######## system_bus ########
Figure 1. Metal 3 (system_bus).
Drawn at 2 px/um.
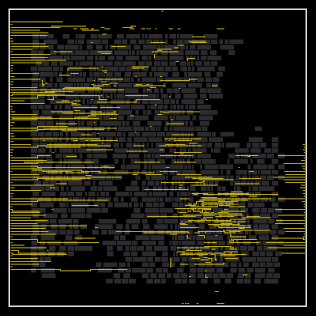

**src/rtl/system_bus.sv**
```systemverilog
// system_bus: single-outstanding memory-side bus controller.
// Decodes each CPU request into RAM, peripheral or unmapped space, steers
// store data onto byte lanes, formats load data (lane select + extension)
// and returns a one-cycle completion pulse, with an error pulse on bad
// accesses or peripheral timeout.
module system_bus #(
  parameter int RAM_AW  = 14,
  parameter int TIMEOUT = 255
) (
  input  logic              i_clk,
  input  logic              i_rst_n,
  input  logic [31:0]       i_cpu_data,
  input  logic [31:0]       i_cpu_address,
  input  logic              i_cpu_DV,
  input  logic [2:0]        i_cpu_bhw,
  input  logic              i_cpu_write_notread,
  output logic [31:0]       o_cpu_data,
  output logic              o_cpu_DV,
  output logic              o_bus_err,
  output logic              o_busy,
  output logic              o_ram_en,
  output logic [3:0]        o_ram_we,
  output logic [RAM_AW-1:0] o_ram_addr,
  output logic [31:0]       o_ram_wdata,
  input  logic [31:0]       i_ram_rdata,
  output logic              o_per_req,
  output logic              o_per_we,
  output logic [3:0]        o_per_be,
  output logic [31:0]       o_per_addr,
  output logic [31:0]       o_per_wdata,
  input  logic              i_per_ack,
  input  logic [31:0]       i_per_rdata
);

  typedef enum logic [2:0] {
    IDLE     = 3'd0,
    RAM_ACC  = 3'd1,
    RAM_RD   = 3'd2,
    PER_WAIT = 3'd3,
    RESP     = 3'd4,
    ERR      = 3'd5
  } state_t;

  // Last counter value still inside the peripheral wait window.
  localparam logic [7:0] CNT_LAST = 8'(TIMEOUT - 1);

  // Byte-lane mask for the access size (bhw[1:0]) at the given byte offset.
  function automatic logic [3:0] lane_mask(input logic [2:0] bhw, input logic [1:0] off);
    case (bhw[1:0])
      2'b00:   lane_mask = 4'b0001 << off;
      2'b01:   lane_mask = off[1] ? 4'b1100 : 4'b0011;
      default: lane_mask = 4'b1111;
    endcase
  endfunction

  // Replicate right-aligned store data across all lanes it may land on.
  function automatic logic [31:0] steer(input logic [2:0] bhw, input logic [31:0] data);
    case (bhw[1:0])
      2'b00:   steer = {4{data[7:0]}};
      2'b01:   steer = {2{data[15:0]}};
      default: steer = data;
    endcase
  endfunction

  // Size/alignment legality: only B, H, W, BU, HU with natural alignment.
  function automatic logic access_ok(input logic [2:0] bhw, input logic [1:0] off);
    case (bhw)
      3'b000, 3'b100: access_ok = 1'b1;
      3'b001, 3'b101: access_ok = ~off[0];
      3'b010:         access_ok = (off == 2'b00);
      default:        access_ok = 1'b0;
    endcase
  endfunction

  // Select the addressed lane of a read word and sign/zero extend it.
  function automatic logic [31:0] fmt(input logic [2:0] bhw, input logic [1:0] off,
                                      input logic [31:0] word);
    logic [7:0]  b;
    logic [15:0] h;
    case (off)
      2'b00:   b = word[7:0];
      2'b01:   b = word[15:8];
      2'b10:   b = word[23:16];
      default: b = word[31:24];
    endcase
    h = off[1] ? word[31:16] : word[15:0];
    case (bhw)
      3'b000:  fmt = {{24{b[7]}}, b};
      3'b001:  fmt = {{16{h[15]}}, h};
      3'b100:  fmt = {24'd0, b};
      3'b101:  fmt = {16'd0, h};
      default: fmt = word;
    endcase
  endfunction

  state_t     state_r;
  logic [7:0] cnt_r;
  logic [1:0] off_r;
  logic [2:0] bhw_r;
  logic       wn_r;

  logic        ram_hit_s;
  logic        per_hit_s;
  logic        ok_s;
  logic [3:0]  mask_s;
  logic [31:0] wdata_s;

  assign ram_hit_s = (i_cpu_address >> (RAM_AW + 2)) == 32'd0;
  assign per_hit_s = (i_cpu_address[31:28] == 4'h1);
  assign ok_s      = access_ok(i_cpu_bhw, i_cpu_address[1:0]);
  assign mask_s    = lane_mask(i_cpu_bhw, i_cpu_address[1:0]);
  assign wdata_s   = i_cpu_write_notread ? steer(i_cpu_bhw, i_cpu_data) : 32'd0;

  // Main controller: state, timeout counter and every registered output.
  always_ff @(posedge i_clk) begin
    if (!i_rst_n) begin
      state_r     <= IDLE;
      cnt_r       <= 8'd0;
      off_r       <= 2'd0;
      bhw_r       <= 3'd0;
      wn_r        <= 1'b0;
      o_cpu_data  <= 32'd0;
      o_cpu_DV    <= 1'b0;
      o_bus_err   <= 1'b0;
      o_busy      <= 1'b0;
      o_ram_en    <= 1'b0;
      o_ram_we    <= 4'd0;
      o_ram_addr  <= '0;
      o_ram_wdata <= 32'd0;
      o_per_req   <= 1'b0;
      o_per_we    <= 1'b0;
      o_per_be    <= 4'd0;
      o_per_addr  <= 32'd0;
      o_per_wdata <= 32'd0;
    end else begin
      o_cpu_DV  <= 1'b0;
      o_bus_err <= 1'b0;
      case (state_r)
        IDLE: begin
          if (i_cpu_DV) begin
            off_r  <= i_cpu_address[1:0];
            bhw_r  <= i_cpu_bhw;
            wn_r   <= i_cpu_write_notread;
            o_busy <= 1'b1;
            if (!ok_s || !(ram_hit_s || per_hit_s)) begin
              state_r    <= ERR;
              o_cpu_DV   <= 1'b1;
              o_bus_err  <= 1'b1;
              o_cpu_data <= 32'd0;
            end else if (ram_hit_s) begin
              state_r     <= RAM_ACC;
              o_ram_en    <= 1'b1;
              o_ram_we    <= i_cpu_write_notread ? mask_s : 4'd0;
              o_ram_addr  <= i_cpu_address[RAM_AW+1:2];
              o_ram_wdata <= wdata_s;
            end else begin
              state_r     <= PER_WAIT;
              cnt_r       <= 8'd0;
              o_per_req   <= 1'b1;
              o_per_we    <= i_cpu_write_notread;
              o_per_be    <= mask_s;
              o_per_addr  <= i_cpu_address;
              o_per_wdata <= wdata_s;
            end
          end else begin
            o_busy <= 1'b0;
          end
        end
        RAM_ACC: begin
          state_r     <= RAM_RD;
          o_ram_en    <= 1'b0;
          o_ram_we    <= 4'd0;
          o_ram_addr  <= '0;
          o_ram_wdata <= 32'd0;
        end
        RAM_RD: begin
          state_r    <= RESP;
          o_cpu_DV   <= 1'b1;
          o_cpu_data <= wn_r ? 32'd0 : fmt(bhw_r, off_r, i_ram_rdata);
        end
        PER_WAIT: begin
          if (i_per_ack || (cnt_r == CNT_LAST)) begin
            o_per_req   <= 1'b0;
            o_per_we    <= 1'b0;
            o_per_be    <= 4'd0;
            o_per_addr  <= 32'd0;
            o_per_wdata <= 32'd0;
            o_cpu_DV    <= 1'b1;
            if (i_per_ack) begin
              state_r    <= RESP;
              o_cpu_data <= wn_r ? 32'd0 : fmt(bhw_r, off_r, i_per_rdata);
            end else begin
              state_r    <= ERR;
              o_bus_err  <= 1'b1;
              o_cpu_data <= 32'd0;
            end
          end else begin
            cnt_r <= cnt_r + 8'd1;
          end
        end
        RESP, ERR: begin
          state_r    <= IDLE;
          o_busy     <= 1'b0;
          o_cpu_data <= 32'd0;
          cnt_r      <= 8'd0;
        end
        default: begin
          state_r    <= IDLE;
          o_busy     <= 1'b0;
          o_cpu_data <= 32'd0;
          cnt_r      <= 8'd0;
        end
      endcase
    end
  end

endmodule

```
**config.mk**
```make
export PLATFORM = sky130hd
export DESIGN_NAME = system_bus
export DESIGN_NICKNAME = d
export VERILOG_FILES = /design/src/rtl/system_bus.sv
export SDC_FILE = /design/constraint.sdc
export NUM_CORES = 1
export LEC_CHECK = 0
export CAP_MARGIN = 20
export CORE_MARGIN = 10
export CORE_UTILIZATION = 48
export DETAILED_ROUTE_END_ITERATION = 6
export PLACE_DENSITY = 0.93
export SKIP_CTS_REPAIR_TIMING = 1
export SYNTH_ARGS = -nofsm -noshare
export SYNTH_HDL_FRONTEND = slang
export SYNTH_SLANG_ARGS = --single-unit
```
**constraint.sdc**
```tcl
create_clock -name i_clk -period 3.5 [get_ports i_clk]
set_clock_uncertainty 0.2 [all_clocks]
set_input_delay 0.7 -clock i_clk [delete_from_list [all_inputs] [get_ports i_clk]]
set_output_delay 0.7 -clock i_clk [all_outputs]
set_load 0.05 [all_outputs]
```
######## ui_cam_cfg_seq ########
### src/rtl/ui_cam_cfg_pkg.sv
// Shared types and constants for the camera configuration sequencer.
package ui_cam_cfg_pkg;

  typedef enum logic [3:0] {
    StIdle,
    StFetch,
    StDelay,
    StWrReq,
    StWrWait,
    StRdReq,
    StRdWait,
    StNext,
    StDone,
    StFail
  } seq_state_e;

  localparam logic [15:0] DelayMarkDefault = 16'hFFFF;

  // Self-clearing reset/clock registers never read back what was written.
  localparam int unsigned NumVerifySkip = 2;
  localparam logic [NumVerifySkip-1:0][15:0] VerifySkipAddr = {16'h3103, 16'h3008};

  function automatic int unsigned ms_cnt_w(input int unsigned clk_hz);
    int unsigned period;
    period = clk_hz / 1000;
    if (period < 2) return 1;
    return $clog2(period);
  endfunction

  function automatic logic verify_skip(input logic [15:0] addr);
    logic skip;
    skip = 1'b0;
    for (int i = 0; i < NumVerifySkip; i++) begin
      if (addr == VerifySkipAddr[i]) skip = 1'b1;
    end
    return skip;
  endfunction

endpackage

### src/rtl/ui_ms_tick.sv
// Millisecond tick generator; restart_i re-phases it so the first tick is 1 ms later.
module ui_ms_tick import ui_cam_cfg_pkg::*; #(
  parameter int unsigned CLK_HZ = 50_000_000
) (
  input  logic clk_i,
  input  logic rst_i,
  input  logic restart_i,
  output logic tick_o
);

  localparam int unsigned Period = (CLK_HZ / 1000 > 1) ? CLK_HZ / 1000 : 1;
  localparam int unsigned CntW = ms_cnt_w(CLK_HZ);
  localparam logic [CntW-1:0] LastCnt = CntW'(Period - 1);

  logic [CntW-1:0] cnt_q, cnt_d;

  assign tick_o = (cnt_q == LastCnt);

  always_comb begin
    cnt_d = cnt_q + 1'b1;
    if (restart_i || tick_o) cnt_d = '0;
  end

  always_ff @(posedge clk_i) begin
    if (rst_i) cnt_q <= '0;
    else       cnt_q <= cnt_d;
  end

endmodule

### src/rtl/ui_cam_cfg_seq.sv
// Walks a sensor register table and issues each entry as an I2C/SCCB write,
// with in-table ms delays, bounded NACK retry and optional read-back verify.
module ui_cam_cfg_seq import ui_cam_cfg_pkg::*; #(
  parameter int unsigned        ADDR_W     = 16,
  parameter int unsigned        DATA_W     = 8,
  parameter int unsigned        IDX_W      = 9,
  parameter int unsigned        CLK_HZ     = 50_000_000,
  parameter int unsigned        MAX_RETRY  = 3,
  parameter int unsigned        VERIFY     = 0,
  parameter logic [ADDR_W-1:0]  DELAY_MARK = ADDR_W'(DelayMarkDefault)
) (
  input  logic                     clk_i,
  input  logic                     rst_i,
  input  logic                     start_i,
  output logic [IDX_W-1:0]         reg_index_o,
  input  logic [ADDR_W+DATA_W-1:0] reg_data_i,
  input  logic [IDX_W-1:0]         reg_size_i,
  output logic                     iic_req_o,
  output logic                     iic_rd_o,
  output logic [ADDR_W-1:0]        iic_addr_o,
  output logic [DATA_W-1:0]        iic_wdata_o,
  input  logic                     iic_ack_i,
  input  logic                     iic_done_i,
  input  logic                     iic_err_i,
  input  logic [DATA_W-1:0]        iic_rdata_i,
  output logic                     busy_o,
  output logic                     done_o,
  output logic                     error_o,
  output logic [IDX_W-1:0]         err_index_o
);

  localparam int unsigned RetryW = (MAX_RETRY > 0) ? $clog2(MAX_RETRY + 1) : 1;
  localparam logic [RetryW-1:0] RetryMax = RetryW'(MAX_RETRY);
  localparam logic [IDX_W-1:0] IdxOne = IDX_W'(1);

  seq_state_e state_q, state_d;

  logic [IDX_W-1:0]  index_q, index_d;
  logic [IDX_W-1:0]  size_q, size_d;
  logic [IDX_W-1:0]  err_index_q, err_index_d;
  logic [ADDR_W-1:0] addr_q, addr_d;
  logic [DATA_W-1:0] data_q, data_d;
  logic [DATA_W-1:0] ms_cnt_q, ms_cnt_d;
  logic [RetryW-1:0] retry_q, retry_d;
  logic              done_q, done_d;
  logic              error_q, error_d;

  logic              tick, restart;
  logic [ADDR_W-1:0] fetch_addr;
  logic [DATA_W-1:0] fetch_data;
  logic              skip_verify;
  logic              wr_resp, rd_resp, wr_ok, rd_ok, attempt_bad;

  assign fetch_addr  = reg_data_i[ADDR_W+DATA_W-1:DATA_W];
  assign fetch_data  = reg_data_i[DATA_W-1:0];
  assign skip_verify = verify_skip(16'(addr_q));

  // A completion may coincide with the ack cycle, so it is honoured in the request state too.
  assign wr_resp = iic_done_i &&
                   ((state_q == StWrWait) || ((state_q == StWrReq) && iic_ack_i));
  assign rd_resp = iic_done_i &&
                   ((state_q == StRdWait) || ((state_q == StRdReq) && iic_ack_i));
  assign wr_ok       = wr_resp && !iic_err_i;
  assign rd_ok       = rd_resp && !iic_err_i && (iic_rdata_i == data_q);
  assign attempt_bad = (wr_resp && iic_err_i) || (rd_resp && !rd_ok);

  ui_ms_tick #(
    .CLK_HZ(CLK_HZ)
  ) u_ms_tick (
    .clk_i     (clk_i),
    .rst_i     (rst_i),
    .restart_i (restart),
    .tick_o    (tick)
  );

  always_comb begin
    state_d     = state_q;
    index_d     = index_q;
    size_d      = size_q;
    err_index_d = err_index_q;
    addr_d      = addr_q;
    data_d      = data_q;
    ms_cnt_d    = ms_cnt_q;
    retry_d     = retry_q;
    done_d      = done_q;
    error_d     = error_q;
    restart     = 1'b0;

    case (state_q)
      StIdle: begin
        if (start_i) begin
          index_d     = '0;
          size_d      = reg_size_i;
          retry_d     = '0;
          done_d      = 1'b0;
          error_d     = 1'b0;
          err_index_d = '0;
          if (reg_size_i == '0) begin
            state_d = StDone;
            done_d  = 1'b1;
          end else begin
            state_d = StFetch;
          end
        end
      end
      StFetch: begin
        addr_d   = fetch_addr;
        data_d   = fetch_data;
        ms_cnt_d = '0;
        if (fetch_addr == DELAY_MARK) begin
          state_d = StDelay;
          restart = 1'b1;
        end else begin
          state_d = StWrReq;
        end
      end
      StDelay: begin
        if (data_q == '0) begin
          state_d = StNext;
        end else if (tick) begin
          if (ms_cnt_q == data_q - 1'b1) state_d = StNext;
          else                           ms_cnt_d = ms_cnt_q + 1'b1;
        end
      end
      StWrReq:  if (iic_ack_i) state_d = StWrWait;
      StRdReq:  if (iic_ack_i) state_d = StRdWait;
      StWrWait: ;
      StRdWait: ;
      StNext: begin
        retry_d = '0;
        if (index_q == size_q - IdxOne) begin
          state_d = StDone;
          done_d  = 1'b1;
        end else begin
          index_d = index_q + 1'b1;
          state_d = StFetch;
        end
      end
      StDone:  state_d = StIdle;
      StFail:  state_d = StIdle;
      default: state_d = StIdle;
    endcase

    if (wr_ok) state_d = ((VERIFY != 0) && !skip_verify) ? StRdReq : StNext;
    if (rd_ok) state_d = StNext;
    // Retry counter only advances below the limit, so it saturates there.
    if (attempt_bad) begin
      if (retry_q < RetryMax) begin
        retry_d = retry_q + 1'b1;
        state_d = StWrReq;
      end else begin
        state_d     = StFail;
        error_d     = 1'b1;
        err_index_d = index_q;
      end
    end
  end

  always_ff @(posedge clk_i) begin
    if (rst_i) begin
      state_q     <= StIdle;
      index_q     <= '0;
      size_q      <= '0;
      err_index_q <= '0;
      addr_q      <= '0;
      data_q      <= '0;
      ms_cnt_q    <= '0;
      retry_q     <= '0;
      done_q      <= 1'b0;
      error_q     <= 1'b0;
    end else begin
      state_q     <= state_d;
      index_q     <= index_d;
      size_q      <= size_d;
      err_index_q <= err_index_d;
      addr_q      <= addr_d;
      data_q      <= data_d;
      ms_cnt_q    <= ms_cnt_d;
      retry_q     <= retry_d;
      done_q      <= done_d;
      error_q     <= error_d;
    end
  end

  assign reg_index_o = index_q;
  assign iic_req_o   = (state_q == StWrReq) || (state_q == StRdReq);
  assign iic_rd_o    = (state_q == StRdReq) || (state_q == StRdWait);
  assign iic_addr_o  = addr_q;
  assign iic_wdata_o = data_q;
  assign busy_o      = !((state_q == StIdle) || (state_q == StDone) || (state_q == StFail));
  assign done_o      = done_q;
  assign error_o     = error_q;
  assign err_index_o = err_index_q;

endmodule

### config.mk
export PLATFORM = sky130hd
export DESIGN_NAME = ui_cam_cfg_seq
export DESIGN_NICKNAME = d
export VERILOG_FILES = /design/src/rtl/ui_cam_cfg_pkg.sv /design/src/rtl/ui_ms_tick.sv /design/src/rtl/ui_cam_cfg_seq.sv
export SDC_FILE = /design/constraint.sdc
export NUM_CORES = 1
export LEC_CHECK = 0
export CAP_MARGIN = 20
export CORE_MARGIN = 5
export CORE_UTILIZATION = 47
export CTS_CLUSTER_SIZE = 40
export DETAILED_ROUTE_END_ITERATION = 7
export PLACE_DENSITY = 0.77
export SETUP_SLACK_MARGIN = 0.2
export SYNTH_ARGS = -nofsm -noshare
export SYNTH_HDL_FRONTEND = slang
export SYNTH_SLANG_ARGS = --single-unit
### constraint.sdc
create_clock -name clk_i -period 3.6 [get_ports clk_i]
set_input_delay 1.08 -clock clk_i [delete_from_list [all_inputs] [get_ports clk_i]]
set_output_delay 1.08 -clock clk_i [all_outputs]
set_load 0.005 [all_outputs]
######## sar_adc_ctrl_flat ########
$ cat config.mk
export PLATFORM = sky130hd
export DESIGN_NAME = sar_adc_ctrl_flat
export DESIGN_NICKNAME = d
export VERILOG_FILES = /design/src/rtl/sar_adc_ctrl_if.sv /design/src/rtl/sar_adc_ctrl.sv /design/src/flat_wrapper.sv
export SDC_FILE = /design/constraint.sdc
export NUM_CORES = 1
export LEC_CHECK = 0
export ABC_CLOCK_PERIOD_IN_PS = 2900
export CORE_ASPECT_RATIO = 1.25
export CORE_UTILIZATION = 50
export DETAILED_ROUTE_END_ITERATION = 6
export HOLD_SLACK_MARGIN = 0.06
export PLACE_DENSITY = 0.75
export REMOVE_ABC_BUFFERS = 1
export SETUP_SLACK_MARGIN = 0.3
export SLEW_MARGIN = 15
export SYNTH_ARGS = -nofsm -noshare
export SYNTH_HDL_FRONTEND = slang
export SYNTH_SLANG_ARGS = --single-unit
$ cat constraint.sdc
create_clock -name clk -period 2.9 [get_ports clk]
set_input_delay 0.87 -clock clk [delete_from_list [all_inputs] [get_ports clk]]
set_output_delay 0.87 -clock clk [all_outputs]
set_load 0.02 [all_outputs]
$ cat src/rtl/sar_adc_ctrl_if.sv
// ---------------------------------------------------------------------------
// sar_adc_ctrl_if
// Signal bundle between the SAR controller, the comparator macro and the
// tile I/O.
//   start    : conversion request (level-sampled, accepted only when idle)
//   abort    : synchronous cancel of a running conversion
//   cmp_in   : raw comparator decision, asynchronous to clk
//              (1 = analog input >= DAC level)
//   dac_code : trial code for the reference DAC
//   sample   : high while the analog input is tracked
//   busy     : high from start acceptance through the done cycle
//   done     : one-cycle pulse, result valid on that cycle
//   result   : last completed conversion
// Modports: slave = controller side, master = requester/comparator side.
// ---------------------------------------------------------------------------
interface sar_adc_ctrl_if #(
    parameter int unsigned WIDTH = 8
);
    logic             start;
    logic             abort;
    logic             cmp_in;
    logic [WIDTH-1:0] dac_code;
    logic             sample;
    logic             busy;
    logic             done;
    logic [WIDTH-1:0] result;

    modport master (
        output start, abort, cmp_in,
        input  dac_code, sample, busy, done, result
    );

    modport slave (
        input  start, abort, cmp_in,
        output dac_code, sample, busy, done, result
    );
endinterface

$ cat src/rtl/sar_adc_ctrl.sv
// ---------------------------------------------------------------------------
// sar_adc_ctrl
// Successive-approximation controller: MSB-first binary search of a WIDTH-bit
// code against an external comparator, one bit per SETTLE+DECIDE round.
// Ports:
//   clk   : system clock
//   rst_n : asynchronous active-low reset
//   bus   : sar_adc_ctrl_if.slave (start/abort/cmp_in in,
//           dac_code/sample/busy/done/result out)
// ---------------------------------------------------------------------------
module sar_adc_ctrl #(
    parameter int unsigned WIDTH         = 8,
    parameter int unsigned SAMPLE_CYCLES = 2,
    parameter int unsigned SETTLE_CYCLES = 4,
    parameter int unsigned SYNC_STAGES   = 2
) (
    input  logic                 clk,
    input  logic                 rst_n,
    sar_adc_ctrl_if.slave        bus
);

    localparam int unsigned IW   = $clog2(WIDTH);
    localparam int unsigned MAXC = (SAMPLE_CYCLES > SETTLE_CYCLES) ? SAMPLE_CYCLES : SETTLE_CYCLES;
    // Counter only ever holds 0..MAXC-1.
    localparam int unsigned CW   = (MAXC > 1) ? $clog2(MAXC) : 1;

    localparam logic [CW-1:0]    SAMPLE_LAST = CW'(SAMPLE_CYCLES - 1);
    localparam logic [CW-1:0]    SETTLE_LAST = CW'(SETTLE_CYCLES - 1);
    localparam logic [IW-1:0]    MSB_IDX     = IW'(WIDTH - 1);
    localparam logic [WIDTH-1:0] ONE         = WIDTH'(1);

    localparam logic [2:0] ST_IDLE   = 3'd0;
    localparam logic [2:0] ST_SAMPLE = 3'd1;
    localparam logic [2:0] ST_SETTLE = 3'd2;
    localparam logic [2:0] ST_DECIDE = 3'd3;
    localparam logic [2:0] ST_DONE   = 3'd4;

    logic [2:0]             state;
    logic [CW-1:0]          cnt;
    logic [IW-1:0]          bit_idx;
    logic [WIDTH-1:0]       trial;
    logic [WIDTH-1:0]       dac_code_q;
    logic                   sample_q;
    logic                   busy_q;
    logic                   done_q;
    logic [WIDTH-1:0]       result_q;
    logic [SYNC_STAGES-1:0] cmp_sync;

    logic                   cmp_s;
    logic [WIDTH-1:0]       trial_new;
    logic [IW-1:0]          next_idx;

    // Comparator output is asynchronous; only the last stage is trusted.
    always_ff @(posedge clk or negedge rst_n) begin
        if (!rst_n) begin
            cmp_sync <= '0;
        end else begin
            cmp_sync <= {cmp_sync[SYNC_STAGES-2:0], bus.cmp_in};
        end
    end

    assign cmp_s = cmp_sync[SYNC_STAGES-1];

    // Bit under test is kept only if the input is at or above the trial level.
    always_comb begin
        trial_new = trial;
        if (cmp_s) begin
            trial_new = trial | (ONE << bit_idx);
        end
        next_idx = bit_idx - IW'(1);
    end

    always_ff @(posedge clk or negedge rst_n) begin
        if (!rst_n) begin
            state      <= ST_IDLE;
            cnt        <= '0;
            bit_idx    <= '0;
            trial      <= '0;
            dac_code_q <= '0;
            sample_q   <= 1'b0;
            busy_q     <= 1'b0;
            done_q     <= 1'b0;
            result_q   <= '0;
        end else if (bus.abort && (state != ST_IDLE)) begin
            // Abort wins over everything else, including a concurrent start.
            state      <= ST_IDLE;
            cnt        <= '0;
            dac_code_q <= '0;
            sample_q   <= 1'b0;
            busy_q     <= 1'b0;
            done_q     <= 1'b0;
        end else begin
            case (state)
                ST_IDLE: begin
                    done_q <= 1'b0;
                    if (bus.start) begin
                        state      <= ST_SAMPLE;
                        cnt        <= '0;
                        bit_idx    <= MSB_IDX;
                        trial      <= '0;
                        dac_code_q <= '0;
                        sample_q   <= 1'b1;
                        busy_q     <= 1'b1;
                    end
                end
                ST_SAMPLE: begin
                    if (cnt == SAMPLE_LAST) begin
                        state      <= ST_SETTLE;
                        cnt        <= '0;
                        sample_q   <= 1'b0;
                        dac_code_q <= ONE << MSB_IDX;
                    end else begin
                        cnt <= cnt + CW'(1);
                    end
                end
                ST_SETTLE: begin
                    if (cnt == SETTLE_LAST) begin
                        state <= ST_DECIDE;
                        cnt   <= '0;
                    end else begin
                        cnt <= cnt + CW'(1);
                    end
                end
                ST_DECIDE: begin
                    trial <= trial_new;
                    if (bit_idx != '0) begin
                        bit_idx    <= next_idx;
                        dac_code_q <= trial_new | (ONE << next_idx);
                        state      <= ST_SETTLE;
                    end else begin
                        result_q   <= trial_new;
                        dac_code_q <= trial_new;
                        done_q     <= 1'b1;
                        state      <= ST_DONE;
                    end
                end
                ST_DONE: begin
                    // start is deliberately not sampled here.
                    done_q <= 1'b0;
                    busy_q <= 1'b0;
                    state  <= ST_IDLE;
                end
                default: begin
                    state    <= ST_IDLE;
                    cnt      <= '0;
                    sample_q <= 1'b0;
                    busy_q   <= 1'b0;
                    done_q   <= 1'b0;
                end
            endcase
        end
    end

    assign bus.dac_code = dac_code_q;
    assign bus.sample   = sample_q;
    assign bus.busy     = busy_q;
    assign bus.done     = done_q;
    assign bus.result   = result_q;

endmodule

$ cat src/flat_wrapper.sv
// flat-port wrapper written by rule: the top's interface ports become plain ports
module sar_adc_ctrl_flat 
#(
    parameter int unsigned WIDTH         = 8,
    parameter int unsigned SAMPLE_CYCLES = 2,
    parameter int unsigned SETTLE_CYCLES = 4,
    parameter int unsigned SYNC_STAGES   = 2
)
  (clk, rst_n, bus_start, bus_abort, bus_cmp_in, bus_dac_code, bus_sample, bus_busy, bus_done, bus_result);
  sar_adc_ctrl_if #(.WIDTH(WIDTH)) bus_i ();
  input  logic clk;
  input  logic rst_n;
  input wire logic [$bits(bus_i.start)-1:0] bus_start;
  input wire logic [$bits(bus_i.abort)-1:0] bus_abort;
  input wire logic [$bits(bus_i.cmp_in)-1:0] bus_cmp_in;
  output wire logic [$bits(bus_i.dac_code)-1:0] bus_dac_code;
  output wire logic [$bits(bus_i.sample)-1:0] bus_sample;
  output wire logic [$bits(bus_i.busy)-1:0] bus_busy;
  output wire logic [$bits(bus_i.done)-1:0] bus_done;
  output wire logic [$bits(bus_i.result)-1:0] bus_result;
  assign bus_i.start = bus_start;
  assign bus_i.abort = bus_abort;
  assign bus_i.cmp_in = bus_cmp_in;
  assign bus_dac_code = bus_i.dac_code;
  assign bus_sample = bus_i.sample;
  assign bus_busy = bus_i.busy;
  assign bus_done = bus_i.done;
  assign bus_result = bus_i.result;
  sar_adc_ctrl #(.WIDTH(WIDTH), .SAMPLE_CYCLES(SAMPLE_CYCLES), .SETTLE_CYCLES(SETTLE_CYCLES), .SYNC_STAGES(SYNC_STAGES)) u_core (.clk(clk), .rst_n(rst_n), .bus(bus_i));
endmodule
######## data_memory_responder_flat ########
`src/rtl/data_memory_responder_if.sv`:
```
// Request/response bus between a memory-stage initiator and the data-memory responder.
// One request is outstanding at a time; both channels use valid/ready handshakes.
interface data_memory_responder_if #(
    parameter int unsigned ADDR_W = 7
);
    logic              req_valid;
    logic              req_ready;
    logic              req_wren;
    logic [ADDR_W-1:0] req_address;
    logic [31:0]       req_wdata;
    logic [3:0]        req_byteen;
    logic              resp_valid;
    logic              resp_ready;
    logic [31:0]       resp_rdata;
    logic              resp_error;

    modport master (
        output req_valid,
        output req_wren,
        output req_address,
        output req_wdata,
        output req_byteen,
        output resp_ready,
        input  req_ready,
        input  resp_valid,
        input  resp_rdata,
        input  resp_error
    );

    modport slave (
        input  req_valid,
        input  req_wren,
        input  req_address,
        input  req_wdata,
        input  req_byteen,
        input  resp_ready,
        output req_ready,
        output resp_valid,
        output resp_rdata,
        output resp_error
    );
endinterface

```
`src/rtl/data_memory_responder.sv`:
```
// Word-organised data memory behind a valid/ready handshake with programmable wait states.
// Checks word alignment, applies byte enables and returns one response per accepted request.
module data_memory_responder #(
    parameter int unsigned ADDR_W      = 7,
    parameter int unsigned WAIT_STATES = 1
) (
    input  logic                  clock,
    input  logic                  reset_n,
    data_memory_responder_if.slave bus
);

    localparam int unsigned Depth    = 2 ** (ADDR_W - 2);
    localparam int unsigned WaitInit = (WAIT_STATES > 0) ? WAIT_STATES - 1 : 0;
    localparam logic [3:0]  WaitLoad = 4'(WaitInit);
    localparam bit          NoWait   = (WAIT_STATES == 0);

    typedef enum logic [1:0] {StIdle, StWait, StResp} state_e;

    state_e            state_q;
    logic              req_ready_q;
    logic              resp_valid_q;
    logic              resp_error_q;
    logic [31:0]       resp_rdata_q;
    logic [3:0]        cnt_q;

    logic              wren_q;
    logic [ADDR_W-1:0] addr_q;
    logic [31:0]       wdata_q;
    logic [3:0]        byteen_q;

    logic [31:0]       mem [Depth];

    logic              accept;
    logic              commit;
    logic              op_wren;
    logic [ADDR_W-1:0] op_addr;
    logic [31:0]       op_wdata;
    logic [3:0]        op_byteen;
    logic [ADDR_W-3:0] op_idx;
    logic              op_misaligned;
    logic [31:0]       load_data;

    // Zero-wait commits straight from the bus at acceptance; otherwise from the latched copy.
    always_comb begin
        accept = bus.req_valid && req_ready_q;
        if (state_q == StIdle) begin
            op_wren   = bus.req_wren;
            op_addr   = bus.req_address;
            op_wdata  = bus.req_wdata;
            op_byteen = bus.req_byteen;
        end else begin
            op_wren   = wren_q;
            op_addr   = addr_q;
            op_wdata  = wdata_q;
            op_byteen = byteen_q;
        end
        op_idx        = op_addr[ADDR_W-1:2];
        op_misaligned = |op_addr[1:0];
        load_data     = (op_wren || op_misaligned) ? 32'h0 : mem[op_idx];
        commit        = (state_q == StIdle && accept && NoWait) ||
                        (state_q == StWait && cnt_q == 4'd0);
    end

    // Storage is deliberately not reset so contents survive a reset pulse.
    always_ff @(posedge clock) begin
        if (commit && op_wren && !op_misaligned) begin
            for (int i = 0; i < 4; i++) begin
                if (op_byteen[i]) begin
                    mem[op_idx][8*i +: 8] <= op_wdata[8*i +: 8];
                end
            end
        end
    end

    always_ff @(posedge clock or negedge reset_n) begin
        if (!reset_n) begin
            state_q      <= StIdle;
            req_ready_q  <= 1'b0;
            resp_valid_q <= 1'b0;
            resp_error_q <= 1'b0;
            resp_rdata_q <= 32'h0;
            cnt_q        <= 4'd0;
            wren_q       <= 1'b0;
            addr_q       <= '0;
            wdata_q      <= 32'h0;
            byteen_q     <= 4'h0;
        end else begin
            unique case (state_q)
                StIdle: begin
                    if (accept) begin
                        wren_q      <= bus.req_wren;
                        addr_q      <= bus.req_address;
                        wdata_q     <= bus.req_wdata;
                        byteen_q    <= bus.req_byteen;
                        req_ready_q <= 1'b0;
                        if (NoWait) begin
                            state_q      <= StResp;
                            resp_valid_q <= 1'b1;
                            resp_rdata_q <= load_data;
                            resp_error_q <= op_misaligned;
                        end else begin
                            state_q <= StWait;
                            cnt_q   <= WaitLoad;
                        end
                    end else begin
                        req_ready_q <= 1'b1;
                    end
                end
                StWait: begin
                    if (cnt_q == 4'd0) begin
                        state_q      <= StResp;
                        resp_valid_q <= 1'b1;
                        resp_rdata_q <= load_data;
                        resp_error_q <= op_misaligned;
                    end else begin
                        cnt_q <= cnt_q - 4'd1;
                    end
                end
                StResp: begin
                    if (bus.resp_ready) begin
                        state_q      <= StIdle;
                        resp_valid_q <= 1'b0;
                        resp_rdata_q <= 32'h0;
                        resp_error_q <= 1'b0;
                        req_ready_q  <= 1'b1;
                    end
                end
                default: begin
                    state_q <= StIdle;
                end
            endcase
        end
    end

    assign bus.req_ready  = req_ready_q;
    assign bus.resp_valid = resp_valid_q;
    assign bus.resp_rdata = resp_rdata_q;
    assign bus.resp_error = resp_error_q;

endmodule

```
`src/flat_wrapper.sv`:
```
// flat-port wrapper written by rule: the top's interface ports become plain ports
module data_memory_responder_flat 
#(
    parameter int unsigned ADDR_W      = 7,
    parameter int unsigned WAIT_STATES = 1
)
  (clock, reset_n, bus_req_valid, bus_req_wren, bus_req_address, bus_req_wdata, bus_req_byteen, bus_resp_ready, bus_req_ready, bus_resp_valid, bus_resp_rdata, bus_resp_error);
  data_memory_responder_if #(.ADDR_W(ADDR_W)) bus_i ();
  input  logic clock;
  input  logic reset_n;
  input wire logic [$bits(bus_i.req_valid)-1:0] bus_req_valid;
  input wire logic [$bits(bus_i.req_wren)-1:0] bus_req_wren;
  input wire logic [$bits(bus_i.req_address)-1:0] bus_req_address;
  input wire logic [$bits(bus_i.req_wdata)-1:0] bus_req_wdata;
  input wire logic [$bits(bus_i.req_byteen)-1:0] bus_req_byteen;
  input wire logic [$bits(bus_i.resp_ready)-1:0] bus_resp_ready;
  output wire logic [$bits(bus_i.req_ready)-1:0] bus_req_ready;
  output wire logic [$bits(bus_i.resp_valid)-1:0] bus_resp_valid;
  output wire logic [$bits(bus_i.resp_rdata)-1:0] bus_resp_rdata;
  output wire logic [$bits(bus_i.resp_error)-1:0] bus_resp_error;
  assign bus_i.req_valid = bus_req_valid;
  assign bus_i.req_wren = bus_req_wren;
  assign bus_i.req_address = bus_req_address;
  assign bus_i.req_wdata = bus_req_wdata;
  assign bus_i.req_byteen = bus_req_byteen;
  assign bus_i.resp_ready = bus_resp_ready;
  assign bus_req_ready = bus_i.req_ready;
  assign bus_resp_valid = bus_i.resp_valid;
  assign bus_resp_rdata = bus_i.resp_rdata;
  assign bus_resp_error = bus_i.resp_error;
  data_memory_responder #(.ADDR_W(ADDR_W), .WAIT_STATES(WAIT_STATES)) u_core (.clock(clock), .reset_n(reset_n), .bus(bus_i));
endmodule
```
`config.mk`:
```
export PLATFORM = sky130hd
export DESIGN_NAME = data_memory_responder_flat
export DESIGN_NICKNAME = d
export VERILOG_FILES = /design/src/rtl/data_memory_responder_if.sv /design/src/rtl/data_memory_responder.sv /design/src/flat_wrapper.sv
export SDC_FILE = /design/constraint.sdc
export NUM_CORES = 1
export LEC_CHECK = 0
export ABC_AREA = 0
export CAP_MARGIN = 20
export CORE_AREA = 2 2 285 287
export CTS_CLUSTER_SIZE = 12
export DETAILED_ROUTE_END_ITERATION = 8
export DIE_AREA = 0 0 287 289
export PLACE_DENSITY = 0.73
export SYNTH_ARGS = -nofsm -noshare
export SYNTH_HDL_FRONTEND = slang
export SYNTH_SLANG_ARGS = --single-unit
```
`constraint.sdc`:
```
create_clock -name clock -period 7.7 [get_ports clock]
set_input_delay 1.155 -clock clock [delete_from_list [all_inputs] [get_ports clock]]
set_output_delay 1.155 -clock clock [all_outputs]
set_load 0.02 [all_outputs]
```
Figure 2. Clock network drawn from the DEF (ui_cam_cfg_seq).
Drawn at 4 px/um.
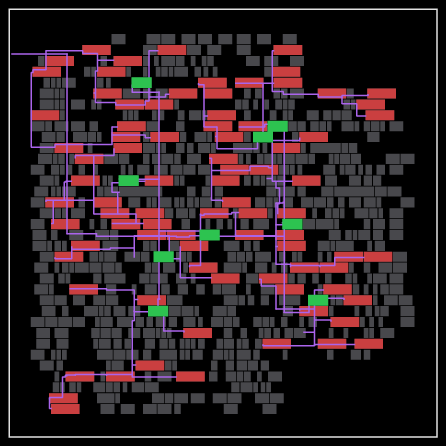
green -> clock-net drivers  # count 9
purple -> clock wires  # length 1010 um
red -> flip-flops  # count 83
flops lie = spread over the die
routed clock nets = 10

==> results_slide.txt, ui_cam_cfg_seq <==
Flow Results at a Glance

Outcome
  • Status: complete, no violations

Floorplan
  • Site Rows: 35
  • Core area: 9150 um2

Worst setup path
  • CP endpoint: iic_rd_o
  • CP bufs+invs: 1
  • Slowest-stage cell, CP: dfxtp_1
  • CP delay by family, top: flip-flops

Routing
  • First drt pass iteration count: 4
  • DR WL met2: 5.40 mm

Layout
  • Cell Count, Final, Fillers Out: 753
  • Utilization after layout: 0.610
  • Final net count: 690
  • Sequential share of cell area: 0.297
  • Top cells excl fill/tap: 107 x nand2_1, 92 x clkdlybuf4s50_1, 83 x dfxtp_1, 60 x a21oi_1, 38 x nor2_1
  • Synth-to-layout area growth: 27.4%

Synth
  • YS warnings: 0
  • Registers, synthesis: 83
  • Synthesized area: 4380 um2

Final timing
  • Worst-margin pin slew: 0.885 ns
  • Hold_ws: 0.450 ns
  • Fmax: 340 MHz

Placement
  • Dpl hpwl: 8.44 mm

Power and ir drop
  • Leak: 1.93 nW

Clock network
  • CTS H-tree depth: 3
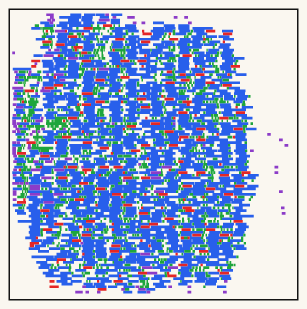
Figure 3: data_memory_responder_flat, placed cells, one color a class.
Drawn at 1 px/um.
purple -> remaining buffers and delay cells  # cells 135
red -> clock drivers and dummy loads  # cells 201
green -> remaining logic cells  # cells 1325
blue -> registers  # cells 1109

==> results_slide.txt, data_memory_responder_flat <==
Flow Results at a Glance

Outcome
  • Status: complete, no violations

Routing
  • Vias: 25300
  • DRT met1 WL: 41.0 mm

Layout
  • Dominant kind of cell: registers
  • Cell Count, Final, Fillers Out: 3830
  • Dominant logic cell type in the layout: edfxtp_1
  • Top cells excl fill/tap: 1024 x edfxtp_1, 512 x o22ai_1, 220 x nand2_1, 176 x o21ai_1, 135 x nor2_1

Final timing
  • Hold_ws: 0.491 ns
  • Unrepaired setup endpoints after global routing: no

Worst setup path
  • Setup CP Type: reg2reg
  • Critical path required time: 7.99 ns
  • Worst r2r path cells: 5
  • Data arrival time of the worst path: 5.11 ns

Synth
  • Max-area cell share: 0.747
  • Post-synthesis compound-gate area fraction: 0.119
  • Yosys stat area: 41100 um2
  • Leading area contributor after synthesis: edfxtp_1
  • Ys async rst share: 0.0766
  • Top cells by count: 1024 x edfxtp_1, 512 x o22ai_1, 220 x nand2_1
  • Mux share: 0.0136

Floorplan
  • Die area: 82900 um2

Power and ir drop
  • Cell area power density: 397 nW/um2
  • Power Clock: 4.80 mW
  • Reg power frac: 0.430

Clock network
  • Post-CTS setup buffer count: 0

Placement
  • Placed insts: 3629
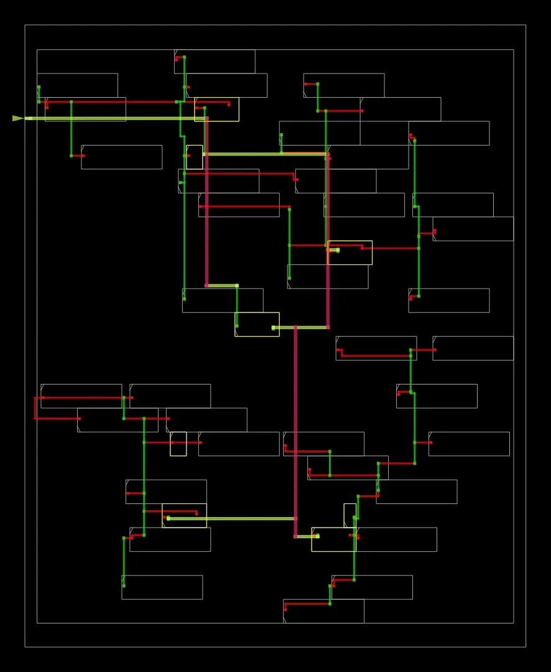
Figure 4: sar_adc_ctrl_flat, the clock network.
clock sinks: 37
clk_skew: 0.00852 ns
Latency at later pin: 0.29 ns
Power Clock: 0.347 mW
TritonCTS Buffers: 5

==> results_slide.txt, sar_adc_ctrl_flat <==
Flow Results at a Glance

Outcome
  • Status: complete, no violations

Routing
  • DR WL met2: 2.12 mm
  • Initial detailed-routing violation count: 100

Power and ir drop
  • Tot Pwr: 1.48 mW
  • Sw frac: 0.370
  • P_comb: 0.450 mW

Layout
  • Non-clk invs: 9
  • Sequential share of cell area: 0.418
  • Clk cell area share: 0.0372

Synth
  • Post-synthesis cell count: 196
  • Top cells by count: 37 x dfrtp_1, 28 x nor2_1, 17 x a21oi_1
  • Seq share, synth: 0.489
  • Distinct lib cells: 44
  • Top cells by area: dfrtp_1 49%, ha_1 5.9%, nor2_1 5.5%, a21oi_1 4.5%, o2bb2ai_1 2.8%

Worst setup path
  • Crit-path cells: clkdlybuf4s50_1

GRT
  • Met1 usage: 0.277

Placement
  • DP Worst Slack: 0.487 ns
Figure 5. Clock network drawn from the DEF (system_bus).
Drawn at 3 px/um.
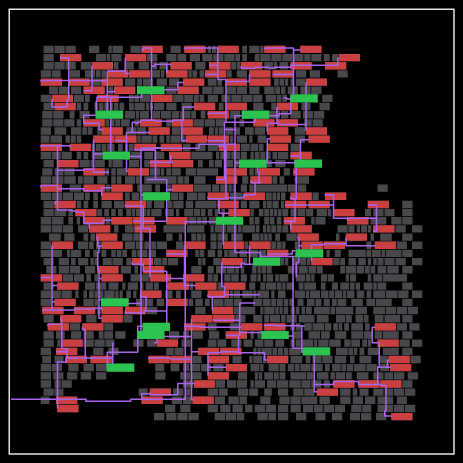
red -> flip-flops  # count 173
green -> clock-net drivers  # count 17
purple -> clock wires  # length 2040 um
routed clock nets = 18

Figure 6. The clock network (system_bus).
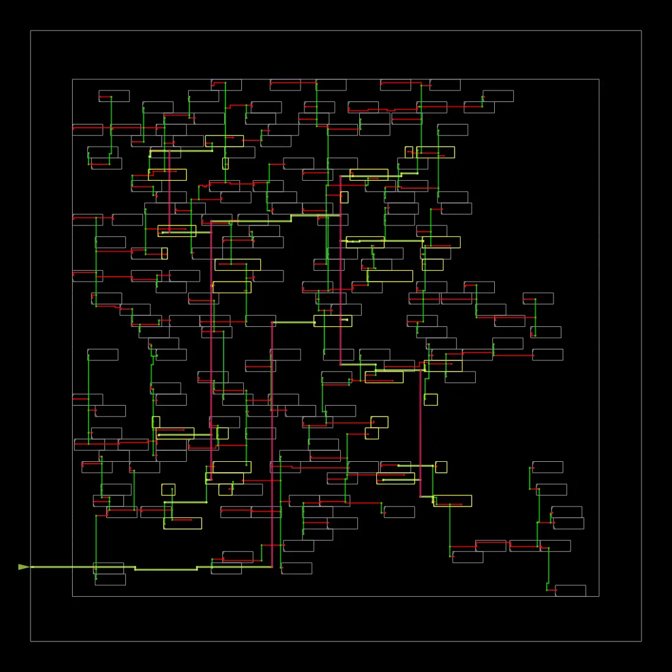
clkbuf count: 20
Power Clock: 1.90 mW
TritonCTS Buffers: 17

About Figure 1:
longest straight run = 56.4 um
share of all routed wire = 12%
wire length on this layer = 3800 um

==> results_slide.txt, system_bus <==
Flow Results at a Glance

Power and ir drop
  • Net switching power: 1.44 mW

GRT
  • Met1 usage: 0.317
  • Global-route wire length before repair: 49.8 mm

Floorplan
  • I/O pin count: 292
  • Core area: 15900 um2

Layout
  • Dominant logic cell type in the layout: clkdlybuf4s50_1
  • Synth-to-layout area growth: 47.8%
  • Register area: 3460 um2
  • Logic area: 4030 um2
  • Top cells excl fill/tap: 290 x clkdlybuf4s50_1, 173 x dfxtp_1, 74 x nand3_1, 63 x nor2_1, 57 x nand2_1
  • Non-clock buffer share: 0.275

Worst setup path
  • CP endpoint: o_cpu_data[31]$_SDFFE_PN0P_
  • CP bufs+invs: 1
  • CP delay by family, top: simple AND/OR/NAND/NOR gates
  • CP endpoint kind: flop

Routing
  • Met3 wire length: 3.80 mm
  • DRT met1 WL: 11.3 mm

Worst hold path
  • Hold Path Cell Cnt: 1

Synth
  • Count leader, synth: dfxtp_1
  • Registers, synthesis: 173
  • Ys async rst share: 0

Final timing
  • Worst setup margin: 0.479 ns

Outcome
  • Status: complete, no violations

Clock network
  • Latency at later pin: 0.43 ns
  • Clock sinks: 173

==> screenshots <==
Metal 3.
Plate I
Drawn at 4 px/um.
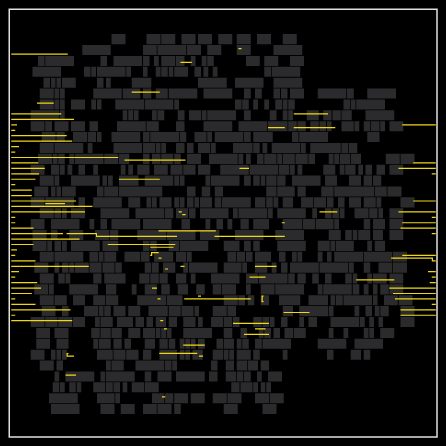
Plate II
Drawn at 6 px/um.
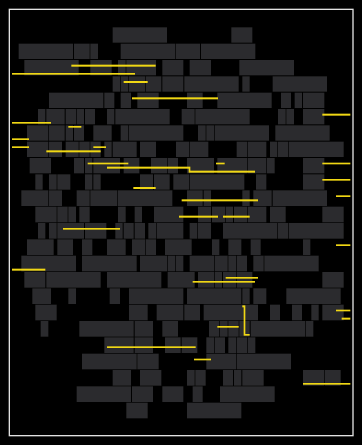
Plate III
Drawn at 1 px/um.
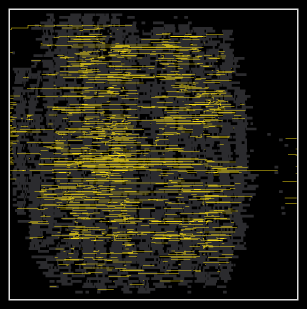
Plate III is data_memory_responder_flat.
Plate II is sar_adc_ctrl_flat.
Plate I is ui_cam_cfg_seq.


######## poly_tone_synth ########
Figure 7. Wires at chosen ports, followed through buffers (poly_tone_synth).
Drawn at 2 px/um.
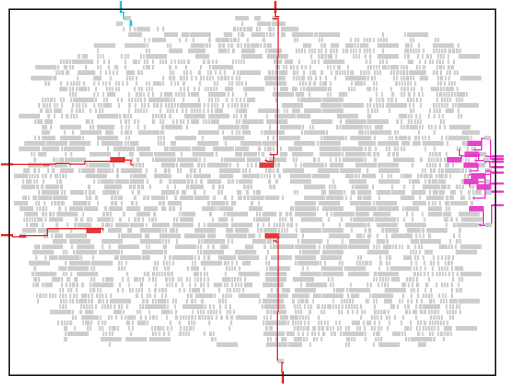

[src/rtl/synth_pkg.sv]
// Shared frame layout and waveform-mode type for poly_tone_synth.
// Mode 10 decodes to TRI only when POLY_TONE_SYNTH_TRIANGLE_EN is defined.
package synth_pkg;

    localparam int FRAME_W  = 32;
    localparam int GATE_BIT = 31;
    localparam int VOICE_HI = 30;
    localparam int VOICE_LO = 28;
    localparam int MODE_HI  = 25;
    localparam int MODE_LO  = 24;
    localparam int INCR_LO  = 0;

    typedef enum logic [1:0] {
        SQUARE = 2'b00,
        SAW    = 2'b01,
        TRI    = 2'b10
    } mode_t;

    // Code 11, and 10 when the triangle is compiled out, collapse onto SQUARE.
    function automatic mode_t decode_mode(input logic [1:0] code);
        mode_t m;
        m = SQUARE;
        if (code == 2'b01) m = SAW;
`ifdef POLY_TONE_SYNTH_TRIANGLE_EN
        else if (code == 2'b10) m = TRI;
`endif
        return m;
    endfunction

endpackage

[src/rtl/spi_frame_rx.sv]
// SPI slave front end: synchronizes sck/sdi/load into clk, shifts 32-bit frames
// and emits either a one-clk frame_valid or a one-clk frame_err per frame.
module spi_frame_rx
    import synth_pkg::*;
(
    input  logic               clk,
    input  logic               reset,
    input  logic               sck,
    input  logic               sdi,
    input  logic               load,
    output logic [FRAME_W-1:0] frame,
    output logic               frame_valid,
    output logic               frame_err
);

    // Bits [1:0] are the synchronizer; bit [2] holds the previous synced value for edge detection.
    logic [2:0]         sck_sync;
    logic [2:0]         load_sync;
    logic [1:0]         sdi_sync;
    logic [FRAME_W-1:0] shift_reg;
    logic [5:0]         bit_cnt;
    logic               sck_rise;
    logic               load_fall;

    assign sck_rise  = sck_sync[1] & ~sck_sync[2];
    assign load_fall = ~load_sync[1] & load_sync[2];
    assign frame     = shift_reg;

    always_ff @(posedge clk) begin
        if (reset) begin
            sck_sync    <= '0;
            load_sync   <= '0;
            sdi_sync    <= '0;
            shift_reg   <= '0;
            bit_cnt     <= '0;
            frame_valid <= 1'b0;
            frame_err   <= 1'b0;
        end else begin
            sck_sync    <= {sck_sync[1:0], sck};
            load_sync   <= {load_sync[1:0], load};
            sdi_sync    <= {sdi_sync[0], sdi};
            frame_valid <= 1'b0;
            frame_err   <= 1'b0;
            if (load_fall) begin
                frame_valid <= (bit_cnt == 6'd32);
                frame_err   <= (bit_cnt != 6'd32);
                bit_cnt     <= '0;
            end else if (load_sync[1] && sck_rise) begin
                shift_reg <= {shift_reg[FRAME_W-2:0], sdi_sync[1]};
                if (bit_cnt != 6'd33) bit_cnt <= bit_cnt + 6'd1;
            end
        end
    end

endmodule

[src/rtl/poly_tone_synth.sv]
// Polyphonic tone synthesizer: SPI-programmed phase-accumulator voices mixed into one sample.
// Define POLY_TONE_SYNTH_TRIANGLE_EN to build the triangle waveform for mode 10.
module poly_tone_synth
    import synth_pkg::*;
#(
    parameter int NVOICES    = 4,
    parameter int PHASE_W    = 24,
    parameter int WAVE_W     = 8,
    parameter int SAMPLE_DIV = 2500
) (
    input  logic               clk,
    input  logic               reset,
    input  logic               sck,
    input  logic               sdi,
    input  logic               load,
    output logic [WAVE_W-1:0]  wave,
    output logic [NVOICES-1:0] active,
    output logic               frame_err
);

    localparam int SHIFT = $clog2(NVOICES);
    localparam int DIV_W = $clog2(SAMPLE_DIV);
    localparam int SUM_W = WAVE_W + SHIFT;
    localparam logic [WAVE_W-1:0] MIDSCALE = {1'b1, {(WAVE_W-1){1'b0}}};

    logic [FRAME_W-1:0] frame;
    logic               frame_valid;

    spi_frame_rx u_rx (
        .clk         (clk),
        .reset       (reset),
        .sck         (sck),
        .sdi         (sdi),
        .load        (load),
        .frame       (frame),
        .frame_valid (frame_valid),
        .frame_err   (frame_err)
    );

    logic               new_gate;
    logic [2:0]         voice_idx;
    mode_t              new_mode;
    logic [PHASE_W-1:0] new_incr;
    logic               unused_frame;

    assign new_gate     = frame[GATE_BIT];
    assign voice_idx    = frame[VOICE_HI:VOICE_LO];
    assign new_mode     = decode_mode(frame[MODE_HI:MODE_LO]);
    assign new_incr     = frame[INCR_LO +: PHASE_W];
    assign unused_frame = ^frame;

    logic [DIV_W-1:0] div_cnt;
    logic             tick;
    logic             tick_d1;
    logic             tick_d2;

    assign tick = (div_cnt == DIV_W'(SAMPLE_DIV - 1));

    always_ff @(posedge clk) begin
        if (reset) begin
            div_cnt <= '0;
            tick_d1 <= 1'b0;
            tick_d2 <= 1'b0;
        end else begin
            div_cnt <= tick ? '0 : div_cnt + DIV_W'(1);
            tick_d1 <= tick;
            tick_d2 <= tick_d1;
        end
    end

    logic [PHASE_W-1:0] phase [NVOICES];
    logic [PHASE_W-1:0] incr  [NVOICES];
    mode_t              mode  [NVOICES];
    logic [NVOICES-1:0] gate;

    // The tick advance uses the pre-commit increment; a fresh gate-on then overrides it with a clear.
    always_ff @(posedge clk) begin
        if (reset) begin
            for (int v = 0; v < NVOICES; v++) begin
                phase[v] <= '0;
                incr[v]  <= '0;
                mode[v]  <= SQUARE;
            end
            gate <= '0;
        end else begin
            for (int v = 0; v < NVOICES; v++) begin
                if (tick && gate[v]) phase[v] <= phase[v] + incr[v];
                if (frame_valid && voice_idx == 3'(v)) begin
                    gate[v] <= new_gate;
                    mode[v] <= new_mode;
                    incr[v] <= new_incr;
                    if (new_gate && !gate[v]) phase[v] <= '0;
                end
            end
        end
    end

    assign active = gate;

    function automatic logic [WAVE_W-1:0] voice_sample(input logic [PHASE_W-1:0] ph,
                                                       input mode_t m, input logic g);
        logic [WAVE_W-1:0] p;
        logic [WAVE_W-1:0] result;
        p      = ph[PHASE_W-1 -: WAVE_W];
        result = {WAVE_W{p[WAVE_W-1]}};
        if (!g) result = MIDSCALE;
        else if (m == SAW) result = p;
`ifdef POLY_TONE_SYNTH_TRIANGLE_EN
        else if (m == TRI) result = p[WAVE_W-1] ? ~{p[WAVE_W-2:0], 1'b0} : {p[WAVE_W-2:0], 1'b0};
`endif
        return result;
    endfunction

    logic [WAVE_W-1:0] sample [NVOICES];
    logic [SUM_W-1:0]  sum;

    always_ff @(posedge clk) begin
        if (reset) begin
            for (int v = 0; v < NVOICES; v++) sample[v] <= MIDSCALE;
        end else if (tick_d1) begin
            for (int v = 0; v < NVOICES; v++) sample[v] <= voice_sample(phase[v], mode[v], gate[v]);
        end
    end

    always_comb begin
        sum = '0;
        for (int v = 0; v < NVOICES; v++) sum = sum + SUM_W'(sample[v]);
    end

    always_ff @(posedge clk) begin
        if (reset) wave <= MIDSCALE;
        else if (tick_d2) wave <= sum[SUM_W-1:SHIFT];
    end

endmodule
[config.mk]
export PLATFORM = sky130hd
export DESIGN_NAME = poly_tone_synth
export DESIGN_NICKNAME = d
export VERILOG_FILES = /design/src/rtl/synth_pkg.sv /design/src/rtl/spi_frame_rx.sv /design/src/rtl/poly_tone_synth.sv
export SDC_FILE = /design/constraint.sdc
export NUM_CORES = 1
export LEC_CHECK = 0
export ABC_AREA = 1
export CORE_ASPECT_RATIO = 0.75
export CORE_UTILIZATION = 43
export CTS_CLUSTER_DIAMETER = 200
export DETAILED_ROUTE_END_ITERATION = 6
export GPL_ROUTABILITY_DRIVEN = 0
export PLACE_DENSITY = 0.6
export REMOVE_ABC_BUFFERS = 1
export SLEW_MARGIN = 40
export SYNTH_ARGS = -nofsm -noshare
export SYNTH_HDL_FRONTEND = slang
export SYNTH_SLANG_ARGS = --single-unit
[constraint.sdc]
create_clock -name clk -period 2.9 [get_ports clk]
set_clock_uncertainty 0.1 [all_clocks]
set_input_delay 0.87 -clock clk [delete_from_list [all_inputs] [get_ports clk]]
set_output_delay 0.87 -clock clk [all_outputs]
set_load 0.02 [all_outputs]
######## fir_decim_out ########
## config.mk

```make
export PLATFORM = sky130hd
export DESIGN_NAME = fir_decim_out
export DESIGN_NICKNAME = d
export VERILOG_FILES = /design/src/rtl/fir_decim_out.sv
export SDC_FILE = /design/constraint.sdc
export NUM_CORES = 1
export LEC_CHECK = 0
export ABC_AREA = 1
export CAP_MARGIN = 5
export CORE_MARGIN = 10
export CORE_UTILIZATION = 35
export CTS_CLUSTER_SIZE = 12
export DETAILED_ROUTE_END_ITERATION = 12
export PLACE_DENSITY = 0.64
export SLEW_MARGIN = 15
export SYNTH_ARGS = -nofsm -noshare
export SYNTH_HDL_FRONTEND = slang
export SYNTH_SLANG_ARGS = --single-unit
```

## constraint.sdc

```tcl
create_clock -name clk -period 10.95 [get_ports clk]
set_clock_uncertainty 0.15 [all_clocks]
set_input_delay 2.19 -clock clk [delete_from_list [all_inputs] [get_ports clk]]
set_output_delay 2.19 -clock clk [all_outputs]
set_load 0.01 [all_outputs]
```

## src/rtl/fir_decim_out.sv

```systemverilog
// FIR output stage: accumulate-and-dump decimator with rounding,
// 8-bit saturation and a small output FIFO with sticky overflow.
module fir_decim_out #(
  parameter int DECIM = 4,
  parameter int SHIFT = 4,
  parameter int DEPTH = 4
) (
  input  logic                     clk,
  input  logic                     rst_n,
  input  logic                     in_valid,
  input  logic [15:0]              in_data,
  output logic                     out_valid,
  input  logic                     out_ready,
  output logic [7:0]               out_data,
  output logic [$clog2(DEPTH):0]   fill,
  output logic                     overflow,
  input  logic                     clr_ovf
);

  localparam int PW = $clog2(DECIM);
  localparam int AW = 16 + PW + 1;
  localparam int AP = $clog2(DEPTH);
  localparam int FW = AP + 1;
  localparam logic [AW:0] HALF = (AW+1)'(1) << (SHIFT - 1);
  localparam logic [PW-1:0] LAST = PW'(DECIM - 1);

  logic [PW-1:0] phase;
  logic [AW-1:0] acc;
  logic [AW-1:0] sum;
  logic [AW:0]   rnd;
  logic [7:0]    res;
  logic          dump;

  logic [7:0]    mem [DEPTH];
  logic [AP-1:0] wp;
  logic [AP-1:0] rp;
  logic [FW-1:0] cnt;
  logic          ovf;
  logic          full;
  logic          pop;
  logic          push;

  // phase 0 starts a fresh block, so the old accumulator is ignored
  always_comb begin
    dump = in_valid && (phase == LAST);
    sum  = ((phase == '0) ? '0 : acc) + AW'(in_data);
    rnd  = ({1'b0, sum} + HALF) >> SHIFT;
    res  = (rnd > (AW+1)'(255)) ? 8'hff : rnd[7:0];
  end

  always_ff @(posedge clk or negedge rst_n) begin
    if (!rst_n) begin
      phase <= '0;
      acc   <= '0;
    end else if (in_valid) begin
      if (dump) begin
        phase <= '0;
        acc   <= '0;
      end else begin
        phase <= phase + 1'b1;
        acc   <= sum;
      end
    end
  end

  always_comb begin
    full = (cnt == FW'(DEPTH));
    pop  = (cnt != '0) && out_ready;
    push = dump && (!full || pop);
  end

  always_ff @(posedge clk) begin
    if (push) mem[wp] <= res;
  end

  always_ff @(posedge clk or negedge rst_n) begin
    if (!rst_n) begin
      wp  <= '0;
      rp  <= '0;
      cnt <= '0;
      ovf <= 1'b0;
    end else begin
      if (push) wp <= wp + 1'b1;
      if (pop)  rp <= rp + 1'b1;
      unique case ({push, pop})
        2'b10:   cnt <= cnt + 1'b1;
        2'b01:   cnt <= cnt - 1'b1;
        default: cnt <= cnt;
      endcase
      // a drop in the same cycle as a clear keeps the flag set
      if (dump && full && !pop) ovf <= 1'b1;
      else if (clr_ovf)         ovf <= 1'b0;
    end
  end

  assign out_valid = (cnt != '0);
  assign out_data  = out_valid ? mem[rp] : 8'h00;
  assign fill      = cnt;
  assign overflow  = ovf;

endmodule
```

######## softmax_job_sched ########
==> src/rtl/softmax_pkg.sv <==
// Shared definitions for the softmax job scheduler: config register map and FSM states.
package softmax_pkg;

  // Softmax core config register addresses
  localparam int unsigned CFG_RADDR = 32'h00;
  localparam int unsigned CFG_WADDR = 32'h01;
  localparam int unsigned CFG_LEN   = 32'h02;
  localparam int unsigned CFG_GO    = 32'h20;

  typedef enum logic [2:0] {
    S_IDLE,
    S_W_RADDR,
    S_W_WADDR,
    S_W_LEN,
    S_W_GO,
    S_WAIT,
    S_W_CLR
  } sched_state_e;

endpackage

==> src/rtl/sched_fifo.sv <==
// Job queue: DEPTH-entry FIFO with a combinational head and an occupancy count.
module sched_fifo #(
  parameter int W     = 8,
  parameter int DEPTH = 4
) (
  input  logic                   clk,
  input  logic                   rst,
  input  logic                   push,
  input  logic [W-1:0]           push_data,
  input  logic                   pop,
  output logic [W-1:0]           head,
  output logic [$clog2(DEPTH):0] count
);
  localparam int PW = $clog2(DEPTH);
  localparam logic [PW:0] FULL_CNT = (PW+1)'(DEPTH);

  logic [W-1:0]  mem_q [DEPTH];
  logic [PW-1:0] wr_ptr_q, wr_ptr_d;
  logic [PW-1:0] rd_ptr_q, rd_ptr_d;
  logic [PW:0]   count_q, count_d;
  logic          do_push, do_pop;

  // Next pointers and count; over/underflow requests are dropped
  always_comb begin
    do_push  = push && (count_q != FULL_CNT);
    do_pop   = pop && (count_q != '0);
    wr_ptr_d = do_push ? wr_ptr_q + 1'b1 : wr_ptr_q;
    rd_ptr_d = do_pop ? rd_ptr_q + 1'b1 : rd_ptr_q;
    case ({do_push, do_pop})
      2'b10:   count_d = count_q + 1'b1;
      2'b01:   count_d = count_q - 1'b1;
      default: count_d = count_q;
    endcase
  end

  // Storage array carries no reset so it can map onto plain RAM
  always_ff @(posedge clk) begin
    if (do_push) mem_q[wr_ptr_q] <= push_data;
  end

  // Pointer and count registers
  always_ff @(posedge clk or posedge rst) begin
    if (rst) begin
      wr_ptr_q <= '0;
      rd_ptr_q <= '0;
      count_q  <= '0;
    end else begin
      wr_ptr_q <= wr_ptr_d;
      rd_ptr_q <= rd_ptr_d;
      count_q  <= count_d;
    end
  end

  assign head  = mem_q[rd_ptr_q];
  assign count = count_q;

endmodule

==> src/rtl/softmax_job_sched.sv <==
// Softmax job scheduler: queues job descriptors, programs the core through its
// config bus, waits for completion (or timeout) and reports each finished job.
module softmax_job_sched
  import softmax_pkg::*;
#(
  parameter int AW      = 12,
  parameter int DW      = 32,
  parameter int CW      = 6,
  parameter int DEPTH   = 4,
  parameter int TIMEOUT = 1 << 20
) (
  input  logic                   clk,
  input  logic                   rst,
  input  logic                   job_valid,
  output logic                   job_ready,
  input  logic [DW-1:0]          job_raddr,
  input  logic [DW-1:0]          job_waddr,
  input  logic [AW-1:0]          job_iolen,
  output logic                   config_ena,
  output logic [CW-1:0]          config_addr,
  output logic [DW-1:0]          config_wdata,
  input  logic                   softmax_core_done,
  output logic                   done_valid,
  output logic                   done_timeout,
  output logic [31:0]            done_cycles,
  output logic                   busy,
  output logic [$clog2(DEPTH):0] q_count
);
  localparam int EW = 2*DW + AW;
  localparam int QW = $clog2(DEPTH) + 1;

  sched_state_e state_q, state_d;
  logic [EW-1:0] job_q, job_d;
  logic [31:0]   cyc_q, cyc_d;
  logic          to_q, to_d;
  logic [EW-1:0] fifo_head;
  logic          pop;

  logic [DW-1:0] cur_raddr, cur_waddr;
  logic [AW-1:0] cur_iolen;

  assign cur_raddr = job_q[EW-1 -: DW];
  assign cur_waddr = job_q[AW+DW-1 -: DW];
  assign cur_iolen = job_q[AW-1:0];

  // Ready comes from the registered count only, so a push can never land on a full queue
  assign job_ready = (q_count < QW'(DEPTH));

  sched_fifo #(
    .W     (EW),
    .DEPTH (DEPTH)
  ) u_fifo (
    .clk       (clk),
    .rst       (rst),
    .push      (job_valid && job_ready),
    .push_data ({job_raddr, job_waddr, job_iolen}),
    .pop       (pop),
    .head      (fifo_head),
    .count     (q_count)
  );

  // Next-state, config bus and completion outputs
  always_comb begin
    state_d      = state_q;
    job_d        = job_q;
    cyc_d        = cyc_q;
    to_d         = to_q;
    pop          = 1'b0;
    config_ena   = 1'b0;
    config_addr  = '0;
    config_wdata = '0;
    done_valid   = 1'b0;
    case (state_q)
      S_IDLE: begin
        if (q_count != '0) begin
          pop     = 1'b1;
          job_d   = fifo_head;
          state_d = S_W_RADDR;
        end
      end
      S_W_RADDR: begin
        config_ena   = 1'b1;
        config_addr  = CW'(CFG_RADDR);
        config_wdata = cur_raddr;
        state_d      = S_W_WADDR;
      end
      S_W_WADDR: begin
        config_ena   = 1'b1;
        config_addr  = CW'(CFG_WADDR);
        config_wdata = cur_waddr;
        state_d      = S_W_LEN;
      end
      S_W_LEN: begin
        config_ena   = 1'b1;
        config_addr  = CW'(CFG_LEN);
        config_wdata = DW'(cur_iolen);
        state_d      = S_W_GO;
      end
      S_W_GO: begin
        config_ena   = 1'b1;
        config_addr  = CW'(CFG_GO);
        config_wdata = DW'(1);
        cyc_d        = '0;
        to_d         = 1'b0;
        state_d      = S_WAIT;
      end
      S_WAIT: begin
        if (cyc_q != '1) cyc_d = cyc_q + 32'd1;
        if (softmax_core_done) begin
          to_d    = 1'b0;
          state_d = S_W_CLR;
        end else if (cyc_q == 32'(TIMEOUT - 1)) begin
          to_d    = 1'b1;
          state_d = S_W_CLR;
        end
      end
      S_W_CLR: begin
        // Dropping GO here guarantees the next job's GO is a fresh rising edge
        config_ena   = 1'b1;
        config_addr  = CW'(CFG_GO);
        config_wdata = '0;
        done_valid   = 1'b1;
        if (q_count != '0) begin
          pop     = 1'b1;
          job_d   = fifo_head;
          state_d = S_W_RADDR;
        end else begin
          state_d = S_IDLE;
        end
      end
      default: state_d = S_IDLE;
    endcase
  end

  // State, working job and counter registers
  always_ff @(posedge clk or posedge rst) begin
    if (rst) begin
      state_q <= S_IDLE;
      job_q   <= '0;
      cyc_q   <= '0;
      to_q    <= 1'b0;
    end else begin
      state_q <= state_d;
      job_q   <= job_d;
      cyc_q   <= cyc_d;
      to_q    <= to_d;
    end
  end

  assign done_timeout = done_valid & to_q;
  assign done_cycles  = cyc_q;
  assign busy         = (state_q != S_IDLE);

endmodule
==> config.mk <==
export PLATFORM = sky130hd
export DESIGN_NAME = softmax_job_sched
export DESIGN_NICKNAME = d
export VERILOG_FILES = /design/src/rtl/softmax_pkg.sv /design/src/rtl/sched_fifo.sv /design/src/rtl/softmax_job_sched.sv
export SDC_FILE = /design/constraint.sdc
export NUM_CORES = 1
export LEC_CHECK = 0
export ABC_CLOCK_PERIOD_IN_PS = 5300
export CORE_ASPECT_RATIO = 1.5
export CORE_MARGIN = 1
export CORE_UTILIZATION = 35
export CTS_BUF_LIST = sky130_fd_sc_hd__clkbuf_4 sky130_fd_sc_hd__clkbuf_8 sky130_fd_sc_hd__clkbuf_16
export DETAILED_ROUTE_END_ITERATION = 10
export GPL_TIMING_DRIVEN = 0
export HOLD_SLACK_MARGIN = 0.1
export SYNTH_ARGS = -nofsm -noshare
export SYNTH_HDL_FRONTEND = slang
export SYNTH_SLANG_ARGS = --single-unit
==> constraint.sdc <==
create_clock -name clk -period 5.3 [get_ports clk]
set_input_delay 1.06 -clock clk [delete_from_list [all_inputs] [get_ports clk]]
set_output_delay 1.06 -clock clk [all_outputs]
set_load 0.01 [all_outputs]
######## neuron_flat ########
<file path="config.mk">
export PLATFORM = sky130hd
export DESIGN_NAME = neuron_flat
export DESIGN_NICKNAME = d
export VERILOG_FILES = /design/src/rtl/neuron_if.sv /design/src/rtl/neuron.sv /design/src/flat_wrapper.sv
export SDC_FILE = /design/constraint.sdc
export NUM_CORES = 2
export LEC_CHECK = 0
export CAP_MARGIN = 20
export CORE_MARGIN = 5
export CORE_UTILIZATION = 40
export CTS_BUF_LIST = sky130_fd_sc_hd__clkbuf_16
export CTS_CLUSTER_SIZE = 14
export DETAILED_ROUTE_END_ITERATION = 12
export PLACE_DENSITY_LB_ADDON = 0.08
export SYNTH_ARGS = -nofsm -noshare
export SYNTH_HDL_FRONTEND = slang
export SYNTH_SLANG_ARGS = --single-unit
</file>
<file path="constraint.sdc">
create_clock -name clk -period 9.55 [get_ports clk]
set_input_delay 1.91 -clock clk [delete_from_list [all_inputs] [get_ports clk]]
set_output_delay 1.91 -clock clk [all_outputs]
set_load 0.03 [all_outputs]
</file>
<file path="src/rtl/neuron_if.sv">
// Stream bundle between the neuron, the previous layer (arg/err) and the sigmoid (res/fbk).
// The neuron sits on the slave modport; the surrounding logic drives the master side.
interface neuron_if #(
  parameter int unsigned ARG_DEPTH = 4,
  parameter int unsigned ARG_WIDTH = 8,
  parameter int unsigned RES_WIDTH = 16,
  parameter int unsigned FBK_WIDTH = 16
);
  logic                           en;
  logic [ARG_DEPTH*ARG_WIDTH-1:0] arg_data;
  logic                           arg_valid;
  logic                           arg_ready;
  logic [RES_WIDTH-1:0]           res_data;
  logic                           res_valid;
  logic                           res_ready;
  logic [FBK_WIDTH-1:0]           fbk_data;
  logic                           fbk_valid;
  logic                           fbk_ready;
  logic [ARG_DEPTH*FBK_WIDTH-1:0] err_data;
  logic                           err_valid;
  logic                           err_ready;

  modport slave (
    input  en, arg_data, arg_valid, res_ready, fbk_data, fbk_valid, err_ready,
    output arg_ready, res_data, res_valid, fbk_ready, err_data, err_valid
  );

  modport master (
    output en, arg_data, arg_valid, res_ready, fbk_data, fbk_valid, err_ready,
    input  arg_ready, res_data, res_valid, fbk_ready, err_data, err_valid
  );
endinterface

</file>
<file path="src/rtl/neuron.sv">
// Weighted-sum neuron: serial MAC forward pass into the sigmoid, optional weight training.
// Define NEURON_BIAS_EN to add a trainable bias register (otherwise bias is constant zero).
module neuron #(
  parameter int unsigned ARG_DEPTH   = 4,
  parameter int unsigned ARG_WIDTH   = 8,
  parameter int unsigned RES_WIDTH   = 16,
  parameter int unsigned FBK_WIDTH   = 16,
  parameter logic [15:0] WEIGHT_INIT = 16'h0100,
  parameter int unsigned RATE_SHIFT  = 4
) (
  input logic     clk,
  input logic     rst_n,
  neuron_if.slave bus
);
  localparam int unsigned AccW = 32;
  localparam int unsigned Frac = 8;
  localparam int unsigned CntW = $clog2(ARG_DEPTH + 1);
  localparam int unsigned IdxW = (ARG_DEPTH > 1) ? $clog2(ARG_DEPTH) : 1;
  localparam int          SatHi = (1 << (RES_WIDTH - 1)) - 1;
  localparam int          SatLo = -SatHi - 1;
  localparam logic [CntW-1:0] LastMac = CntW'(ARG_DEPTH - 1);
`ifdef NEURON_BIAS_EN
  localparam logic [CntW-1:0] LastUpd = CntW'(ARG_DEPTH);
`else
  localparam logic [CntW-1:0] LastUpd = CntW'(ARG_DEPTH - 1);
`endif

  typedef enum logic [2:0] {StIdle, StMac, StFwd, StWaitFbk, StUpdate, StBwd} state_e;

  function automatic logic [RES_WIDTH-1:0] sat(input logic signed [AccW-1:0] v);
    if (v > SatHi) return RES_WIDTH'(SatHi);
    if (v < SatLo) return RES_WIDTH'(SatLo);
    return v[RES_WIDTH-1:0];
  endfunction

  function automatic logic signed [AccW-1:0] sx(input logic [RES_WIDTH-1:0] v);
    return {{(AccW-RES_WIDTH){v[RES_WIDTH-1]}}, v};
  endfunction

  state_e                         state_q, state_d;
  logic [CntW-1:0]                idx_q, idx_d;
  logic signed [AccW-1:0]         acc_q, acc_d;
  logic [ARG_DEPTH*ARG_WIDTH-1:0] x_q, x_d;
  logic                           en_q, en_d;
  logic [FBK_WIDTH-1:0]           d_q, d_d;
  logic [RES_WIDTH-1:0]           w_q [ARG_DEPTH];
  logic [RES_WIDTH-1:0]           w_d [ARG_DEPTH];
  logic [FBK_WIDTH-1:0]           err_q [ARG_DEPTH];
  logic [FBK_WIDTH-1:0]           err_d [ARG_DEPTH];
  logic [RES_WIDTH-1:0]           res_data_q, res_data_d;
  logic                           res_valid_q, res_valid_d;
  logic                           err_valid_q, err_valid_d;
  logic [RES_WIDTH-1:0]           bias;
`ifdef NEURON_BIAS_EN
  logic [RES_WIDTH-1:0]           bias_q, bias_d;
  assign bias = bias_q;
`else
  assign bias = '0;
`endif

  logic [IdxW-1:0]        eidx;
  logic [ARG_WIDTH-1:0]   x_cur;
  logic signed [AccW-1:0] x_s, w_s, d_s, prod, dw, dx;

  assign eidx  = idx_q[IdxW-1:0];
  assign x_cur = x_q[eidx*ARG_WIDTH +: ARG_WIDTH];
  assign x_s   = $signed({{(AccW-ARG_WIDTH){1'b0}}, x_cur});
  assign w_s   = sx(w_q[eidx]);
  assign d_s   = sx(d_q);
  assign prod  = x_s * w_s;
  assign dw    = d_s * w_s;
  assign dx    = d_s * x_s;

  always_ff @(posedge clk or negedge rst_n) begin
    if (!rst_n) state_q <= StIdle;
    else        state_q <= state_d;
  end

  always_comb begin
    state_d = state_q;
    unique case (state_q)
      StIdle:    if (bus.arg_valid) state_d = StMac;
      StMac:     if (idx_q == LastMac) state_d = StFwd;
      StFwd:     if (res_valid_q && bus.res_ready) state_d = en_q ? StWaitFbk : StIdle;
      StWaitFbk: if (bus.fbk_valid) state_d = StUpdate;
      StUpdate:  if (idx_q == LastUpd) state_d = StBwd;
      StBwd:     if (err_valid_q && bus.err_ready) state_d = StIdle;
      default:   state_d = StIdle;
    endcase
  end

  always_comb begin
    bus.arg_ready = (state_q == StIdle);
    bus.fbk_ready = (state_q == StWaitFbk);
    bus.res_data  = res_data_q;
    bus.res_valid = res_valid_q;
    bus.err_valid = err_valid_q;
    bus.err_data  = '0;
    for (int i = 0; i < ARG_DEPTH; i++) bus.err_data[i*FBK_WIDTH +: FBK_WIDTH] = err_q[i];
  end

  always_comb begin
    idx_d       = idx_q;
    acc_d       = acc_q;
    x_d         = x_q;
    en_d        = en_q;
    d_d         = d_q;
    w_d         = w_q;
    err_d       = err_q;
    res_data_d  = res_data_q;
    res_valid_d = res_valid_q;
    err_valid_d = err_valid_q;
`ifdef NEURON_BIAS_EN
    bias_d      = bias_q;
`endif
    unique case (state_q)
      StIdle: if (bus.arg_valid) begin
        x_d   = bus.arg_data;
        en_d  = bus.en;
        acc_d = sx(bias) <<< Frac;
        idx_d = '0;
      end
      StMac: begin
        acc_d = acc_q + prod;
        idx_d = (idx_q == LastMac) ? '0 : idx_q + 1'b1;
      end
      // First FWD cycle registers the result; valid then holds until taken.
      StFwd: begin
        if (!res_valid_q) begin
          res_valid_d = 1'b1;
          res_data_d  = sat(acc_q >>> Frac);
        end else if (bus.res_ready) begin
          res_valid_d = 1'b0;
        end
      end
      StWaitFbk: if (bus.fbk_valid) begin
        d_d   = bus.fbk_data;
        idx_d = '0;
      end
      StUpdate: begin
        idx_d = idx_q + 1'b1;
        if (idx_q < CntW'(ARG_DEPTH)) begin
          err_d[eidx] = sat(dw >>> Frac);
          w_d[eidx]   = sat(w_s - (dx >>> (Frac + RATE_SHIFT)));
        end
`ifdef NEURON_BIAS_EN
        else begin
          bias_d = sat(sx(bias_q) - (d_s >>> RATE_SHIFT));
        end
`endif
      end
      StBwd: begin
        if (!err_valid_q) err_valid_d = 1'b1;
        else if (bus.err_ready) err_valid_d = 1'b0;
      end
      default: ;
    endcase
  end

  always_ff @(posedge clk or negedge rst_n) begin
    if (!rst_n) begin
      idx_q       <= '0;
      acc_q       <= '0;
      x_q         <= '0;
      en_q        <= 1'b0;
      d_q         <= '0;
      res_data_q  <= '0;
      res_valid_q <= 1'b0;
      err_valid_q <= 1'b0;
      for (int i = 0; i < ARG_DEPTH; i++) begin
        w_q[i]   <= WEIGHT_INIT;
        err_q[i] <= '0;
      end
`ifdef NEURON_BIAS_EN
      bias_q      <= '0;
`endif
    end else begin
      idx_q       <= idx_d;
      acc_q       <= acc_d;
      x_q         <= x_d;
      en_q        <= en_d;
      d_q         <= d_d;
      res_data_q  <= res_data_d;
      res_valid_q <= res_valid_d;
      err_valid_q <= err_valid_d;
      w_q         <= w_d;
      err_q       <= err_d;
`ifdef NEURON_BIAS_EN
      bias_q      <= bias_d;
`endif
    end
  end
endmodule

</file>
<file path="src/flat_wrapper.sv">
// flat-port wrapper written by rule: the top's interface ports become plain ports
module neuron_flat 
#(
  parameter int unsigned ARG_DEPTH   = 4,
  parameter int unsigned ARG_WIDTH   = 8,
  parameter int unsigned RES_WIDTH   = 16,
  parameter int unsigned FBK_WIDTH   = 16,
  parameter logic [15:0] WEIGHT_INIT = 16'h0100,
  parameter int unsigned RATE_SHIFT  = 4
)
  (clk, rst_n, bus_en, bus_arg_data, bus_arg_valid, bus_res_ready, bus_fbk_data, bus_fbk_valid, bus_err_ready, bus_arg_ready, bus_res_data, bus_res_valid, bus_fbk_ready, bus_err_data, bus_err_valid);
  neuron_if #(.ARG_DEPTH(ARG_DEPTH), .ARG_WIDTH(ARG_WIDTH), .RES_WIDTH(RES_WIDTH), .FBK_WIDTH(FBK_WIDTH)) bus_i ();
  input logic clk;
  input logic rst_n;
  input wire logic [$bits(bus_i.en)-1:0] bus_en;
  input wire logic [$bits(bus_i.arg_data)-1:0] bus_arg_data;
  input wire logic [$bits(bus_i.arg_valid)-1:0] bus_arg_valid;
  input wire logic [$bits(bus_i.res_ready)-1:0] bus_res_ready;
  input wire logic [$bits(bus_i.fbk_data)-1:0] bus_fbk_data;
  input wire logic [$bits(bus_i.fbk_valid)-1:0] bus_fbk_valid;
  input wire logic [$bits(bus_i.err_ready)-1:0] bus_err_ready;
  output wire logic [$bits(bus_i.arg_ready)-1:0] bus_arg_ready;
  output wire logic [$bits(bus_i.res_data)-1:0] bus_res_data;
  output wire logic [$bits(bus_i.res_valid)-1:0] bus_res_valid;
  output wire logic [$bits(bus_i.fbk_ready)-1:0] bus_fbk_ready;
  output wire logic [$bits(bus_i.err_data)-1:0] bus_err_data;
  output wire logic [$bits(bus_i.err_valid)-1:0] bus_err_valid;
  assign bus_i.en = bus_en;
  assign bus_i.arg_data = bus_arg_data;
  assign bus_i.arg_valid = bus_arg_valid;
  assign bus_i.res_ready = bus_res_ready;
  assign bus_i.fbk_data = bus_fbk_data;
  assign bus_i.fbk_valid = bus_fbk_valid;
  assign bus_i.err_ready = bus_err_ready;
  assign bus_arg_ready = bus_i.arg_ready;
  assign bus_res_data = bus_i.res_data;
  assign bus_res_valid = bus_i.res_valid;
  assign bus_fbk_ready = bus_i.fbk_ready;
  assign bus_err_data = bus_i.err_data;
  assign bus_err_valid = bus_i.err_valid;
  neuron #(.ARG_DEPTH(ARG_DEPTH), .ARG_WIDTH(ARG_WIDTH), .RES_WIDTH(RES_WIDTH), .FBK_WIDTH(FBK_WIDTH), .WEIGHT_INIT(WEIGHT_INIT), .RATE_SHIFT(RATE_SHIFT)) u_core (.clk(clk), .rst_n(rst_n), .bus(bus_i));
endmodule
</file>
Figure 8. The clock network (fir_decim_out).
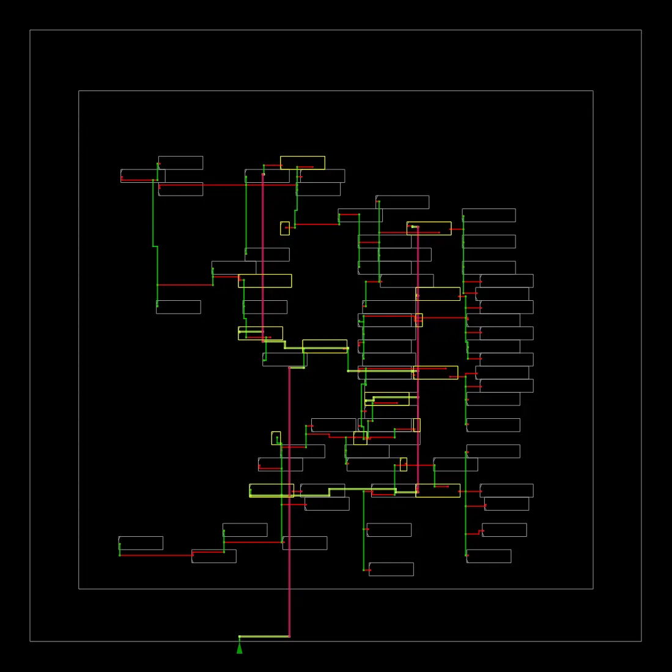
Latency at later pin: 0.33 ns
TritonCTS Buffers: 9
clkbuf count: 11

==> results_slide.txt, fir_decim_out <==
Flow Results at a Glance

Clock network
  • CTS root buf: clkbuf_16
  • Post-CTS setup buffer count: 0

Outcome
  • Status: complete, no violations

Layout
  • Logic area: 1970 um2
  • Max reg flops: 32

Placement
  • Global placer's final weighted congestion: 0.906
  • DP Worst Slack: 5.57 ns

Worst hold path
  • Hold Path Cell Cnt: 1

Synth
  • Post-synthesis compound-gate area fraction: 0.104
  • Avg Cell Area, Syn: 7.99 um2

Worst setup path
  • R2R Setup Slk: 6.86 ns
  • CP Depth: 16
  • CP Max Fanout: 8

GRT
  • GR Util met3: 0.0258
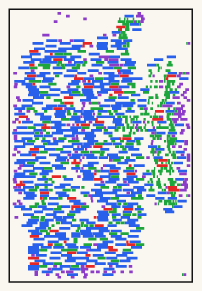
Figure 9: softmax_job_sched, placed cells, one color a class.
Drawn at 1 px/um.
red -> clock drivers and dummy loads  # cells 75
green -> remaining logic cells  # cells 451
blue -> registers  # cells 423
purple -> remaining buffers and delay cells  # cells 214

==> results_slide.txt, softmax_job_sched <==
Flow Results at a Glance

Outcome
  • Status: complete, no violations

Clock network
  • Post-CTS setup buffer count: 0
  • CTS root buf: clkbuf_16
  • CTS tree: done

Synth
  • Count leader, synth: edfxtp_1
  • Seq share, synth: 0.715
  • Leading area contributor after synthesis: edfxtp_1
  • Registers, synthesis: 423

Layout
  • Clk cell area share: 0.0681
  • Register area: 12100 um2
  • Non-clock buffer share: 0.0931

Floorplan
  • Well Taps: 600
  • Die height: 271 um

Worst setup path
  • Critical Path Start Type: flop
  • Crit-path cells: clkbuf_1 -> nor3b_1 -> clkbuf_1 -> a22o_1 -> clkdlybuf4s50_1

Routing
  • Met3 wire length: 2.08 mm
  • First drt pass iteration count: 5
  • ANT nets after route: 0

Final timing
  • Fmax: 200 MHz
Figure 10. The clock network (neuron_flat).
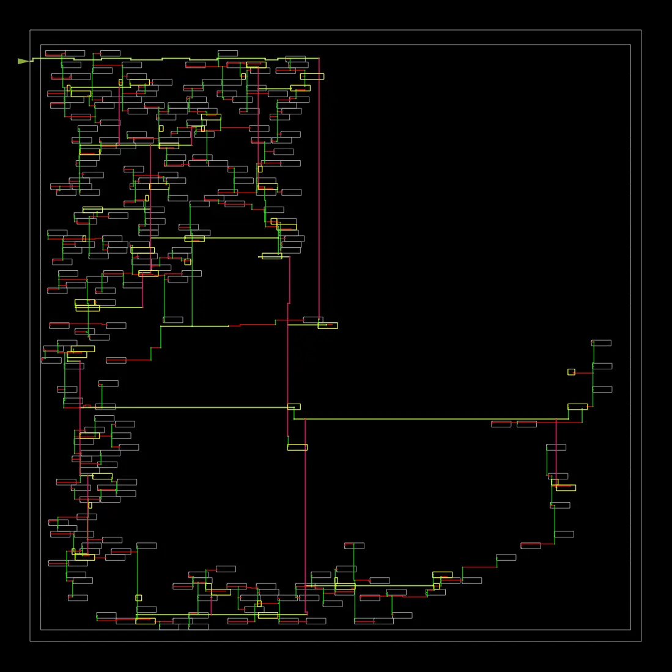
clock sinks: 233
clk_skew: 0.0254 ns
Latency at later pin: 0.59 ns

==> results_slide.txt, neuron_flat <==
Flow Results at a Glance

Worst hold path
  • Min-delay src: u_core.w_q[8]$_DFFE_PN1P_

Final timing
  • Worst setup margin: 0.739 ns
  • Fmax: 113 MHz
  • Final Hold Fails: 0

Worst setup path
  • Worst r2r path cells: 29
  • Critical Path Start Type: flop
  • CP delay by family, top: adder cells
  • R2R Path Start: u_core.idx_q[1]$_DFFE_PN0P_

Floorplan
  • Well Taps: 1030

Synth
  • Leading area contributor after synthesis: fa_1
  • Ys async rst share: 1.00
  • Syn Nets: 4085
  • Area fraction in full adders, half adders and majority gates: 0.408

Clock network
  • Hold buffer count at CTS: 0

Routing
  • Met3 wire length: 5.87 mm
  • Remaining DRCs: 0

Placement
  • DP Worst Slack: 0.907 ns
  • Port bufs: 138

Layout
  • Clk cell area share: 0.0274
  • Combinational share of cell area: 0.636

GRT
  • Met2 Use GR: 0.341
  • All-Layer GR Usage: 0.214

Outcome
  • Status: complete, no violations
Figure 11. Clock network drawn from the DEF (poly_tone_synth).
Drawn at 2 px/um.
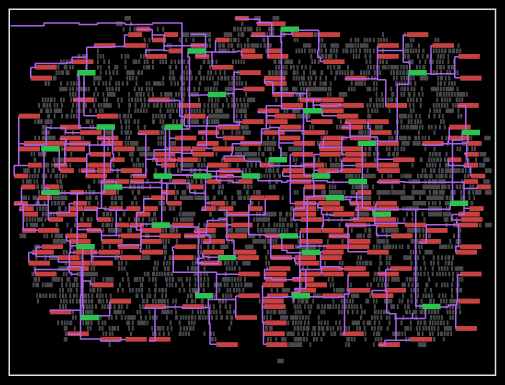
purple -> clock wires  # length 4290 um
green -> clock-net drivers  # count 31
red -> flip-flops  # count 302
routed clock nets = 32

Figure 12. Metal 3 (poly_tone_synth).
Drawn at 1.5 px/um.
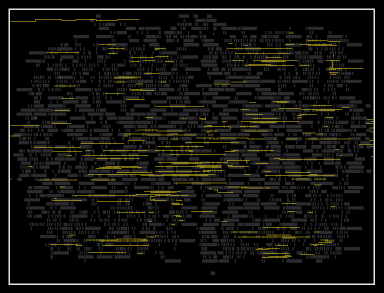
share of all routed wire = 6.2%
longest straight run = 48.3 um

About Figure 7:
red -> active  # bits 4, direction output, end cells 4, buffers 4, wire 286 um
magenta -> wave  # bits 8, direction output, end cells 8, buffers 8, wire 140 um
cyan -> load  # bits 1, direction input, end cells 1, buffers 1, wire 7.60 um

==> results_slide.txt, poly_tone_synth <==
Flow Results at a Glance

Synth
  • Main logic family: simple AND/OR/NAND/NOR gates
  • Distinct lib cells: 32
  • EDFF count, synth: 228
  • Ys flop type: edfxtp_1
  • Leading area contributor after synthesis: edfxtp_1
  • Area fraction in full adders, half adders and majority gates: 0.0906
  • Post-synthesis xor/xnor area fraction: 0.00658

GRT
  • Initial antenna violation count: 0
  • GR Util met3: 0.0231
  • Gr busiest metal: met1

Placement
  • DP Worst Slack: -0.0282 ns
  • Cell Area, Placed: 19800 um2
  • Port bufs: 17

Routing
  • Met3 wire length: 2.99 mm
  • Remaining DRCs: 0
  • DRT met1 WL: 24.1 mm
  • DR WL met2: 20.1 mm

Worst hold path
  • Hold crit path type: reg2reg

Worst setup path
  • R2R Setup Slk: 0.09 ns

Floorplan
  • Init Core Util: 0.440
  • Chip width: 242 um

Layout
  • Dominant kind of cell: multi-input combinational cells

Clock network
  • CTS root buf: clkbuf_16
  • Max Buffers Root-to-Sink: 3

Outcome
  • Status: complete, no violations

Final timing
  • Fmax: 355 MHz
  • Final Hold Fails: 0

==> notes/layouts.md <==
Pictures saved along the way, in no particular order.

Wires at chosen ports, followed through buffers.
(a)
Drawn at 1.5 px/um.
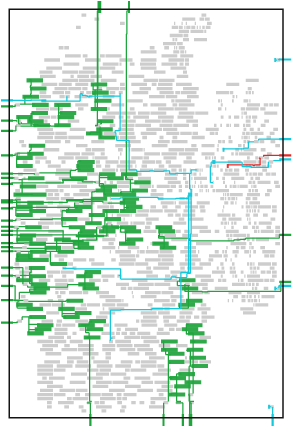
(b)
Drawn at 1.5 px/um.
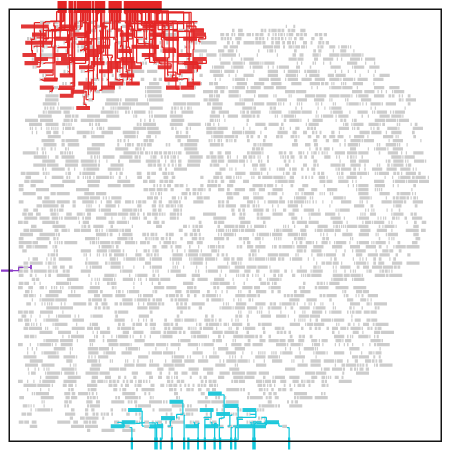
(c)
Drawn at 4 px/um.
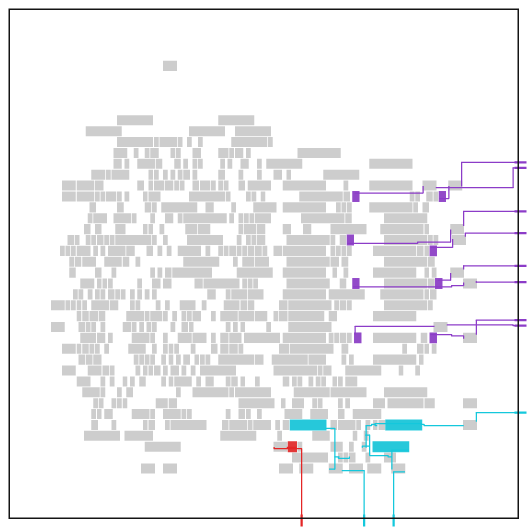
softmax_job_sched: (a)
neuron_flat: (b)
fir_decim_out: (c)
- smallest die: (c)
- fewest cells: (c)



==> notes/layouts.md <==
Pictures saved along the way, in no particular order.

Wires at chosen ports, followed through buffers.
panel A
Drawn at 3 px/um.
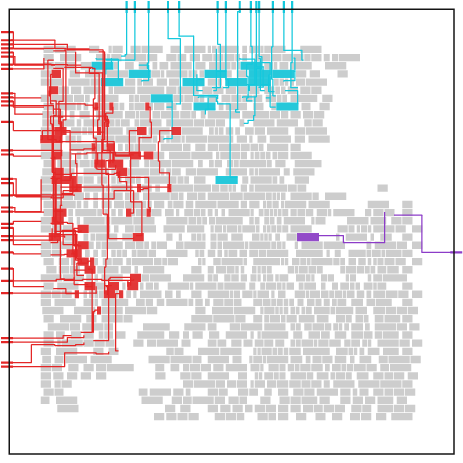
panel B
Drawn at 4 px/um.
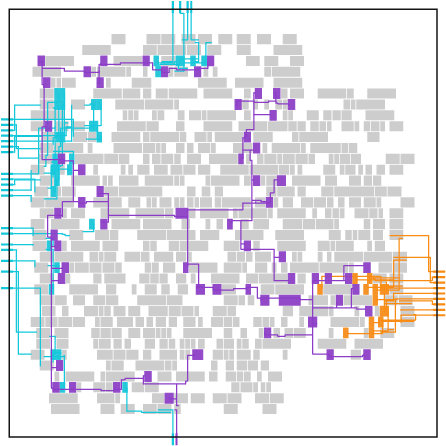
panel C
Drawn at 6 px/um.
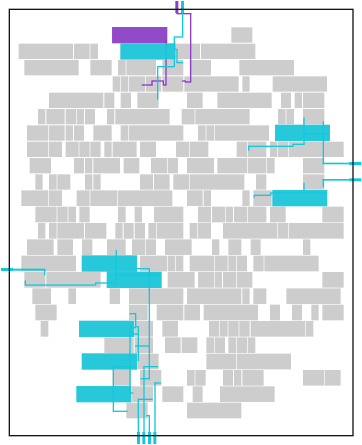
panel D
Drawn at 1.5 px/um.
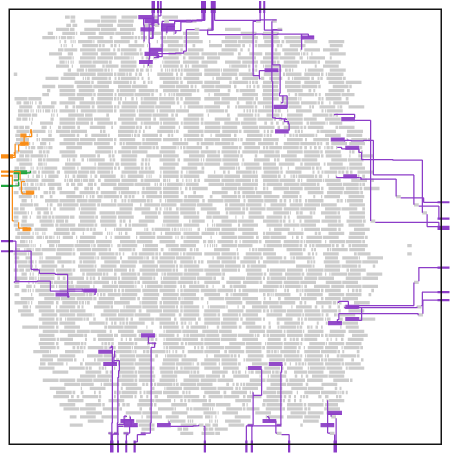
Panel C is sar_adc_ctrl_flat.
Panel A is system_bus.
Panel B is ui_cam_cfg_seq.
Panel D is data_memory_responder_flat.
Of these, largest die: panel D
Of these, smallest die: panel C


==> gallery <==
The clock network.
image #1
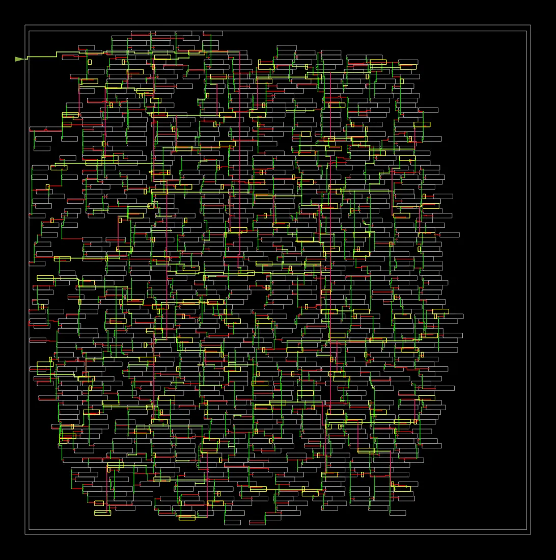
image #2
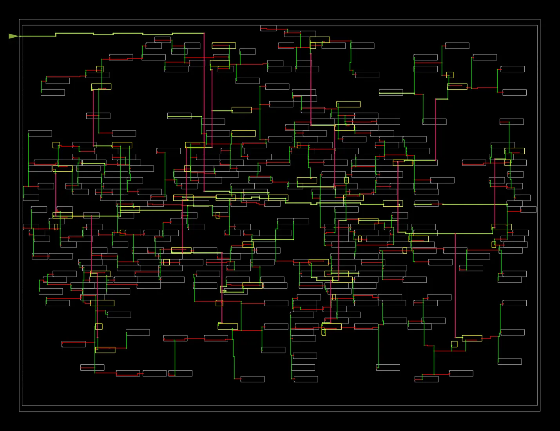
image #3
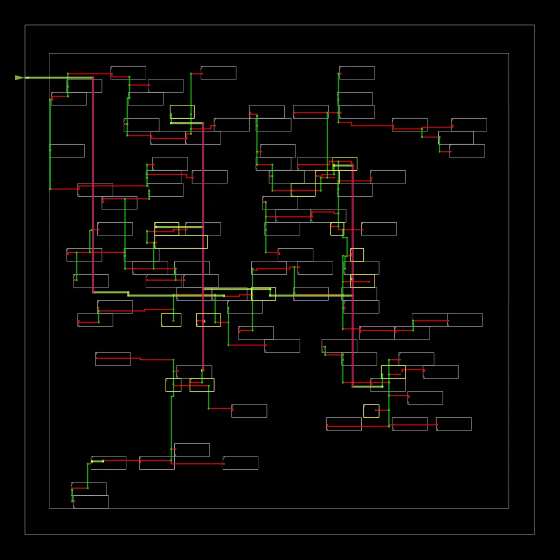
image #4
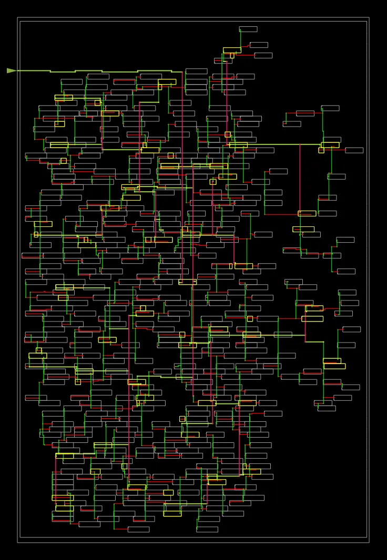
- image #3 = ui_cam_cfg_seq
- image #1 = data_memory_responder_flat
- image #4 = softmax_job_sched
- image #2 = poly_tone_synth
Of these, most clock buffers: image #1
Of these, fewest clock buffers: image #3

Power figures rest on the tool's default switching activity, not on a simulated workload.
